=== parity_checker_rx_flat ===
`src/rtl/parity_pkg.sv`:
```
// Shared types and helpers for the serial parity receiver: FSM states,
// parity-sense encodings and the parity-mismatch helper.
package parity_pkg;

  typedef enum logic [1:0] {
    IDLE = 2'd0,
    DATA = 2'd1,
    PAR  = 2'd2
  } state_t;

  localparam logic PAR_EVEN = 1'b0;
  localparam logic PAR_ODD  = 1'b1;

  // acc is the XOR of all data bits; a set result means the frame is bad
  function automatic logic parity_mismatch(input logic acc, input logic par_bit, input logic sense);
    return acc ^ par_bit ^ sense;
  endfunction

endpackage

```
`src/rtl/parity_checker_rx_if.sv`:
```
// Bit-stream input and valid/ready word output of the parity receiver.
// master = stream source / word consumer, slave = the receiver.
interface parity_checker_rx_if #(parameter int width = 8);
  logic             sof;
  logic             bit_valid;
  logic             bit_in;
  logic             out_valid;
  logic             out_ready;
  logic [width-1:0] out_data;
  logic             out_err;

  modport master (
    output sof, bit_valid, bit_in, out_ready,
    input  out_valid, out_data, out_err
  );

  modport slave (
    input  sof, bit_valid, bit_in, out_ready,
    output out_valid, out_data, out_err
  );
endinterface

```
`src/rtl/parity_checker_rx.sv`:
```
// Deserialises sof-framed bit streams (LSB first + parity bit), checks parity
// and offers each word on a one-deep valid/ready slot with error statistics.
module parity_checker_rx
  import parity_pkg::*;
#(
  parameter int width = 8,
  parameter int odd   = 0,
  parameter int cnt_w = 8
) (
  input  logic                 clk,
  input  logic                 reset_n,
  parity_checker_rx_if.slave   bus,
  input  logic                 err_clr,
  output logic [cnt_w-1:0]     err_count,
  output logic                 overrun
);

  localparam int              CW       = $clog2(width + 1);
  localparam logic            ODD_BIT  = (odd != 0) ? PAR_ODD : PAR_EVEN;
  localparam logic [CW-1:0]   LAST_IDX = CW'(width - 1);
  localparam logic [cnt_w-1:0] CNT_MAX = {cnt_w{1'b1}};

  state_t             state_r, state_nxt_s;
  logic [CW-1:0]      cnt_r, cnt_nxt_s;
  logic               xor_r, xor_nxt_s;
  logic [width-1:0]   shift_r, shift_nxt_s;
  logic               out_valid_r, out_valid_nxt_s;
  logic [width-1:0]   out_data_r, out_data_nxt_s;
  logic               out_err_r, out_err_nxt_s;
  logic [cnt_w-1:0]   err_count_r, err_count_nxt_s, err_base_s;
  logic               overrun_r, overrun_nxt_s;
  logic               frame_done_s, slot_free_s, par_err_s;

  // Frame FSM: sof restarts from any state, bits are taken only on bit_valid
  always_comb begin
    state_nxt_s  = state_r;
    cnt_nxt_s    = cnt_r;
    xor_nxt_s    = xor_r;
    shift_nxt_s  = shift_r;
    frame_done_s = 1'b0;
    if (bus.sof) begin
      state_nxt_s = DATA;
      cnt_nxt_s   = {CW{1'b0}};
      xor_nxt_s   = 1'b0;
    end else if (bus.bit_valid) begin
      case (state_r)
        IDLE: state_nxt_s = IDLE;
        DATA: begin
          for (int i = 0; i < width; i++) begin
            if (cnt_r == CW'(i)) begin
              shift_nxt_s[i] = bus.bit_in;
            end else begin
              shift_nxt_s[i] = shift_r[i];
            end
          end
          xor_nxt_s = xor_r ^ bus.bit_in;
          cnt_nxt_s = cnt_r + {{(CW-1){1'b0}}, 1'b1};
          if (cnt_r == LAST_IDX) begin
            state_nxt_s = PAR;
          end else begin
            state_nxt_s = DATA;
          end
        end
        PAR: begin
          frame_done_s = 1'b1;
          state_nxt_s  = IDLE;
        end
        default: state_nxt_s = IDLE;
      endcase
    end else begin
      state_nxt_s = state_r;
    end
  end

  // Output slot and status: clear is applied before a same-cycle event
  always_comb begin
    slot_free_s     = !out_valid_r || bus.out_ready;
    par_err_s       = parity_mismatch(xor_r, bus.bit_in, ODD_BIT);
    out_valid_nxt_s = out_valid_r && !bus.out_ready;
    out_data_nxt_s  = out_data_r;
    out_err_nxt_s   = out_err_r;
    err_base_s      = err_clr ? {cnt_w{1'b0}} : err_count_r;
    err_count_nxt_s = err_base_s;
    overrun_nxt_s   = err_clr ? 1'b0 : overrun_r;
    if (frame_done_s && slot_free_s) begin
      out_valid_nxt_s = 1'b1;
      out_data_nxt_s  = shift_r;
      out_err_nxt_s   = par_err_s;
      if (par_err_s && (err_base_s != CNT_MAX)) begin
        err_count_nxt_s = err_base_s + {{(cnt_w-1){1'b0}}, 1'b1};
      end else begin
        err_count_nxt_s = err_base_s;
      end
    end else if (frame_done_s) begin
      overrun_nxt_s = 1'b1;
    end else begin
      overrun_nxt_s = err_clr ? 1'b0 : overrun_r;
    end
  end

  // State and output registers
  always_ff @(posedge clk or negedge reset_n) begin
    if (!reset_n) begin
      state_r     <= IDLE;
      cnt_r       <= {CW{1'b0}};
      xor_r       <= 1'b0;
      shift_r     <= {width{1'b0}};
      out_valid_r <= 1'b0;
      out_data_r  <= {width{1'b0}};
      out_err_r   <= 1'b0;
      err_count_r <= {cnt_w{1'b0}};
      overrun_r   <= 1'b0;
    end else begin
      state_r     <= state_nxt_s;
      cnt_r       <= cnt_nxt_s;
      xor_r       <= xor_nxt_s;
      shift_r     <= shift_nxt_s;
      out_valid_r <= out_valid_nxt_s;
      out_data_r  <= out_data_nxt_s;
      out_err_r   <= out_err_nxt_s;
      err_count_r <= err_count_nxt_s;
      overrun_r   <= overrun_nxt_s;
    end
  end

  assign bus.out_valid = out_valid_r;
  assign bus.out_data  = out_data_r;
  assign bus.out_err   = out_err_r;
  assign err_count     = err_count_r;
  assign overrun       = overrun_r;

endmodule

```
`src/flat_wrapper.sv`:
```
// flat-port wrapper written by rule: the top's interface ports become plain ports
module parity_checker_rx_flat import parity_pkg::*;
#(
  parameter int width = 8,
  parameter int odd   = 0,
  parameter int cnt_w = 8
)
  (clk, reset_n, err_clr, err_count, overrun, bus_sof, bus_bit_valid, bus_bit_in, bus_out_ready, bus_out_valid, bus_out_data, bus_out_err);
  parity_checker_rx_if #(.width(width)) bus_i ();
  input  logic clk;
  input  logic reset_n;
  input  logic err_clr;
  output logic [cnt_w-1:0] err_count;
  output logic overrun;
  input wire logic [$bits(bus_i.sof)-1:0] bus_sof;
  input wire logic [$bits(bus_i.bit_valid)-1:0] bus_bit_valid;
  input wire logic [$bits(bus_i.bit_in)-1:0] bus_bit_in;
  input wire logic [$bits(bus_i.out_ready)-1:0] bus_out_ready;
  output wire logic [$bits(bus_i.out_valid)-1:0] bus_out_valid;
  output wire logic [$bits(bus_i.out_data)-1:0] bus_out_data;
  output wire logic [$bits(bus_i.out_err)-1:0] bus_out_err;
  assign bus_i.sof = bus_sof;
  assign bus_i.bit_valid = bus_bit_valid;
  assign bus_i.bit_in = bus_bit_in;
  assign bus_i.out_ready = bus_out_ready;
  assign bus_out_valid = bus_i.out_valid;
  assign bus_out_data = bus_i.out_data;
  assign bus_out_err = bus_i.out_err;
  parity_checker_rx #(.width(width), .odd(odd), .cnt_w(cnt_w)) u_core (.clk(clk), .reset_n(reset_n), .bus(bus_i), .err_clr(err_clr), .err_count(err_count), .overrun(overrun));
endmodule
```
`config.mk`:
```
export PLATFORM = sky130hd
export DESIGN_NAME = parity_checker_rx_flat
export DESIGN_NICKNAME = d
export VERILOG_FILES = /design/src/rtl/parity_pkg.sv /design/src/rtl/parity_checker_rx_if.sv /design/src/rtl/parity_checker_rx.sv /design/src/flat_wrapper.sv
export SDC_FILE = /design/constraint.sdc
export NUM_CORES = 1
export LEC_CHECK = 0
export ABC_AREA = 1
export CAP_MARGIN = 20
export CORE_ASPECT_RATIO = 1.75
export CORE_UTILIZATION = 33
export DETAILED_ROUTE_END_ITERATION = 10
export GPL_TIMING_DRIVEN = 0
export MAX_ROUTING_LAYER = met4
export SLEW_MARGIN = 0
export SYNTH_ARGS = -nofsm -noshare
export SYNTH_HDL_FRONTEND = slang
export SYNTH_SLANG_ARGS = --single-unit
```
`constraint.sdc`:
```
create_clock -name clk -period 3.9 [get_ports clk]
set_clock_uncertainty 0.1 [all_clocks]
set_input_delay 0.585 -clock clk [delete_from_list [all_inputs] [get_ports clk]]
set_output_delay 0.585 -clock clk [all_outputs]
set_load 0.1 [all_outputs]
```
==> summary.txt <==
Purpose: to document the outcome of synthesis and place and route.

Die
According to the I/O placement log, the pin count is 26. The overall die width is around 56 um. The core region is 4750 um^2. The chip height is between 90 and 100 um. The flow inserted approximately 52 tap cells.

Layout
The relative area of non-clock buffer cells in the final design is 0.121. The post-route utilization of the core is recorded as 0.436. The sequential share of cell area is 0.411.

Of the cells placed in the final design, the portion with a size suffix greater than 1 is 0.103. The final layout net count is about 230. The clock tree buffer count of the final layout is 5. In the final layout, excluding clock buffers the buffer count is 26. The finished layout cell area is approximately 2100 um^2.

Placement
The number of buffers inserted by port buffering is 24. The placed instance count is between 200 and 300. The weighted congestion at the end of routability-driven global placement is 0.828.

The cell area reported after detailed placement is just under 2000 um^2.

Route
The post-route report lists met1 wire length as 1300 um. Signal routing reaches up to met4. The detailed router reports a met3 wire length of a little under 80 um.

The number of iterations in the first detailed-routing pass is 4. The met2 wirelength from detailed routing is roughly 1700 um. The remaining routing DRC violations is 0.

Clocking
The clock passes through at most 2 buffers. TritonCTS built the clock tree. The number of cells upsized or downsized after cts is 0. The number of buffers inserted by post-CTS setup repair is 0. The number of clock sinks came to 34. In this run the number of H-tree levels came out at 2.

Pwr
The clock network fraction of design power is 0.425. The final power report lists total power as 0.000750 W. The share of total power dissipated in sequential elements is 0.505. The power density normalized to cell area is 363 nW/um^2.

Critical path
The destination of the worst register-to-register timing path is u_core.err_count[4]. The reg2reg setup slack is 2.40 ns. The timing report gives the biggest stage delay along the critical path as ~1.2 ns. The reg-to-reg critical path startpoint is u_core.xor_r. The critical path class is reg2out. Data on the critical path is required at its endpoint by ~3.2 ns. In this run the critical path is formed by clkdlybuf4s50_1. Counting both buffers and inverters, the worst setup path holds a total of 1.

Yosys
Sorting the synthesized cells by area gives the leading types as sky130_fd_sc_hd__dfrtp_1 51%, sky130_fd_sc_hd__nand2_1 13%, sky130_fd_sc_hd__inv_1 5.2%, sky130_fd_sc_hd__nand3_1 4.2%, sky130_fd_sc_hd__o21ai_0 4.2%. Dividing the synthesized area by the synthesized cell count gives 8.69 um^2. The library cell with the highest instance count after synthesis is sky130_fd_sc_hd__nand2_1. The proportion of synthesized flip-flops having asynchronous set or reset is 1.00. The area fraction in xor and xnor cells is 0.0211. The count of instantiated cells in the yosys netlist is about 190. The number of different library cells in the post-synthesis netlist is 28.

By area, the combinational part of the netlist is dominated by simple AND/OR/NAND/NOR gates. The post-synthesis compound-gate area fraction is 0.0558. The simple-gate area share of the yosys netlist is 0.306.

The cell type with the highest aggregate area in the netlist is sky130_fd_sc_hd__dfrtp_1.

GRT
The number of antenna violations at the first check in global routing is 0. met3 track demand over resource after global routing is 0.0282. Recorded from the global router log, the overflow total was 0.

The met2 capacity usage during global routing is 0.252.

Outcome
The run finished with clean final reports.

Final timing
In the final report, the number of hold violations comes to 0. Max-slew check failures listed in the final report amount to 0.
Fig. 1: parity_checker_rx_flat, supply network
Bar = 20 um. Pins as bars on the die edge.
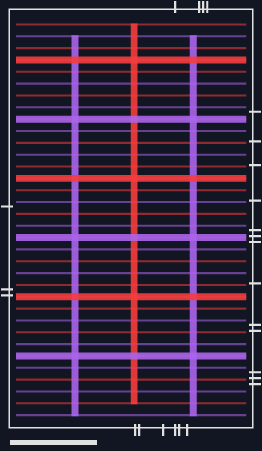
colour	net
red	VDD
purple	VSS
met4 straps	3
met1 rails	34
rows	33
met5 straps	6


=== stopwatch_bcd ===
**src/rtl/clock_pkg.sv**
```systemverilog
// Shared definitions for the clock display path: stopwatch states and seven-segment patterns.
// Segment bit order is {g,f,e,d,c,b,a}, active-high.
package clock_pkg;

  typedef enum logic [2:0] {
    ST_IDLE  = 3'd0,
    ST_RUN   = 3'd1,
    ST_PAUSE = 3'd2,
    ST_LAP   = 3'd3,
    ST_DONE  = 3'd4
  } sw_state_e;

  localparam int unsigned SEG_W   = 7;
  localparam int unsigned DIGIT_W = 4;

  localparam logic [SEG_W-1:0] SEG_BLANK = 7'h00;
  localparam logic [SEG_W-1:0] SEG_0     = 7'h3F;
  localparam logic [SEG_W-1:0] SEG_1     = 7'h06;
  localparam logic [SEG_W-1:0] SEG_2     = 7'h5B;
  localparam logic [SEG_W-1:0] SEG_3     = 7'h4F;
  localparam logic [SEG_W-1:0] SEG_4     = 7'h66;
  localparam logic [SEG_W-1:0] SEG_5     = 7'h6D;
  localparam logic [SEG_W-1:0] SEG_6     = 7'h7D;
  localparam logic [SEG_W-1:0] SEG_7     = 7'h07;
  localparam logic [SEG_W-1:0] SEG_8     = 7'h7F;
  localparam logic [SEG_W-1:0] SEG_9     = 7'h6F;

  // Non-decimal nibbles blank the digit.
  function automatic logic [SEG_W-1:0] seg7_pattern(input logic [DIGIT_W-1:0] v);
    logic [SEG_W-1:0] p;
    case (v)
      4'd0:    p = SEG_0;
      4'd1:    p = SEG_1;
      4'd2:    p = SEG_2;
      4'd3:    p = SEG_3;
      4'd4:    p = SEG_4;
      4'd5:    p = SEG_5;
      4'd6:    p = SEG_6;
      4'd7:    p = SEG_7;
      4'd8:    p = SEG_8;
      4'd9:    p = SEG_9;
      default: p = SEG_BLANK;
    endcase
    return p;
  endfunction

endpackage

```
**src/rtl/bcd_to_seg7.sv**
```systemverilog
// Single-digit BCD to seven-segment decoder, purely combinational.
module bcd_to_seg7
  import clock_pkg::*;
(
  input  logic [DIGIT_W-1:0] bcd_i,
  output logic [SEG_W-1:0]   seg_c
);

  assign seg_c = seg7_pattern(bcd_i);

endmodule

```
**src/rtl/stopwatch_bcd.sv**
```systemverilog
// Multi-digit BCD stopwatch / countdown timer with run, pause, lap-freeze, clear and preset load.
// Count, display and pulse outputs are registered; seg is decoded from the display register.
module stopwatch_bcd
  import clock_pkg::*;
#(
  parameter int unsigned DIGITS         = 4,
  parameter int unsigned TICK_DIV       = 100000,
  parameter bit          SEG_ACTIVE_LOW = 1'b0
) (
  input  logic                  clk,
  input  logic                  reset,
  input  logic                  start_stop,
  input  logic                  lap,
  input  logic                  clear,
  input  logic                  down,
  input  logic                  load,
  input  logic [4*DIGITS-1:0]   preset,
  output logic [7*DIGITS-1:0]   seg,
  output logic [4*DIGITS-1:0]   bcd,
  output logic                  running,
  output logic                  wrap,
  output logic                  expired
);

  localparam int unsigned CW = DIGIT_W * DIGITS;
  localparam int unsigned PW = (TICK_DIV > 2) ? $clog2(TICK_DIV) : 1;
  localparam logic [PW-1:0] PRESC_LAST = PW'(TICK_DIV - 1);
  localparam logic [SEG_W-1:0] SEG_OFF = {SEG_W{SEG_ACTIVE_LOW}};

  sw_state_e       state_q, state_d;
  logic [CW-1:0]   count_q, count_d;
  logic [CW-1:0]   disp_q, disp_d;
  logic [PW-1:0]   presc_q, presc_d;
  logic            freeze_q, freeze_d;
  logic            running_q, running_d;
  logic            wrap_q, wrap_d;
  logic            expired_q, expired_d;
  logic            ss_cur_q, ss_prev_q;
  logic            lap_cur_q, lap_prev_q;
  logic            seg_on_q;

  logic [CW-1:0]   inc_c, dec_c, preset_sat_c;
  logic [DIGITS:0] carry_c, borrow_c;
  logic            ss_edge_c, lap_edge_c, cnt_zero_c, dec_zero_c, all_nine_c;

  assign ss_edge_c  = ss_cur_q & ~ss_prev_q;
  assign lap_edge_c = lap_cur_q & ~lap_prev_q;

  // Ripple carry/borrow chains for the BCD counter, plus per-digit decode.
  assign carry_c[0]  = 1'b1;
  assign borrow_c[0] = 1'b1;

  for (genvar i = 0; i < DIGITS; i++) begin : g_digit
    logic [DIGIT_W-1:0] d;
    logic [DIGIT_W-1:0] p;
    logic [SEG_W-1:0]   pat;

    assign d = count_q[DIGIT_W*i +: DIGIT_W];
    assign p = preset[DIGIT_W*i +: DIGIT_W];

    assign inc_c[DIGIT_W*i +: DIGIT_W] = !carry_c[i] ? d :
                                         (d == 4'd9) ? 4'd0 : d + 4'd1;
    assign carry_c[i+1] = carry_c[i] & (d == 4'd9);

    assign dec_c[DIGIT_W*i +: DIGIT_W] = !borrow_c[i] ? d :
                                         (d == 4'd0) ? 4'd9 : d - 4'd1;
    assign borrow_c[i+1] = borrow_c[i] & (d == 4'd0);

    assign preset_sat_c[DIGIT_W*i +: DIGIT_W] = (p > 4'd9) ? 4'd9 : p;

    bcd_to_seg7 u_seg7 (
      .bcd_i (disp_q[DIGIT_W*i +: DIGIT_W]),
      .seg_c (pat)
    );

    assign seg[SEG_W*i +: SEG_W] = seg_on_q ? (pat ^ SEG_OFF) : SEG_OFF;
  end

  assign all_nine_c = carry_c[DIGITS];
  assign cnt_zero_c = borrow_c[DIGITS];
  assign dec_zero_c = (dec_c == '0);

  // Next-state: clear > load > start_stop > lap > tick.
  always_comb begin
    state_d   = state_q;
    count_d   = count_q;
    presc_d   = presc_q;
    freeze_d  = freeze_q;
    disp_d    = freeze_q ? disp_q : count_q;
    wrap_d    = 1'b0;
    expired_d = 1'b0;
    running_d = 1'b0;

    if (clear) begin
      state_d  = ST_IDLE;
      count_d  = '0;
      presc_d  = '0;
      freeze_d = 1'b0;
      disp_d   = '0;
    end else if (load && (state_q == ST_IDLE || state_q == ST_PAUSE || state_q == ST_DONE)) begin
      state_d = ST_PAUSE;
      count_d = preset_sat_c;
      disp_d  = preset_sat_c;
      presc_d = '0;
    end else if (ss_edge_c && state_q != ST_DONE) begin
      case (state_q)
        ST_IDLE, ST_PAUSE: state_d = ST_RUN;
        ST_RUN, ST_LAP:    state_d = ST_PAUSE;
        default:           state_d = state_q;
      endcase
    end else begin
      if (lap_edge_c) begin
        case (state_q)
          ST_RUN: begin
            state_d  = ST_LAP;
            freeze_d = 1'b1;
          end
          ST_LAP: begin
            state_d  = ST_RUN;
            freeze_d = 1'b0;
          end
          default: freeze_d = 1'b0;
        endcase
      end
      if (state_q == ST_RUN || state_q == ST_LAP) begin
        if (presc_q == PRESC_LAST) begin
          presc_d = '0;
          if (down) begin
            if (!cnt_zero_c) count_d = dec_c;
            if (cnt_zero_c || dec_zero_c) begin
              expired_d = 1'b1;
              state_d   = ST_DONE;
            end
          end else begin
            count_d = inc_c;
            wrap_d  = all_nine_c;
          end
        end else begin
          presc_d = presc_q + PW'(1);
        end
      end
    end

    running_d = (state_d == ST_RUN) || (state_d == ST_LAP);
  end

  // All state, including the input edge-detect registers.
  always_ff @(posedge clk or posedge reset) begin
    if (reset) begin
      state_q    <= ST_IDLE;
      count_q    <= '0;
      disp_q     <= '0;
      presc_q    <= '0;
      freeze_q   <= 1'b0;
      running_q  <= 1'b0;
      wrap_q     <= 1'b0;
      expired_q  <= 1'b0;
      ss_cur_q   <= 1'b0;
      ss_prev_q  <= 1'b0;
      lap_cur_q  <= 1'b0;
      lap_prev_q <= 1'b0;
      seg_on_q   <= 1'b0;
    end else begin
      state_q    <= state_d;
      count_q    <= count_d;
      disp_q     <= disp_d;
      presc_q    <= presc_d;
      freeze_q   <= freeze_d;
      running_q  <= running_d;
      wrap_q     <= wrap_d;
      expired_q  <= expired_d;
      ss_cur_q   <= start_stop;
      ss_prev_q  <= ss_cur_q;
      lap_cur_q  <= lap;
      lap_prev_q <= lap_cur_q;
      seg_on_q   <= 1'b1;
    end
  end

  assign bcd     = disp_q;
  assign running = running_q;
  assign wrap    = wrap_q;
  assign expired = expired_q;

endmodule

```
**config.mk**
```make
export PLATFORM = sky130hd
export DESIGN_NAME = stopwatch_bcd
export DESIGN_NICKNAME = d
export VERILOG_FILES = /design/src/rtl/clock_pkg.sv /design/src/rtl/bcd_to_seg7.sv /design/src/rtl/stopwatch_bcd.sv
export SDC_FILE = /design/constraint.sdc
export NUM_CORES = 1
export LEC_CHECK = 0
export CELL_PAD_IN_SITES_DETAIL_PLACEMENT = 1
export CELL_PAD_IN_SITES_GLOBAL_PLACEMENT = 2
export CORE_ASPECT_RATIO = 0.7
export CORE_UTILIZATION = 30
export CTS_CLUSTER_SIZE = 25
export DETAILED_ROUTE_END_ITERATION = 10
export GPL_TIMING_DRIVEN = 1
export PLACE_DENSITY = 0.88
export SETUP_SLACK_MARGIN = 0.3
export SLEW_MARGIN = 30
export SYNTH_ARGS = -nofsm -noshare
export SYNTH_HDL_FRONTEND = slang
export SYNTH_SLANG_ARGS = --single-unit
```
**constraint.sdc**
```tcl
create_clock -name clk -period 2.4 [get_ports clk]
set_input_delay 0.24 -clock clk [delete_from_list [all_inputs] [get_ports clk]]
set_output_delay 0.24 -clock clk [all_outputs]
set_load 0.005 [all_outputs]
```
==> summary.txt <==
Purpose: to document the outcome of synthesis and place and route.

Final timing
In the final timing run, aggregate negative setup slack is 0 ns. The final timing summary puts the cycle share of the worst path at 0.980. The final hold violation count recorded for this run is 0. For the pin with the worst max-slew slack, the measured transition is roughly 0.67 ns.

Clocking
The tree built by TritonCTS fans out to slightly above 60 sinks. The clock buffer count from CTS is 9. The clock edge transition at the registers on the reported setup and hold paths is roughly 0.060 ns. The H-tree depth is 3.

Critical path
The kind of start point of the critical path is a flip-flop. The signal arrival time at the worst endpoint is roughly 2.6 ns. The reg-to-reg critical path startpoint is presc_q[12]. The capturing element type of the critical path is a flip-flop. The biggest fanout along the worst timing path is 4. The capturing instance or port of the critical path is count_q[6]. The critical path class is reg2reg. The capture point of the worst register-to-register path is recorded as count_q[6].

Outcome
The flow ran to the end, and the final reports show no timing, DRC or antenna violations.

Layout
The fraction of final cell area spent on non-clock buffers in this run is 0.219. Multi-input logic gates represent a cell area share of 0.480. In the final design database the tool counted about 830 nets. The combined flip-flop and latch cell area is around 1500 um^2. The number of cells in the finished layout apart from fillers is just under 1,000.

Looking at the area split, the leading class of cells is logic gates. Measured on the final layout, the clock distribution area share stands at 0.0378. The fraction of final layout cells with drive strength greater than 1 is 0.331. In the finished layout, the clock tree contains a buffer count of 13. The top cell types in the final layout, fill and taps aside, are 102 x sky130_fd_sc_hd__buf_4, 55 x sky130_fd_sc_hd__nand2_1, 49 x sky130_fd_sc_hd__o21ai_0, 46 x sky130_fd_sc_hd__dfrtp_1, 46 x sky130_fd_sc_hd__clkdlybuf4s50_1. The number of fillers in the final layout is approximately 1,900. The repair_antennas step left the layout with diodes totalling 0.

Yosys
The cell area that synthesis handed to floorplanning was 4970 um^2. In the post-synthesis netlist, the biggest area contributors are sky130_fd_sc_hd__dfrtp_1 31%, sky130_fd_sc_hd__ha_1 9.8%, sky130_fd_sc_hd__o21ai_0 5.3%, sky130_fd_sc_hd__nand2_1 4.5%, sky130_fd_sc_hd__a21oi_1 4.4%. The synthesized netlist cell count is just over 600. The average instance in the mapped netlist occupies around 8.2 um^2. The stat command in Yosys gives a chip area of 4970 um^2.

The area fraction in full adders, half adders and majority gates is 0.0981. The library cell with the highest instance count after synthesis is sky130_fd_sc_hd__dfrtp_1. The cell-mix breakdown from Yosys lists the XOR/XNOR area share as 0.0299. The number of enable flip-flop cells is 0.

Die
The chip height is about 110 um. The area of the core is 15,800 um^2. The I/O pin count is 70. The initial utilization of the core area, before any placement, comes to 0.314. The well tap count is about 220. According to the floorplan report, the total die area is roughly 17,000 um^2. According to the floorplan log, the row count is 38.

Route
The remaining routing DRC violations is 0. For this block, the routed nets add up to between 15,000 and 20,000 um of wire. The number of vias per cell after detailed routing is 5.20.

Pwr
The reported clock group power is 0.00126 W. Cell internal power was estimated by the tool at around 0.0028 W. The cell leakage power is between 3 and 4 nW.

GRT
For met3 alone, demand over resource in global routing was 0.0323. The via count of the first global-routing pass came to between 5,000 and 6,000.

Worst hold path
Note that the worst hold path type here is in2async.

Placement
The pre-CTS setup slack is about 0.000063 ns.
Fig. 2: stopwatch_bcd, supply network
Bar = 50 um. Pins as bars on the die edge.
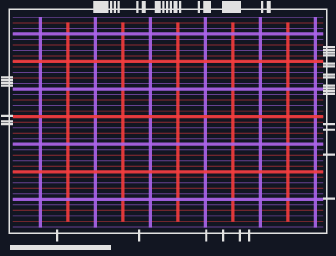
colour	net
red	VDD
purple	VSS
rows	38
met5 straps	7
met1 rails	39
signal pins	70


=== pld_config_sequencer ===
Fig. 3: pld_config_sequencer, supply network
Bar = 100 um. Pins as bars on the die edge.
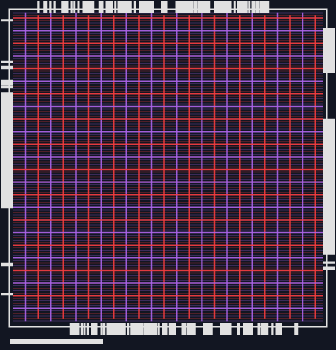
Fig. 4: pld_config_sequencer, cell classes on the final placement
Fill, decap, tap and diode cells in grey.
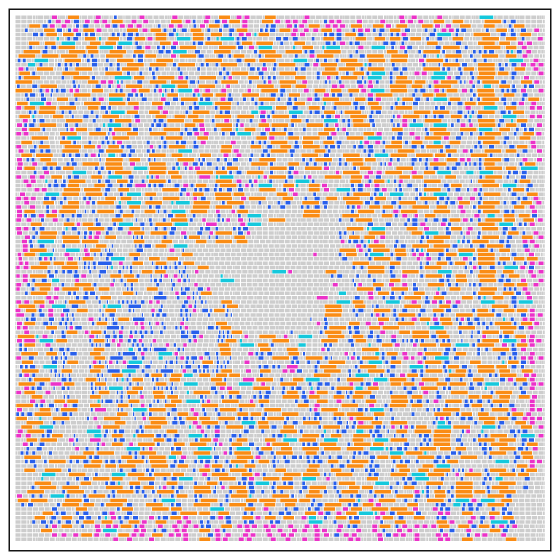
Fig. 5: pld_config_sequencer, clock distribution
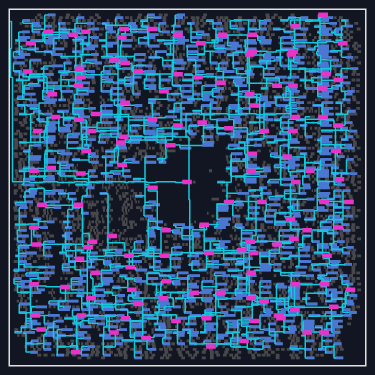
### src/rtl/pld_cfg_pkg.sv
// pld_cfg_pkg: shared types and sizes for the PLD configuration path
package pld_cfg_pkg;
  localparam int PLD_CFG_BYTES = 64;
  localparam int PLD_CONFIG_LEN = PLD_CFG_BYTES * 8;
  typedef enum logic [1:0] {IDLE, QUIESCE, COMMIT, RUN} state_t;
endpackage

### src/rtl/pld_cfg_shadow.sv
// pld_cfg_shadow: byte-addressable shadow image with written-mask and distinct-byte counter
module pld_cfg_shadow import pld_cfg_pkg::*; #(
  parameter int CFG_BYTES = PLD_CFG_BYTES,
  parameter int ADDR_W = 6
) (
  input  logic                   clk,
  input  logic                   reset,
  input  logic                   wr_en,
  input  logic [ADDR_W-1:0]      wr_addr,
  input  logic [7:0]             wr_data,
  input  logic                   clear,
  output logic [CFG_BYTES*8-1:0] shadow,
  output logic [ADDR_W:0]        bytes_loaded,
  output logic                   mask_full
);
  localparam logic [ADDR_W:0] FULL_CNT = CFG_BYTES[ADDR_W:0];
  localparam logic [ADDR_W:0] ONE = 1;
  logic [7:0] mem [CFG_BYTES];
  logic [CFG_BYTES-1:0] mask;
  logic hit, fresh;
  assign hit = wr_en && ({1'b0, wr_addr} < FULL_CNT);
  assign fresh = hit && !mask[wr_addr];
  // full including a write landing on this same edge, so a commit can ride along with the last byte
  assign mask_full = (bytes_loaded + (fresh ? ONE : '0)) == FULL_CNT;
  for (genvar i = 0; i < CFG_BYTES; i++) begin : g_pack
    assign shadow[i*8 +: 8] = mem[i];
  end
  // shadow bytes survive a commit; only reset clears them
  always_ff @(posedge clk) begin
    if (!reset) begin
      for (int k = 0; k < CFG_BYTES; k++) mem[k] <= '0;
    end else if (hit) begin
      mem[wr_addr] <= wr_data;
    end
  end
  // mask and count track distinct bytes written since the last commit
  always_ff @(posedge clk) begin
    if (!reset || clear) begin
      mask <= '0;
      bytes_loaded <= '0;
    end else if (fresh) begin
      mask[wr_addr] <= 1'b1;
      bytes_loaded <= bytes_loaded + ONE;
    end
  end
endmodule

### src/rtl/pld_config_sequencer.sv
// pld_config_sequencer: atomic commit of a shadowed config image with pld_en quiesce sequencing
module pld_config_sequencer import pld_cfg_pkg::*; #(
  parameter int CFG_BYTES = PLD_CFG_BYTES,
  parameter int ADDR_W = 6,
  parameter int QUIESCE_CYCLES = 2,
  parameter int REQUIRE_FULL = 1
) (
  input  logic                   clk,
  input  logic                   reset,
  input  logic                   wr_valid,
  output logic                   wr_ready,
  input  logic [ADDR_W-1:0]      wr_addr,
  input  logic [7:0]             wr_data,
  input  logic                   commit_req,
  input  logic                   stop_req,
  output logic                   commit_ack,
  output logic                   commit_err,
  output logic [CFG_BYTES*8-1:0] pld_config,
  output logic                   pld_en,
  output logic                   busy,
  output logic [ADDR_W:0]        bytes_loaded
);
  localparam logic [3:0] Q_LAST = 4'(QUIESCE_CYCLES - 1);
  state_t state, state_nx;
  logic [3:0] q_cnt;
  logic [CFG_BYTES*8-1:0] shadow;
  logic mask_full, stop, commit, accept;
  assign wr_ready = state == IDLE || state == RUN;
  assign pld_en = state == RUN;
  assign busy = state == QUIESCE || state == COMMIT;
  pld_cfg_shadow #(.CFG_BYTES(CFG_BYTES), .ADDR_W(ADDR_W)) u_shadow (
    .clk(clk),
    .reset(reset),
    .wr_en(wr_valid && wr_ready),
    .wr_addr(wr_addr),
    .wr_data(wr_data),
    .clear(state == COMMIT),
    .shadow(shadow),
    .bytes_loaded(bytes_loaded),
    .mask_full(mask_full)
  );
  // stop beats commit; requests are only honoured while the write port is open
  always_comb begin
    stop = state == RUN && stop_req;
    commit = wr_ready && commit_req && !stop;
    accept = commit && (REQUIRE_FULL == 0 || mask_full);
    state_nx = stop ? IDLE :
               accept ? QUIESCE :
               state == QUIESCE ? (q_cnt == Q_LAST ? COMMIT : QUIESCE) :
               state == COMMIT ? RUN : state;
  end
  // state register and quiesce cycle counter
  always_ff @(posedge clk) begin
    if (!reset) begin
      state <= IDLE;
      q_cnt <= '0;
    end else begin
      state <= state_nx;
      q_cnt <= state == QUIESCE ? q_cnt + 4'd1 : 4'd0;
    end
  end
  // image transfer at the end of COMMIT plus registered status pulses
  always_ff @(posedge clk) begin
    if (!reset) begin
      pld_config <= '0;
      commit_ack <= 1'b0;
      commit_err <= 1'b0;
    end else begin
      commit_ack <= state == COMMIT;
      commit_err <= commit && !accept;
      if (state == COMMIT) pld_config <= shadow;
    end
  end
endmodule
### config.mk
export PLATFORM = sky130hd
export DESIGN_NAME = pld_config_sequencer
export DESIGN_NICKNAME = d
export VERILOG_FILES = /design/src/rtl/pld_cfg_pkg.sv /design/src/rtl/pld_cfg_shadow.sv /design/src/rtl/pld_config_sequencer.sv
export SDC_FILE = /design/constraint.sdc
export NUM_CORES = 1
export LEC_CHECK = 0
export CAP_MARGIN = 5
export CELL_PAD_IN_SITES_DETAIL_PLACEMENT = 1
export CELL_PAD_IN_SITES_GLOBAL_PLACEMENT = 2
export CORE_MARGIN = 3
export CORE_UTILIZATION = 38
export CTS_CLUSTER_DIAMETER = 200
export DETAILED_ROUTE_END_ITERATION = 8
export HOLD_SLACK_MARGIN = 0.15
export PLACE_DENSITY_LB_ADDON = 0.1
export SYNTH_ARGS = -nofsm -noshare
export SYNTH_HDL_FRONTEND = slang
export SYNTH_HIERARCHICAL = 1
export SYNTH_SLANG_ARGS = --single-unit
### constraint.sdc
create_clock -name clk -period 3.6 [get_ports clk]
set_input_delay 0.36 -clock clk [delete_from_list [all_inputs] [get_ports clk]]
set_output_delay 0.36 -clock clk [all_outputs]
set_load 0.01 [all_outputs]
==> summary.txt <==
Purpose: to document the outcome of synthesis and place and route.

Clocking
The H-tree depth is 4. The clock tree buffer depth is 3.

Layout
The final antenna diode tally reported by the flow is 15. The fraction of final layout cells with drive strength greater than 1 is 0.0931. By instance count after routing, the leading logic cell types are 591 x sky130_fd_sc_hd__dfxtp_1, 533 x sky130_fd_sc_hd__clkdlybuf4s50_1, 522 x sky130_fd_sc_hd__mux2i_1, 518 x sky130_fd_sc_hd__and2_1, 516 x sky130_fd_sc_hd__nor2b_1. The number of signal-net inverters in the final layout is 9.

Critical path
STA puts the critical path data arrival time at 3.74 ns.

Yosys
Among all flip-flop cells after synthesis, the most frequent one is sky130_fd_sc_hd__dfxtp_1.

Die
After floorplanning, the core was divided into between 100 and 150 placement rows. The share of the core filled by cells before placement is 0.384.

Final timing
The setup TNS is 0 ns. The number of pins with negative max-slew slack in the final report is 0.

Pwr
The internal power of the cells totals 0.0248 W.

Outcome
The run finished with clean final reports.

Route
In the routed layout, each cell is associated on average with a via count of roughly 4.8.

Worst hold path
The number of cells traversed by the worst hold path is 3.
## Picture notes: Fig. 3
colour	net
purple	VSS
red	VDD
met4 straps	24
met5 straps	24

## Picture notes: Fig. 4
colour	class	cells	share of their area
magenta	remaining buffers and delay cells	697	13%
blue	remaining logic cells	1,984	27%
cyan	clock drivers and dummy loads	233	7.9%
orange	registers	1,103	52%

## Picture notes: Fig. 5
[blue] flip-flops | count: 1,103
[cyan] clock wires | length: 14,600 um
[magenta] clock-net drivers | count: 130
flops lie	widely spread


=== univ_shift_reg ===
Fig. 6: univ_shift_reg, supply network
Bar = 20 um. Pins as bars on the die edge.
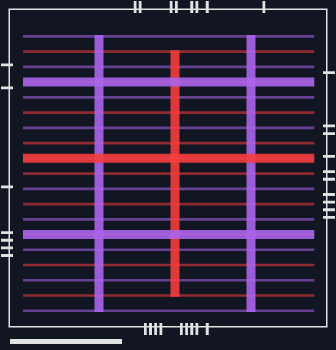
Fig. 7: univ_shift_reg, cell classes on the final placement
Fill, decap, tap and diode cells in grey.
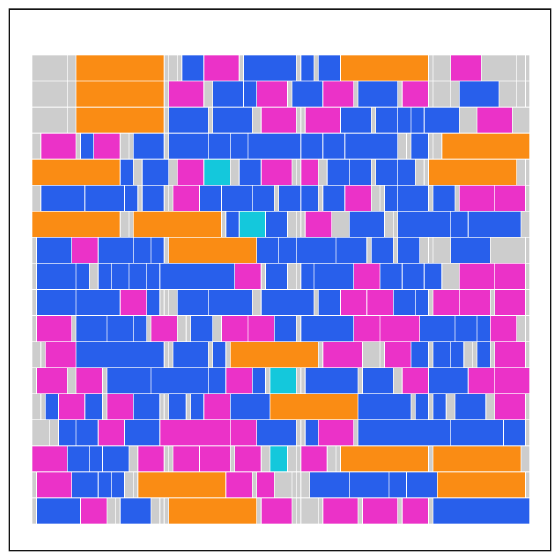
[src/rtl/shift_pkg.sv]
// Shared definitions for the universal shift register.
// - MODE_* : 3-bit operation select encoding driven on MODE
// - state_t: burst controller state (ST_IDLE / ST_RUN)
// - is_burst_mode(): true for modes that may be repeated as a burst
package shift_pkg;

  localparam logic [2:0] MODE_HOLD = 3'b000;
  localparam logic [2:0] MODE_LOAD = 3'b001;
  localparam logic [2:0] MODE_SHL  = 3'b010;
  localparam logic [2:0] MODE_SHR  = 3'b011;
  localparam logic [2:0] MODE_ROL  = 3'b100;
  localparam logic [2:0] MODE_ROR  = 3'b101;
  localparam logic [2:0] MODE_ASR  = 3'b110;
  localparam logic [2:0] MODE_CLR  = 3'b111;

  typedef enum logic {
    ST_IDLE = 1'b0,
    ST_RUN  = 1'b1
  } state_t;

  // Only the shift/rotate family can be repeated; hold, load and clear
  // are idempotent or meaningless as a burst.
  function automatic logic is_burst_mode(input logic [2:0] mode);
    return (mode >= MODE_SHL) && (mode <= MODE_ASR);
  endfunction

endpackage

[src/rtl/shift_step_unit.sv]
// Combinational next-value function for one step of the shift register.
// Ports:
//   q           in  WIDTH  current register contents
//   mode        in  3      operation (shift_pkg MODE_* encoding)
//   sin_l       in  1      serial bit entering the MSB on SHR
//   sin_r       in  1      serial bit entering the LSB on SHL
//   d           in  WIDTH  parallel load data
//   reset_value in  WIDTH  value used by the synchronous clear mode
//   q_next      out WIDTH  register contents after one step
module shift_step_unit
  import shift_pkg::*;
#(
  parameter int WIDTH = 8
) (
  input  logic [WIDTH-1:0] q,
  input  logic [2:0]       mode,
  input  logic             sin_l,
  input  logic             sin_r,
  input  logic [WIDTH-1:0] d,
  input  logic [WIDTH-1:0] reset_value,
  output logic [WIDTH-1:0] q_next
);

  always_comb begin
    q_next = q;
    case (mode)
      MODE_HOLD: q_next = q;
      MODE_LOAD: q_next = d;
      MODE_SHL:  q_next = {q[WIDTH-2:0], sin_r};
      MODE_SHR:  q_next = {sin_l, q[WIDTH-1:1]};
      MODE_ROL:  q_next = {q[WIDTH-2:0], q[WIDTH-1]};
      MODE_ROR:  q_next = {q[0], q[WIDTH-1:1]};
      MODE_ASR:  q_next = {q[WIDTH-1], q[WIDTH-1:1]};
      MODE_CLR:  q_next = reset_value;
      default:   q_next = q;
    endcase
  end

endmodule

[src/rtl/univ_shift_reg.sv]
// Universal shift register with selectable clock edge, async clear, clock
// enable, parallel load, single-step shift/rotate and a counted burst mode.
// Ports:
//   CLK     in   clock; active edge chosen by NEG_EDGE (1 = falling)
//   CLR     in   asynchronous active-high clear
//   EN      in   clock enable; low freezes Q, count and state
//   MODE    in   operation select (shift_pkg MODE_*)
//   D       in   parallel load data
//   SIN_L   in   serial input into the MSB on right shifts
//   SIN_R   in   serial input into the LSB on left shifts
//   START   in   request a burst of AMT steps in the current MODE
//   AMT     in   burst length 0..WIDTH
//   Q       out  register contents
//   SOUT_L  out  Q[WIDTH-1]
//   SOUT_R  out  Q[0]
//   BUSY    out  burst in progress (registered)
//   DONE    out  one-edge pulse after the final burst step
//   state_dbg out burst controller state, for observation only
//
// Burst handshake: START is a request accepted only on an enabled active
// edge while BUSY is low and MODE is a shift/rotate mode. Once accepted,
// BUSY is high while steps remain; requests seen with BUSY high are dropped,
// not queued. Completion is signalled by DONE for exactly one edge period.
module univ_shift_reg
  import shift_pkg::*;
#(
  parameter int               WIDTH       = 8,
  parameter int               NEG_EDGE    = 1,
  parameter logic [WIDTH-1:0] RESET_VALUE = {WIDTH{1'b0}},
  parameter int               AW          = $clog2(WIDTH + 1)
) (
  input  logic             CLK,
  input  logic             CLR,
  input  logic             EN,
  input  logic [2:0]       MODE,
  input  logic [WIDTH-1:0] D,
  input  logic             SIN_L,
  input  logic             SIN_R,
  input  logic             START,
  input  logic [AW-1:0]    AMT,
  output logic [WIDTH-1:0] Q,
  output logic             SOUT_L,
  output logic             SOUT_R,
  output logic             BUSY,
  output logic             DONE,
  output state_t           state_dbg
);

  localparam logic [AW-1:0] ONE = {{(AW-1){1'b0}}, 1'b1};

  logic [WIDTH-1:0] q_r, q_n, step_q;
  logic [2:0]       mode_r, mode_n, step_mode;
  logic [AW-1:0]    cnt_r, cnt_n, amt_m1;
  state_t           st_r, st_n;
  logic             done_r, done_n;
  logic             start_ok;

  // In RUN the latched mode drives the step; otherwise the live MODE.
  assign step_mode = (st_r == ST_RUN) ? mode_r : MODE;
  assign start_ok  = (st_r == ST_IDLE) && START && is_burst_mode(MODE);
  assign amt_m1    = AMT - ONE;

  shift_step_unit #(
    .WIDTH (WIDTH)
  ) u_step (
    .q           (q_r),
    .mode        (step_mode),
    .sin_l       (SIN_L),
    .sin_r       (SIN_R),
    .d           (D),
    .reset_value (RESET_VALUE),
    .q_next      (step_q)
  );

  // Next-state logic. DONE defaults low so it is cleared on every active
  // edge, enabled or not, which keeps it to a single edge period.
  always_comb begin
    q_n    = q_r;
    mode_n = mode_r;
    cnt_n  = cnt_r;
    st_n   = st_r;
    done_n = 1'b0;
    if (EN) begin
      case (st_r)
        ST_IDLE: begin
          if (start_ok) begin
            mode_n = MODE;
            if (AMT == '0) begin
              // Zero-length burst: nothing to do, report completion.
              done_n = 1'b1;
            end else begin
              q_n   = step_q;
              cnt_n = amt_m1;
              if (amt_m1 != '0) st_n = ST_RUN;
              else              done_n = 1'b1;
            end
          end else begin
            q_n = step_q;
          end
        end
        ST_RUN: begin
          q_n   = step_q;
          cnt_n = cnt_r - ONE;
          if (cnt_r == ONE) begin
            st_n   = ST_IDLE;
            done_n = 1'b1;
          end
        end
        default: st_n = ST_IDLE;
      endcase
    end
  end

  // One register process; the generate branch only selects the clock edge.
  generate
    if (NEG_EDGE != 0) begin : g_neg
      always_ff @(negedge CLK or posedge CLR) begin
        if (CLR) begin
          q_r    <= RESET_VALUE;
          mode_r <= MODE_HOLD;
          cnt_r  <= '0;
          st_r   <= ST_IDLE;
          done_r <= 1'b0;
        end else begin
          q_r    <= q_n;
          mode_r <= mode_n;
          cnt_r  <= cnt_n;
          st_r   <= st_n;
          done_r <= done_n;
        end
      end
    end else begin : g_pos
      always_ff @(posedge CLK or posedge CLR) begin
        if (CLR) begin
          q_r    <= RESET_VALUE;
          mode_r <= MODE_HOLD;
          cnt_r  <= '0;
          st_r   <= ST_IDLE;
          done_r <= 1'b0;
        end else begin
          q_r    <= q_n;
          mode_r <= mode_n;
          cnt_r  <= cnt_n;
          st_r   <= st_n;
          done_r <= done_n;
        end
      end
    end
  endgenerate

  assign Q         = q_r;
  assign SOUT_L    = q_r[WIDTH-1];
  assign SOUT_R    = q_r[0];
  assign BUSY      = (st_r == ST_RUN);
  assign DONE      = done_r;
  assign state_dbg = st_r;

endmodule
[config.mk]
export PLATFORM = sky130hd
export DESIGN_NAME = univ_shift_reg
export DESIGN_NICKNAME = d
export VERILOG_FILES = /design/src/rtl/shift_pkg.sv /design/src/rtl/shift_step_unit.sv /design/src/rtl/univ_shift_reg.sv
export SDC_FILE = /design/constraint.sdc
export NUM_CORES = 1
export LEC_CHECK = 0
export CAP_MARGIN = 20
export CORE_MARGIN = 2
export CORE_UTILIZATION = 55
export CTS_BUF_LIST = sky130_fd_sc_hd__clkbuf_2 sky130_fd_sc_hd__clkbuf_4 sky130_fd_sc_hd__clkbuf_8
export CTS_CLUSTER_DIAMETER = 30
export DETAILED_ROUTE_END_ITERATION = 12
export PLACE_DENSITY = 0.84
export SETUP_SLACK_MARGIN = 0.05
export SLEW_MARGIN = 20
export SYNTH_ARGS = -nofsm -noshare
export SYNTH_HDL_FRONTEND = slang
export SYNTH_HIERARCHICAL = 1
export SYNTH_SLANG_ARGS = --single-unit
[constraint.sdc]
create_clock -name CLK -period 3.9 [get_ports CLK]
set_input_delay 0.585 -clock CLK [delete_from_list [all_inputs] [get_ports CLK]]
set_output_delay 0.585 -clock CLK [all_outputs]
set_load 0.03 [all_outputs]
==> summary.txt <==
Purpose: to document the outcome of synthesis and place and route.

Outcome
The flow ran to the end, and the final reports show no timing, DRC or antenna violations.

Yosys
The count of instantiated cells in the yosys netlist is 161. Of all flip-flops after synthesis, the portion carrying an async set or reset was 1.00. Post-synth the commonest register cell is sky130_fd_sc_hd__dfrtn_1. The area fraction of the largest cell type after synthesis is 0.282. The average cell area after synthesis is 9.37 um^2.

Layout
The register with the most flip-flops in the layout has 8 of them. The most common logic cells in the final layout are 35 x sky130_fd_sc_hd__buf_4, 17 x sky130_fd_sc_hd__dfrtn_1, 14 x sky130_fd_sc_hd__dlygate4sd2_1, 14 x sky130_fd_sc_hd__clkdlybuf4s50_1, 13 x sky130_fd_sc_hd__o22ai_1. The most common cell after layout, fill and taps aside is sky130_fd_sc_hd__buf_4. Of the total standard cell area in the layout, the sequential portion is 0.193. The fraction of final cell area spent on clock buffers and inverters in this run is 0.0125. The area growth from synthesis to layout is 45.9%. The fraction of area in multi-input gates is 0.495. The finished layout cell area is 2200 um^2. The non-clock inverters instantiated in the layout total 9.

The final sequential cell count is 17. The area taken by multi-input combinational cells is reported as 1090 um^2.

Clocking
The CTS report gives the tree buffer count as 3. The latest clock arrival within the worst-skew pair is 0.30 ns.

GRT
In the global route stage, overall resource usage came out at 0.301. The met1 routing resource usage after global routing is 0.328. The global route stage reports its total congestion overflow as 0. In this run the most used layer during global routing was met2.

Pwr
After layout, the design draws a total of about 0.002 W. In this run, power in combinational logic comes to between 0.001 and 0.0015 W.

Critical path
The kind of start point of the critical path is a primary input. The data arrival time reported for the critical path is about 2.3 ns. Together, buffers and inverters on the worst path number 1. The capturing instance or port of the critical path is Q[4]. In this run the worst path has a maximum fanout of 8.

Route
In the log, the iteration count for the first detailed-route pass is 7. The routed design shows a via density per instance of between 6 and 7. Routed signal wires occupy layers up through met4.

Placement
Once placement completed, the tool counted placed cells totaling about 250.

Run
The number of logged tool warnings is 31.

Final timing
The hold violation count in the final report is 0.

Worst hold path
The worst hold path terminates at mode_r[0].
About Fig. 6:
colour	net
purple	VSS
red	VDD
signal pins	34
met1 rails	19
met5 straps	3

About Fig. 7:
colour	class	cells	share of their area
orange	registers	17	20%
cyan	clock drivers and dummy loads	4	1.3%
blue	remaining logic cells	139	52%
magenta	remaining buffers and delay cells	69	27%


=== order_entry_interface_flat ===
### config.mk
export PLATFORM = sky130hd
export DESIGN_NAME = order_entry_interface_flat
export DESIGN_NICKNAME = d
export VERILOG_FILES = /design/src/rtl/order_entry_interface_if.sv /design/src/rtl/order_entry_interface.sv /design/src/flat_wrapper.sv
export SDC_FILE = /design/constraint.sdc
export NUM_CORES = 1
export LEC_CHECK = 0
export CAP_MARGIN = 25
export CORE_AREA = 2 2 186 188
export DETAILED_ROUTE_END_ITERATION = 8
export DIE_AREA = 0 0 188 190
export HOLD_SLACK_MARGIN = 0.02
export SLEW_MARGIN = 20
export SYNTH_ARGS = -nofsm -noshare
export SYNTH_HDL_FRONTEND = slang
export SYNTH_SLANG_ARGS = --single-unit
### constraint.sdc
create_clock -name clk -period 8.35 [get_ports clk]
set_input_delay 0.835 -clock clk [delete_from_list [all_inputs] [get_ports clk]]
set_output_delay 0.835 -clock clk [all_outputs]
set_load 0.05 [all_outputs]
### src/rtl/order_entry_interface_if.sv
// order_entry_interface_if
//   Groups the order-side valid/ready handshake and the framed transmit beat
//   stream of the order entry framer.
//   slave  : the framer (accepts orders, drives tx beats)
//   master : strategy logic plus link (drives orders and tx_ready)
//   order_data/order_valid/order_ready : 64-bit order word handshake
//   tx_data/tx_valid/tx_ready          : 16-bit beat handshake
//   tx_sof/tx_eof                      : header / checksum beat markers
//   tx_seq                             : sequence number of current/next frame
interface order_entry_interface_if;
    logic [63:0] order_data;
    logic        order_valid;
    logic        order_ready;
    logic [15:0] tx_data;
    logic        tx_valid;
    logic        tx_ready;
    logic        tx_sof;
    logic        tx_eof;
    logic [7:0]  tx_seq;

    modport slave (
        input  order_data, order_valid, tx_ready,
        output order_ready, tx_data, tx_valid, tx_sof, tx_eof, tx_seq
    );

    modport master (
        output order_data, order_valid, tx_ready,
        input  order_ready, tx_data, tx_valid, tx_sof, tx_eof, tx_seq
    );
endinterface

### src/rtl/order_entry_interface.sv
// order_entry_interface
//   Buffers 64-bit order words in a small FIFO and emits each one as a
//   6-beat 16-bit frame: header {SYNC_BYTE, seq}, four payload beats
//   (MSB beat first) and an XOR checksum of the five preceding beats.
//   clk     : single clock, posedge
//   reset_n : asynchronous active-low reset; discards FIFO and in-flight frame
//   bus     : order_entry_interface_if.slave (order handshake + tx beat stream)
module order_entry_interface #(
    parameter int         FIFO_DEPTH = 4,
    parameter logic [7:0] SYNC_BYTE  = 8'hA5
) (
    input  logic                    clk,
    input  logic                    reset_n,
    order_entry_interface_if.slave  bus
);

    localparam int PW = (FIFO_DEPTH > 1) ? $clog2(FIFO_DEPTH) : 1;
    localparam int CW = $clog2(FIFO_DEPTH + 1);

    typedef enum logic [1:0] {IDLE, HDR, PAY, CSUM} state_e;

    // ---------------- order FIFO ----------------
    logic [63:0]   fifo_mem [FIFO_DEPTH];
    logic [PW-1:0] wr_ptr_q, wr_ptr_d, rd_ptr_q, rd_ptr_d;
    logic [CW-1:0] count_q, count_d;
    logic          order_ready_q, order_ready_d;
    logic          nempty_q, nempty_d;
    logic          push, pop, avail;

    // ---------------- framer ----------------
    state_e        state_q, state_d;
    logic [1:0]    idx_q, idx_d;
    logic [63:0]   word_q, word_d;
    logic [15:0]   xor_q, xor_d;
    logic [7:0]    seq_q, seq_d;
    logic [15:0]   tx_data_q, tx_data_d;
    logic          tx_valid_q, tx_valid_d;
    logic          tx_sof_q, tx_sof_d;
    logic          tx_eof_q, tx_eof_d;
    logic          adv;
    logic [15:0]   nxt_beat, hdr_now, hdr_next;

    function automatic logic [15:0] pay_beat(input logic [63:0] w, input logic [1:0] i);
        logic [15:0] r;
        case (i)
            2'd0:    r = w[63:48];
            2'd1:    r = w[47:32];
            2'd2:    r = w[31:16];
            default: r = w[15:0];
        endcase
        return r;
    endfunction

    assign push = bus.order_valid && order_ready_q;
    // An entry becomes poppable only after it has been in the FIFO for a full
    // cycle (nempty_q lags count_q); this fixes the order-to-header latency at
    // two edges. count_q != 0 guards against the stale flag after a drain.
    assign avail = (count_q != '0) && nempty_q;
    assign adv   = tx_valid_q && bus.tx_ready;

    always_comb begin
        wr_ptr_d      = wr_ptr_q + PW'(push);
        rd_ptr_d      = rd_ptr_q + PW'(pop);
        count_d       = count_q + CW'(push) - CW'(pop);
        order_ready_d = (count_d != CW'(FIFO_DEPTH));
        nempty_d      = (count_q != '0);
    end

    always_ff @(posedge clk) begin
        if (push) fifo_mem[wr_ptr_q] <= bus.order_data;
    end

    always_ff @(posedge clk or negedge reset_n) begin
        if (!reset_n) begin
            wr_ptr_q      <= '0;
            rd_ptr_q      <= '0;
            count_q       <= '0;
            order_ready_q <= 1'b0;
            nempty_q      <= 1'b0;
        end else begin
            wr_ptr_q      <= wr_ptr_d;
            rd_ptr_q      <= rd_ptr_d;
            count_q       <= count_d;
            order_ready_q <= order_ready_d;
            nempty_q      <= nempty_d;
        end
    end

    // Outputs are registered: each transition loads the beat of the state
    // being entered, so tx_* always describe state_q.
    assign nxt_beat = pay_beat(word_q, (state_q == HDR) ? 2'd0 : idx_q + 2'd1);
    assign hdr_now  = {SYNC_BYTE, seq_q};
    assign hdr_next = {SYNC_BYTE, seq_q + 8'd1};

    always_comb begin
        state_d    = state_q;
        idx_d      = idx_q;
        word_d     = word_q;
        xor_d      = xor_q;
        seq_d      = seq_q;
        pop        = 1'b0;
        tx_data_d  = tx_data_q;
        tx_valid_d = tx_valid_q;
        tx_sof_d   = tx_sof_q;
        tx_eof_d   = tx_eof_q;
        case (state_q)
            IDLE: begin
                if (avail) begin
                    pop        = 1'b1;
                    word_d     = fifo_mem[rd_ptr_q];
                    state_d    = HDR;
                    tx_data_d  = hdr_now;
                    tx_valid_d = 1'b1;
                    tx_sof_d   = 1'b1;
                    tx_eof_d   = 1'b0;
                    xor_d      = hdr_now;
                end
            end
            HDR: begin
                if (adv) begin
                    state_d   = PAY;
                    idx_d     = 2'd0;
                    tx_data_d = nxt_beat;
                    tx_sof_d  = 1'b0;
                    xor_d     = xor_q ^ nxt_beat;
                end
            end
            PAY: begin
                if (adv) begin
                    if (idx_q == 2'd3) begin
                        state_d   = CSUM;
                        tx_data_d = xor_q;
                        tx_eof_d  = 1'b1;
                    end else begin
                        idx_d     = idx_q + 2'd1;
                        tx_data_d = nxt_beat;
                        xor_d     = xor_q ^ nxt_beat;
                    end
                end
            end
            CSUM: begin
                if (adv) begin
                    seq_d    = seq_q + 8'd1;
                    tx_eof_d = 1'b0;
                    if (avail) begin
                        // chain straight into the next header, no idle beat
                        pop       = 1'b1;
                        word_d    = fifo_mem[rd_ptr_q];
                        state_d   = HDR;
                        tx_data_d = hdr_next;
                        tx_sof_d  = 1'b1;
                        xor_d     = hdr_next;
                    end else begin
                        state_d    = IDLE;
                        tx_data_d  = 16'h0000;
                        tx_valid_d = 1'b0;
                    end
                end
            end
            default: state_d = IDLE;
        endcase
    end

    always_ff @(posedge clk or negedge reset_n) begin
        if (!reset_n) begin
            state_q    <= IDLE;
            idx_q      <= 2'd0;
            word_q     <= '0;
            xor_q      <= '0;
            seq_q      <= '0;
            tx_data_q  <= '0;
            tx_valid_q <= 1'b0;
            tx_sof_q   <= 1'b0;
            tx_eof_q   <= 1'b0;
        end else begin
            state_q    <= state_d;
            idx_q      <= idx_d;
            word_q     <= word_d;
            xor_q      <= xor_d;
            seq_q      <= seq_d;
            tx_data_q  <= tx_data_d;
            tx_valid_q <= tx_valid_d;
            tx_sof_q   <= tx_sof_d;
            tx_eof_q   <= tx_eof_d;
        end
    end

    assign bus.order_ready = order_ready_q;
    assign bus.tx_data     = tx_data_q;
    assign bus.tx_valid    = tx_valid_q;
    assign bus.tx_sof      = tx_sof_q;
    assign bus.tx_eof      = tx_eof_q;
    assign bus.tx_seq      = seq_q;

endmodule
### src/flat_wrapper.sv
// flat-port wrapper written by rule: the top's interface ports become plain ports
module order_entry_interface_flat 
#(
    parameter int         FIFO_DEPTH = 4,
    parameter logic [7:0] SYNC_BYTE  = 8'hA5
)
  (clk, reset_n, bus_order_data, bus_order_valid, bus_tx_ready, bus_order_ready, bus_tx_data, bus_tx_valid, bus_tx_sof, bus_tx_eof, bus_tx_seq);
  order_entry_interface_if bus_i ();
  input  logic clk;
  input  logic reset_n;
  input wire logic [$bits(bus_i.order_data)-1:0] bus_order_data;
  input wire logic [$bits(bus_i.order_valid)-1:0] bus_order_valid;
  input wire logic [$bits(bus_i.tx_ready)-1:0] bus_tx_ready;
  output wire logic [$bits(bus_i.order_ready)-1:0] bus_order_ready;
  output wire logic [$bits(bus_i.tx_data)-1:0] bus_tx_data;
  output wire logic [$bits(bus_i.tx_valid)-1:0] bus_tx_valid;
  output wire logic [$bits(bus_i.tx_sof)-1:0] bus_tx_sof;
  output wire logic [$bits(bus_i.tx_eof)-1:0] bus_tx_eof;
  output wire logic [$bits(bus_i.tx_seq)-1:0] bus_tx_seq;
  assign bus_i.order_data = bus_order_data;
  assign bus_i.order_valid = bus_order_valid;
  assign bus_i.tx_ready = bus_tx_ready;
  assign bus_order_ready = bus_i.order_ready;
  assign bus_tx_data = bus_i.tx_data;
  assign bus_tx_valid = bus_i.tx_valid;
  assign bus_tx_sof = bus_i.tx_sof;
  assign bus_tx_eof = bus_i.tx_eof;
  assign bus_tx_seq = bus_i.tx_seq;
  order_entry_interface #(.FIFO_DEPTH(FIFO_DEPTH), .SYNC_BYTE(SYNC_BYTE)) u_core (.clk(clk), .reset_n(reset_n), .bus(bus_i));
endmodule
Fig. 8: order_entry_interface_flat, supply network
Bar = 50 um. Pins as bars on the die edge.
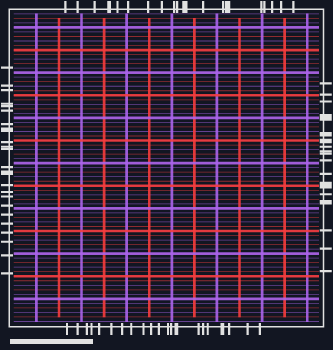
colour	net
red	VDD
purple	VSS
met5 straps	13
rows	68
met4 straps	13
met1 rails	69
signal pins	96

==> summary.txt <==
Purpose: to document the outcome of synthesis and place and route.

Outcome
The run finished with clean final reports.

Layout
The clock tree buffer count of the final layout is 63. The sequential share of cell area is 0.586. Multi-input logic gates represent a cell area share of 0.241. The register ranked first by flip-flop count is u_core.fifo_mem. By instance count after routing, the leading logic cell types are 256 x sky130_fd_sc_hd__edfxtp_1, 118 x sky130_fd_sc_hd__dfrtp_1, 94 x sky130_fd_sc_hd__clkdlybuf4s50_1, 72 x sky130_fd_sc_hd__mux2_2, 64 x sky130_fd_sc_hd__mux4_2. After the last flow step, the layout net total stands at about 1,100.

The total number of multi-input combinational cells is 449.

Critical path
The biggest fanout along the worst timing path is 19. The beginning of the critical path is u_core.state_q[0]. The delay of the slowest cell on the worst path is 0.72 ns.

The most numerous cell type found on the critical path is sky130_fd_sc_hd__ha_1. The cell sequence reported for the critical path is ha_1 -> nand2_1 -> a211oi_1 -> ha_1 -> inv_1 -> ha_1 -> fa_1 -> xnor2_1 -> xnor2_1 -> nand2_1.

GRT
Routing resource usage on met2 recorded by global route was 0.295.

Pwr
The reported clock group power is 0.00183 W. Combinational power for this build is about 0.0032 W.

Yosys
The area fraction in xor and xnor cells is 0.00855. The synthesized netlist cell count is 897. The area fraction in full adders, half adders and majority gates is 0.0103. In this run the cell area of the synthesized design comes to ~15,000 um^2. Yosys reported a register bit count of roughly 380. The area reported by Yosys stat is 15,400 um^2.

Final timing
The end-of-flow timing check tallies setup violations at 0. Between clock sinks in the finished design, the worst skew comes to 0.0117 ns.

Clocking
The clock edge transition at the registers on the reported setup and hold paths is 0.06 ns. The number of buffers inserted by post-CTS setup repair is 0.

Route
The detailed router's first-iteration violation count is ~700. Once detail routing completed, the nets flagged for antenna violations numbered 0.

Die
The well tap count is ~460.

=== hazard_ctrl_flat ===
Fig. 9: hazard_ctrl_flat, supply network
Bar = 20 um. Pins as bars on the die edge.
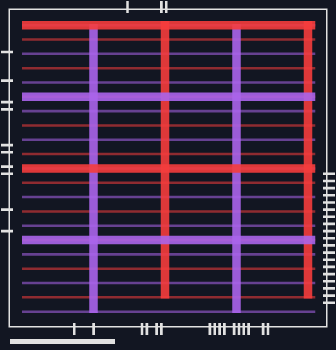
Fig. 10: hazard_ctrl_flat, cell classes on the final placement
Fill, decap, tap and diode cells in grey.
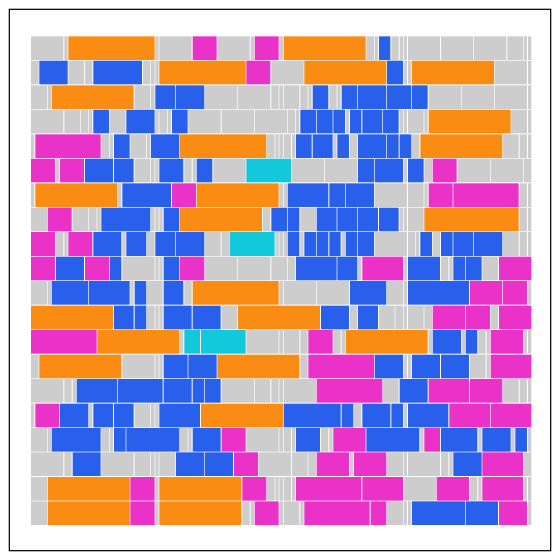
<file path="config.mk">
export PLATFORM = sky130hd
export DESIGN_NAME = hazard_ctrl_flat
export DESIGN_NICKNAME = d
export VERILOG_FILES = /design/src/rtl/hazard_ctrl_if.sv /design/src/rtl/hazard_ctrl.sv /design/src/flat_wrapper.sv
export SDC_FILE = /design/constraint.sdc
export NUM_CORES = 1
export LEC_CHECK = 0
export ABC_AREA = 0
export CAP_MARGIN = 20
export CORE_MARGIN = 2
export CORE_UTILIZATION = 48
export CTS_BUF_LIST = sky130_fd_sc_hd__clkbuf_8
export DETAILED_ROUTE_END_ITERATION = 6
export PLACE_DENSITY_LB_ADDON = 0.12
export SYNTH_ARGS = -nofsm -noshare
export SYNTH_HDL_FRONTEND = slang
export SYNTH_SLANG_ARGS = --single-unit
</file>
<file path="constraint.sdc">
create_clock -name clk -period 2.39 [get_ports clk]
set_input_delay 0.478 -clock clk [delete_from_list [all_inputs] [get_ports clk]]
set_output_delay 0.478 -clock clk [all_outputs]
set_load 0.1 [all_outputs]
</file>
<file path="src/rtl/hazard_ctrl_if.sv">
// rtl/hazard_ctrl_if.sv - pipeline-register control fields and hazard controller outputs
interface hazard_ctrl_if #(
    parameter int CNT_W = 16
);
    logic [4:0]       ifid_rs;
    logic [4:0]       ifid_rt;
    logic             idex_mem_read;
    logic [4:0]       idex_rt;
    logic             exmem_mem_read;
    logic             exmem_mem_write;
    logic             branch_taken;
    logic             dmem_ack;
    logic             pc_write;
    logic             ifid_write;
    logic             idex_write;
    logic             exmem_write;
    logic             idex_bubble;
    logic             ifid_flush;
    logic             dmem_req;
    logic [CNT_W-1:0] stall_count;
    logic             timeout_err;
    logic [1:0]       state;

    modport master (
        input  ifid_rs, ifid_rt, idex_mem_read, idex_rt,
               exmem_mem_read, exmem_mem_write, branch_taken, dmem_ack,
        output pc_write, ifid_write, idex_write, exmem_write,
               idex_bubble, ifid_flush, dmem_req, stall_count, timeout_err, state
    );

    modport slave (
        output ifid_rs, ifid_rt, idex_mem_read, idex_rt,
               exmem_mem_read, exmem_mem_write, branch_taken, dmem_ack,
        input  pc_write, ifid_write, idex_write, exmem_write,
               idex_bubble, ifid_flush, dmem_req, stall_count, timeout_err, state
    );
endinterface

</file>
<file path="src/rtl/hazard_ctrl.sv">
// rtl/hazard_ctrl.sv - load-use/branch/memory-wait hazard controller with stall counter
module hazard_ctrl #(
    parameter int CNT_W   = 16,
    parameter int TIMEOUT = 64
) (
    input  logic          clk,
    input  logic          reset,
    hazard_ctrl_if.master hz
);
    localparam int WAIT_W = $clog2(TIMEOUT + 1);

    typedef enum logic [1:0] {
        RUN      = 2'd0,
        MEM_WAIT = 2'd1
    } state_t;

    state_t             st;
    logic [WAIT_W-1:0]  wait_cnt;
    logic [CNT_W-1:0]   stall_cnt;
    logic               err;

    logic mem_op;
    logic load_use;

    assign mem_op   = hz.exmem_mem_read | hz.exmem_mem_write;
    assign load_use = hz.idex_mem_read && (hz.idex_rt != 5'd0) &&
                      ((hz.idex_rt == hz.ifid_rs) || (hz.idex_rt == hz.ifid_rt));

    // Default is a full freeze, which is also what reset and MEM_WAIT present.
    always_comb begin
        hz.pc_write    = 1'b0;
        hz.ifid_write  = 1'b0;
        hz.idex_write  = 1'b0;
        hz.exmem_write = 1'b0;
        hz.idex_bubble = 1'b0;
        hz.ifid_flush  = 1'b0;
        hz.dmem_req    = 1'b0;
        if (!reset) begin
            case (st)
                RUN: begin
                    hz.dmem_req = mem_op;
                    if (mem_op && !hz.dmem_ack) begin
                        hz.pc_write = 1'b0;
                    end else if (hz.branch_taken) begin
                        hz.pc_write    = 1'b1;
                        hz.ifid_write  = 1'b1;
                        hz.idex_write  = 1'b1;
                        hz.exmem_write = 1'b1;
                        hz.idex_bubble = 1'b1;
                        hz.ifid_flush  = 1'b1;
                    end else if (load_use) begin
                        hz.idex_write  = 1'b1;
                        hz.exmem_write = 1'b1;
                        hz.idex_bubble = 1'b1;
                    end else begin
                        hz.pc_write    = 1'b1;
                        hz.ifid_write  = 1'b1;
                        hz.idex_write  = 1'b1;
                        hz.exmem_write = 1'b1;
                    end
                end
                MEM_WAIT: hz.dmem_req = 1'b1;
                default:  hz.dmem_req = 1'b0;
            endcase
        end
    end

    always_ff @(posedge clk or posedge reset) begin
        if (reset) begin
            st        <= RUN;
            wait_cnt  <= '0;
            stall_cnt <= '0;
            err       <= 1'b0;
        end else begin
            if (!hz.pc_write && (stall_cnt != {CNT_W{1'b1}}))
                stall_cnt <= stall_cnt + 1'b1;
            case (st)
                RUN: begin
                    if (mem_op && !hz.dmem_ack) begin
                        st       <= MEM_WAIT;
                        wait_cnt <= WAIT_W'(1);
                    end
                end
                MEM_WAIT: begin
                    if (hz.dmem_ack) begin
                        st       <= RUN;
                        wait_cnt <= '0;
                    end else begin
                        // Counter parks at TIMEOUT; the error stays set until reset.
                        if (wait_cnt != WAIT_W'(TIMEOUT))
                            wait_cnt <= wait_cnt + 1'b1;
                        else
                            err <= 1'b1;
                    end
                end
                default: st <= RUN;
            endcase
        end
    end

    assign hz.stall_count = stall_cnt;
    assign hz.timeout_err = err;
    assign hz.state       = st;
endmodule
</file>
<file path="src/flat_wrapper.sv">
// flat-port wrapper written by rule: the top's interface ports become plain ports
module hazard_ctrl_flat 
#(
    parameter int CNT_W   = 16,
    parameter int TIMEOUT = 64
)
  (clk, reset, hz_ifid_rs, hz_ifid_rt, hz_idex_mem_read, hz_idex_rt, hz_exmem_mem_read, hz_exmem_mem_write, hz_branch_taken, hz_dmem_ack, hz_pc_write, hz_ifid_write, hz_idex_write, hz_exmem_write, hz_idex_bubble, hz_ifid_flush, hz_dmem_req, hz_stall_count, hz_timeout_err, hz_state);
  hazard_ctrl_if #(.CNT_W(CNT_W)) hz_i ();
  input  logic clk;
  input  logic reset;
  input wire logic [$bits(hz_i.ifid_rs)-1:0] hz_ifid_rs;
  input wire logic [$bits(hz_i.ifid_rt)-1:0] hz_ifid_rt;
  input wire logic [$bits(hz_i.idex_mem_read)-1:0] hz_idex_mem_read;
  input wire logic [$bits(hz_i.idex_rt)-1:0] hz_idex_rt;
  input wire logic [$bits(hz_i.exmem_mem_read)-1:0] hz_exmem_mem_read;
  input wire logic [$bits(hz_i.exmem_mem_write)-1:0] hz_exmem_mem_write;
  input wire logic [$bits(hz_i.branch_taken)-1:0] hz_branch_taken;
  input wire logic [$bits(hz_i.dmem_ack)-1:0] hz_dmem_ack;
  output wire logic [$bits(hz_i.pc_write)-1:0] hz_pc_write;
  output wire logic [$bits(hz_i.ifid_write)-1:0] hz_ifid_write;
  output wire logic [$bits(hz_i.idex_write)-1:0] hz_idex_write;
  output wire logic [$bits(hz_i.exmem_write)-1:0] hz_exmem_write;
  output wire logic [$bits(hz_i.idex_bubble)-1:0] hz_idex_bubble;
  output wire logic [$bits(hz_i.ifid_flush)-1:0] hz_ifid_flush;
  output wire logic [$bits(hz_i.dmem_req)-1:0] hz_dmem_req;
  output wire logic [$bits(hz_i.stall_count)-1:0] hz_stall_count;
  output wire logic [$bits(hz_i.timeout_err)-1:0] hz_timeout_err;
  output wire logic [$bits(hz_i.state)-1:0] hz_state;
  assign hz_i.ifid_rs = hz_ifid_rs;
  assign hz_i.ifid_rt = hz_ifid_rt;
  assign hz_i.idex_mem_read = hz_idex_mem_read;
  assign hz_i.idex_rt = hz_idex_rt;
  assign hz_i.exmem_mem_read = hz_exmem_mem_read;
  assign hz_i.exmem_mem_write = hz_exmem_mem_write;
  assign hz_i.branch_taken = hz_branch_taken;
  assign hz_i.dmem_ack = hz_dmem_ack;
  assign hz_pc_write = hz_i.pc_write;
  assign hz_ifid_write = hz_i.ifid_write;
  assign hz_idex_write = hz_i.idex_write;
  assign hz_exmem_write = hz_i.exmem_write;
  assign hz_idex_bubble = hz_i.idex_bubble;
  assign hz_ifid_flush = hz_i.ifid_flush;
  assign hz_dmem_req = hz_i.dmem_req;
  assign hz_stall_count = hz_i.stall_count;
  assign hz_timeout_err = hz_i.timeout_err;
  assign hz_state = hz_i.state;
  hazard_ctrl #(.CNT_W(CNT_W), .TIMEOUT(TIMEOUT)) u_core (.clk(clk), .reset(reset), .hz(hz_i));
endmodule
</file>
==> summary.txt <==
Purpose: to document the outcome of synthesis and place and route.

Outcome
The flow ran to the end, and the final reports show no timing, DRC or antenna violations.

Critical path
The required time at the worst endpoint is listed as about 1.9 ns. Tracing the worst setup path back leads to its startpoint at hz_idex_rt[0]. The worst setup path is launched from a primary input.

Route
In the detailed route, the total length drawn on met3 is about 160 um. The first routing iteration left around 41 violations. The detailed router used layers up to and including met4.

Yosys
The post-synth net total is 173. The dominant kind of combinational cell is simple AND/OR/NAND/NOR gates. Per the synthesis report, the AND-OR/OR-AND share of the synthesized area is 0.0790.

Layout
The final sequential cell count is 25. The number of signal-net inverters in the final layout is 3. The combined flip-flop and latch cell area is about 630 um^2.

Final timing
The worst hold margin is approximately 0.48 ns. Counting endpoints that fail hold in the final report gives 0.

Clocking
Looking at the post-CTS report, the setup buffer insertion count equals 1.

Die
The well tap count is around 44.

Pwr
The combinational fraction of design power is 0.555. The switching share of power is 0.534.
## Picture notes: Fig. 9
colour	net
red	VDD
purple	VSS
rows	20
met1 rails	21
met5 straps	4
signal pins	48

## Picture notes: Fig. 10
colour	class	cells	share of their area
magenta	remaining buffers and delay cells	52	26%
orange	registers	25	30%
blue	remaining logic cells	118	42%
cyan	clock drivers and dummy loads	4	2.2%


=== cdb_arbiter ===
Fig. 11: cdb_arbiter, supply network
Bar = 20 um. Pins as bars on the die edge.
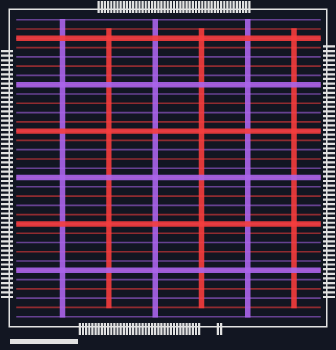
Fig. 12: cdb_arbiter, cell classes on the final placement
Fill, decap, tap and diode cells in grey.
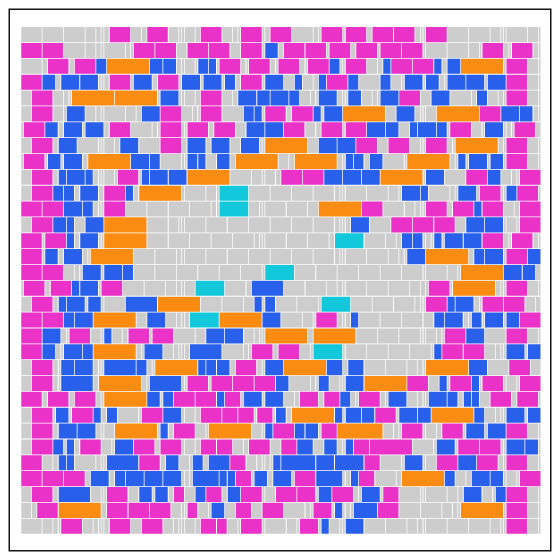
===== config.mk =====
export PLATFORM = sky130hd
export DESIGN_NAME = cdb_arbiter
export DESIGN_NICKNAME = d
export VERILOG_FILES = /design/src/rtl/cdb_arbiter.sv
export SDC_FILE = /design/constraint.sdc
export NUM_CORES = 1
export LEC_CHECK = 0
export CORE_MARGIN = 1.5
export CORE_UTILIZATION = 36
export DETAILED_ROUTE_END_ITERATION = 8
export GPL_ROUTABILITY_DRIVEN = 0
export GPL_TIMING_DRIVEN = 1
export PLACE_DENSITY = 0.87
export RECOVER_POWER = 50
export SLEW_MARGIN = 20
export SYNTH_ARGS = -nofsm -noshare
export SYNTH_HDL_FRONTEND = slang
export SYNTH_SLANG_ARGS = --single-unit

===== constraint.sdc =====
create_clock -name clock -period 2.4 [get_ports clock]
set_input_delay 0.36 -clock clock [delete_from_list [all_inputs] [get_ports clock]]
set_output_delay 0.36 -clock clock [all_outputs]
set_load 0.02 [all_outputs]

===== src/rtl/cdb_arbiter.sv =====
// ---------------------------------------------------------------------------
// cdb_arbiter
//   Round-robin arbiter for the common data bus (CDB). Each cycle it picks at
//   most one valid execution-stage result (ALU, MULT, LB, spare), returns a
//   one-hot written pulse in the same cycle, and registers the winning
//   tag/value for broadcast to the ROB and reservation stations next cycle.
//
// Ports
//   clock, reset        : clock; synchronous active-high reset
//   flush               : branch mispredict, suppresses grant and broadcast
//   req_valid[NUM_REQ]  : per-requester result valid
//   req_tag             : packed tags, requester i at [i*TAG_W +: TAG_W]
//   req_value           : packed values, requester i at [i*DATA_W +: DATA_W]
//   req_written         : one-hot grant, combinational, same cycle
//   cdb_valid/tag/value : registered broadcast
//   cdb_src             : index of the requester behind the current broadcast
//
// Optional build macro CDB_PERF_CNT_EN adds saturating performance counters:
//   perf_grant_cnt[NUM_REQ] : grants per requester
//   perf_conflict_cnt       : cycles with two or more valid requesters
// ---------------------------------------------------------------------------
module cdb_arbiter #(
   parameter int unsigned NUM_REQ = 4,
   parameter int unsigned TAG_W   = 5,
   parameter int unsigned DATA_W  = 32
) (
   input  logic                        clock,
   input  logic                        reset,
   input  logic                        flush,
   input  logic [NUM_REQ-1:0]          req_valid,
   input  logic [NUM_REQ*TAG_W-1:0]    req_tag,
   input  logic [NUM_REQ*DATA_W-1:0]   req_value,
   output logic [NUM_REQ-1:0]          req_written,
   output logic                        cdb_valid,
   output logic [TAG_W-1:0]            cdb_tag,
   output logic [DATA_W-1:0]           cdb_value,
`ifdef CDB_PERF_CNT_EN
   output logic [$clog2(NUM_REQ)-1:0]  cdb_src,
   output logic [31:0]                 perf_grant_cnt [NUM_REQ],
   output logic [31:0]                 perf_conflict_cnt
`else
   output logic [$clog2(NUM_REQ)-1:0]  cdb_src
`endif
);

   localparam int unsigned PTR_W = $clog2(NUM_REQ);

   logic [PTR_W-1:0]  rr_ptr;
   logic [PTR_W-1:0]  rr_ptr_next;
   logic [PTR_W-1:0]  win_idx;
   logic              win_found;
   logic              grant_en;
   int unsigned       scan_idx;

   logic [TAG_W-1:0]  tag_arr   [NUM_REQ];
   logic [DATA_W-1:0] value_arr [NUM_REQ];

   // Unpack the flat request buses into per-requester arrays.
   for (genvar i = 0; i < NUM_REQ; i++) begin : g_unpack
      assign tag_arr[i]   = req_tag[i*TAG_W +: TAG_W];
      assign value_arr[i] = req_value[i*DATA_W +: DATA_W];
   end

   // Pointer and broadcast register.
   always_ff @(posedge clock) begin
      if (reset) begin
         rr_ptr    <= '0;
         cdb_valid <= 1'b0;
         cdb_tag   <= '0;
         cdb_value <= '0;
         cdb_src   <= '0;
      end else begin
         rr_ptr    <= rr_ptr_next;
         cdb_valid <= grant_en;
         if (grant_en) begin
            cdb_tag   <= tag_arr[win_idx];
            cdb_value <= value_arr[win_idx];
            cdb_src   <= win_idx;
         end
      end
   end

   // Rotating scan from rr_ptr; the modulo wrap is done by subtraction so a
   // non-power-of-2 NUM_REQ never indexes past the last requester.
   always_comb begin
      win_found   = 1'b0;
      win_idx     = '0;
      scan_idx    = 0;
      req_written = '0;
      rr_ptr_next = rr_ptr;

      for (int unsigned k = 0; k < NUM_REQ; k++) begin
         scan_idx = 32'(rr_ptr) + k;
         if (scan_idx >= NUM_REQ) begin
            scan_idx = scan_idx - NUM_REQ;
         end
         if (!win_found && req_valid[PTR_W'(scan_idx)]) begin
            win_found = 1'b1;
            win_idx   = PTR_W'(scan_idx);
         end
      end

      // Reset and flush both withhold the grant; pointer then holds.
      grant_en = win_found && !reset && !flush;

      if (grant_en) begin
         req_written[win_idx] = 1'b1;
         if (win_idx == PTR_W'(NUM_REQ - 1)) begin
            rr_ptr_next = '0;
         end else begin
            rr_ptr_next = win_idx + PTR_W'(1);
         end
      end
   end

`ifdef CDB_PERF_CNT_EN
   logic [PTR_W:0] num_valid;

   // Population count of valid requesters for conflict detection.
   always_comb begin
      num_valid = '0;
      for (int unsigned i = 0; i < NUM_REQ; i++) begin
         num_valid = num_valid + (PTR_W+1)'(req_valid[i]);
      end
   end

   // Saturating grant and conflict counters.
   always_ff @(posedge clock) begin
      if (reset) begin
         for (int unsigned i = 0; i < NUM_REQ; i++) begin
            perf_grant_cnt[i] <= '0;
         end
         perf_conflict_cnt <= '0;
      end else begin
         for (int unsigned i = 0; i < NUM_REQ; i++) begin
            if (req_written[i] && (perf_grant_cnt[i] != 32'hFFFF_FFFF)) begin
               perf_grant_cnt[i] <= perf_grant_cnt[i] + 32'd1;
            end
         end
         if (!flush && (num_valid >= (PTR_W+1)'(2)) &&
             (perf_conflict_cnt != 32'hFFFF_FFFF)) begin
            perf_conflict_cnt <= perf_conflict_cnt + 32'd1;
         end
      end
   end
`endif

endmodule


==> summary.txt <==
Purpose: to document the outcome of synthesis and place and route.

Die
The number of core rows is 32. Per the OpenROAD floorplan log, the area of the die is roughly 8600 um^2. The well tap count is roughly 100.

Critical path
Per the post-run analysis, buffers plus inverters along the critical path come to 3. For the worst setup path, the data arrival time is slightly below 2 ns. The cell count along the critical path is 8.

Clocking
The CTS tree is done. The post-cts hold-fix buffer tally is 0.

Layout
After routing the design area is ~5000 um^2. The fraction of final cell area spent on clock buffers and inverters in this run is 0.0220.

Outcome
The flow ran to the end, and the final reports show no timing, DRC or antenna violations.

Pwr
The sequential group share of total power is 0.327. Per report_power, the Sequential row totals approximately 0.00087 W.

Worst hold path
The worst min-delay path startpoint is cdb_value[18].

Yosys
The dominant kind of combinational cell is AND-OR/OR-AND gates. The number of different library cells in the post-synthesis netlist is 28.

GRT
The first global-routing pass estimated between 15,000 and 20,000 um of wire.
## Picture notes: Fig. 11
colour	net
red	VDD
purple	VSS
met1 rails	33
met5 straps	6
rows	32

## Picture notes: Fig. 12
colour	class	cells	share of their area
orange	registers	42	17%
magenta	remaining buffers and delay cells	216	43%
cyan	clock drivers and dummy loads	8	2.3%
blue	remaining logic cells	257	37%



==> layout pictures side by side <==
Routed metal, one colour a layer.
shot_01.png
Bar = 50 um. Two of the layers only.
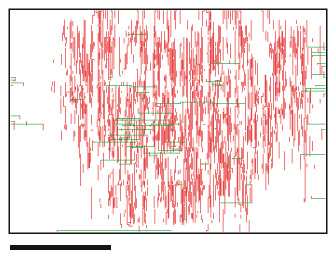
shot_02.png
Bar = 100 um. Two of the layers only.
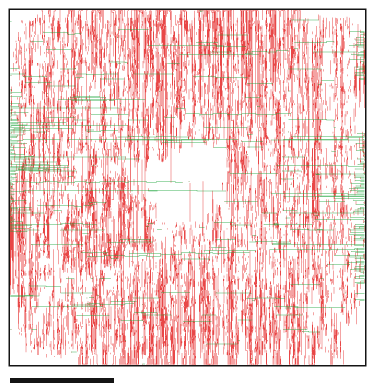
shot_03.png
Bar = 20 um. Two of the layers only.
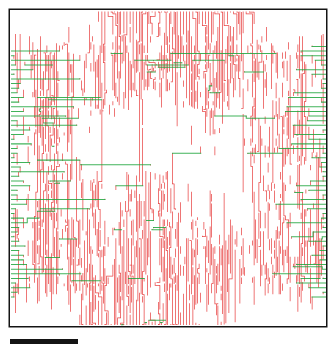
shot_04.png
Bar = 50 um. Two of the layers only.
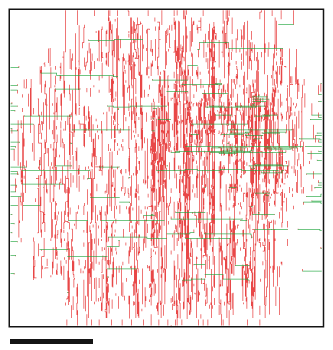
shot_05.png
Bar = 20 um. Two of the layers only.
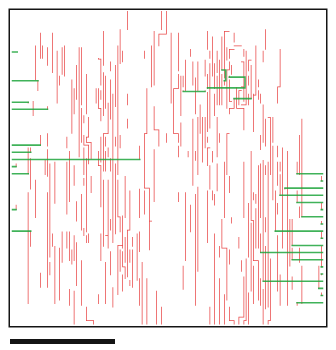
shot_06.png
Bar = 20 um. Two of the layers only.
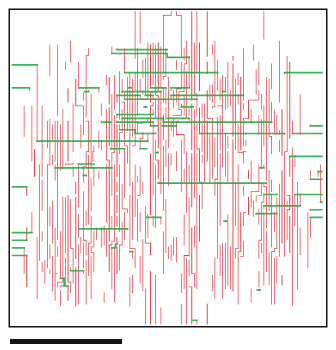
| from | picture |
|---|---|
| univ_shift_reg | shot_06.png |
| cdb_arbiter | shot_03.png |
| pld_config_sequencer | shot_02.png |
| stopwatch_bcd | shot_01.png |
| order_entry_interface_flat | shot_04.png |
| hazard_ctrl_flat | shot_05.png |
Of these, most wire: shot_02.png
Of these, least wire: shot_05.png

Key to shot_06.png:
colour	layer	wire length
green	M3	303 um
red	M2	2,370 um


==> layout pictures side by side <==
Clock nets.
panel A
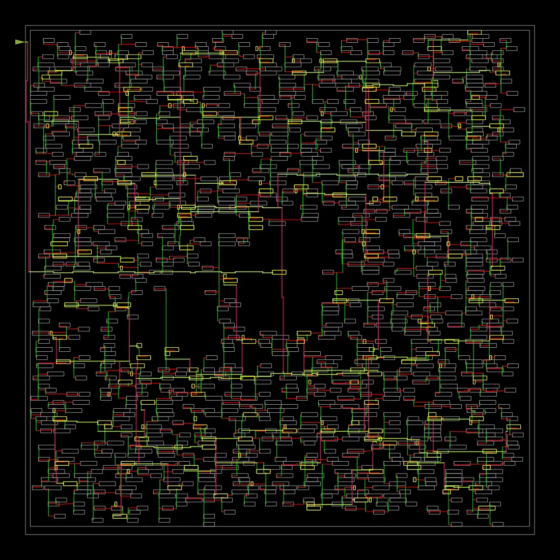
panel B
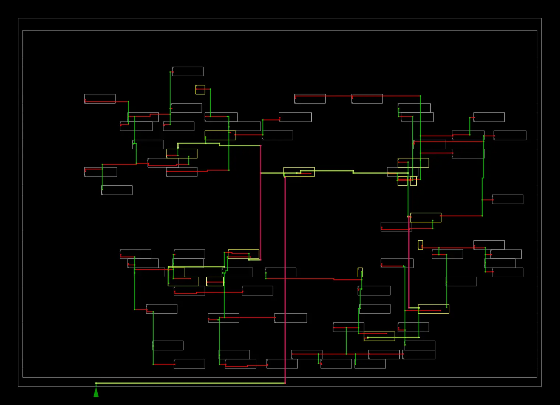
panel C
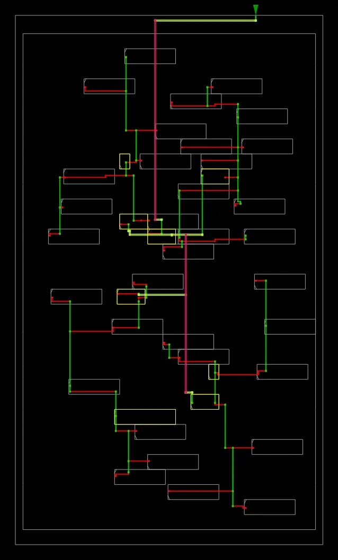
panel D
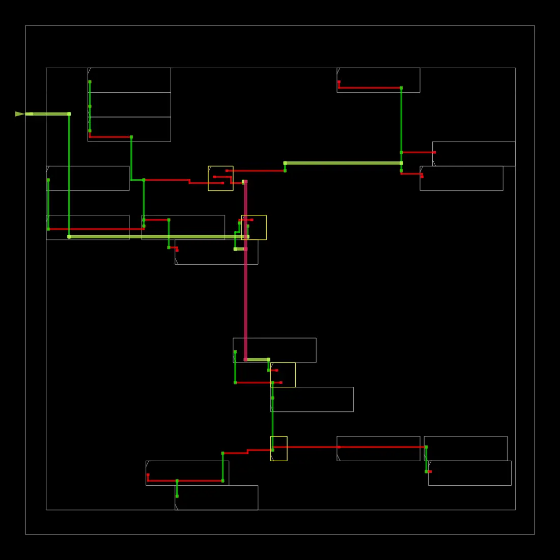
panel E
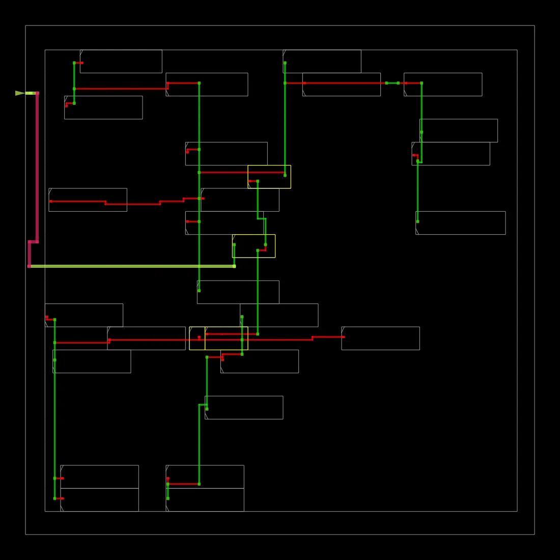
panel F
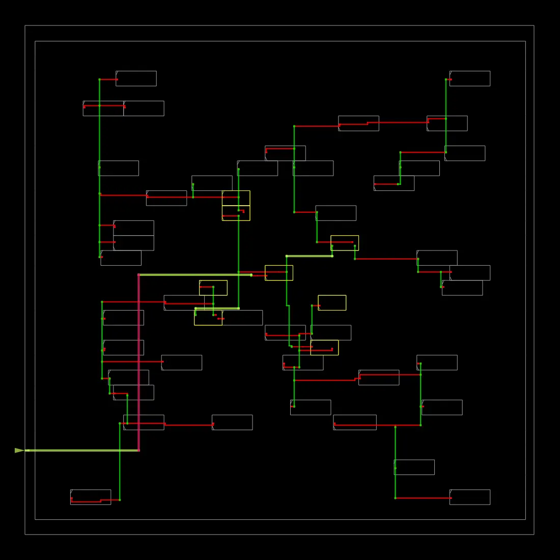
Of these, fewest sequential cells: panel D
| picture | from |
|---|---|
| panel B | stopwatch_bcd |
| panel F | cdb_arbiter |
| panel E | hazard_ctrl_flat |
| panel C | parity_checker_rx_flat |
| panel A | pld_config_sequencer |
| panel D | univ_shift_reg |

Power is estimated from default activity; no workload was simulated.
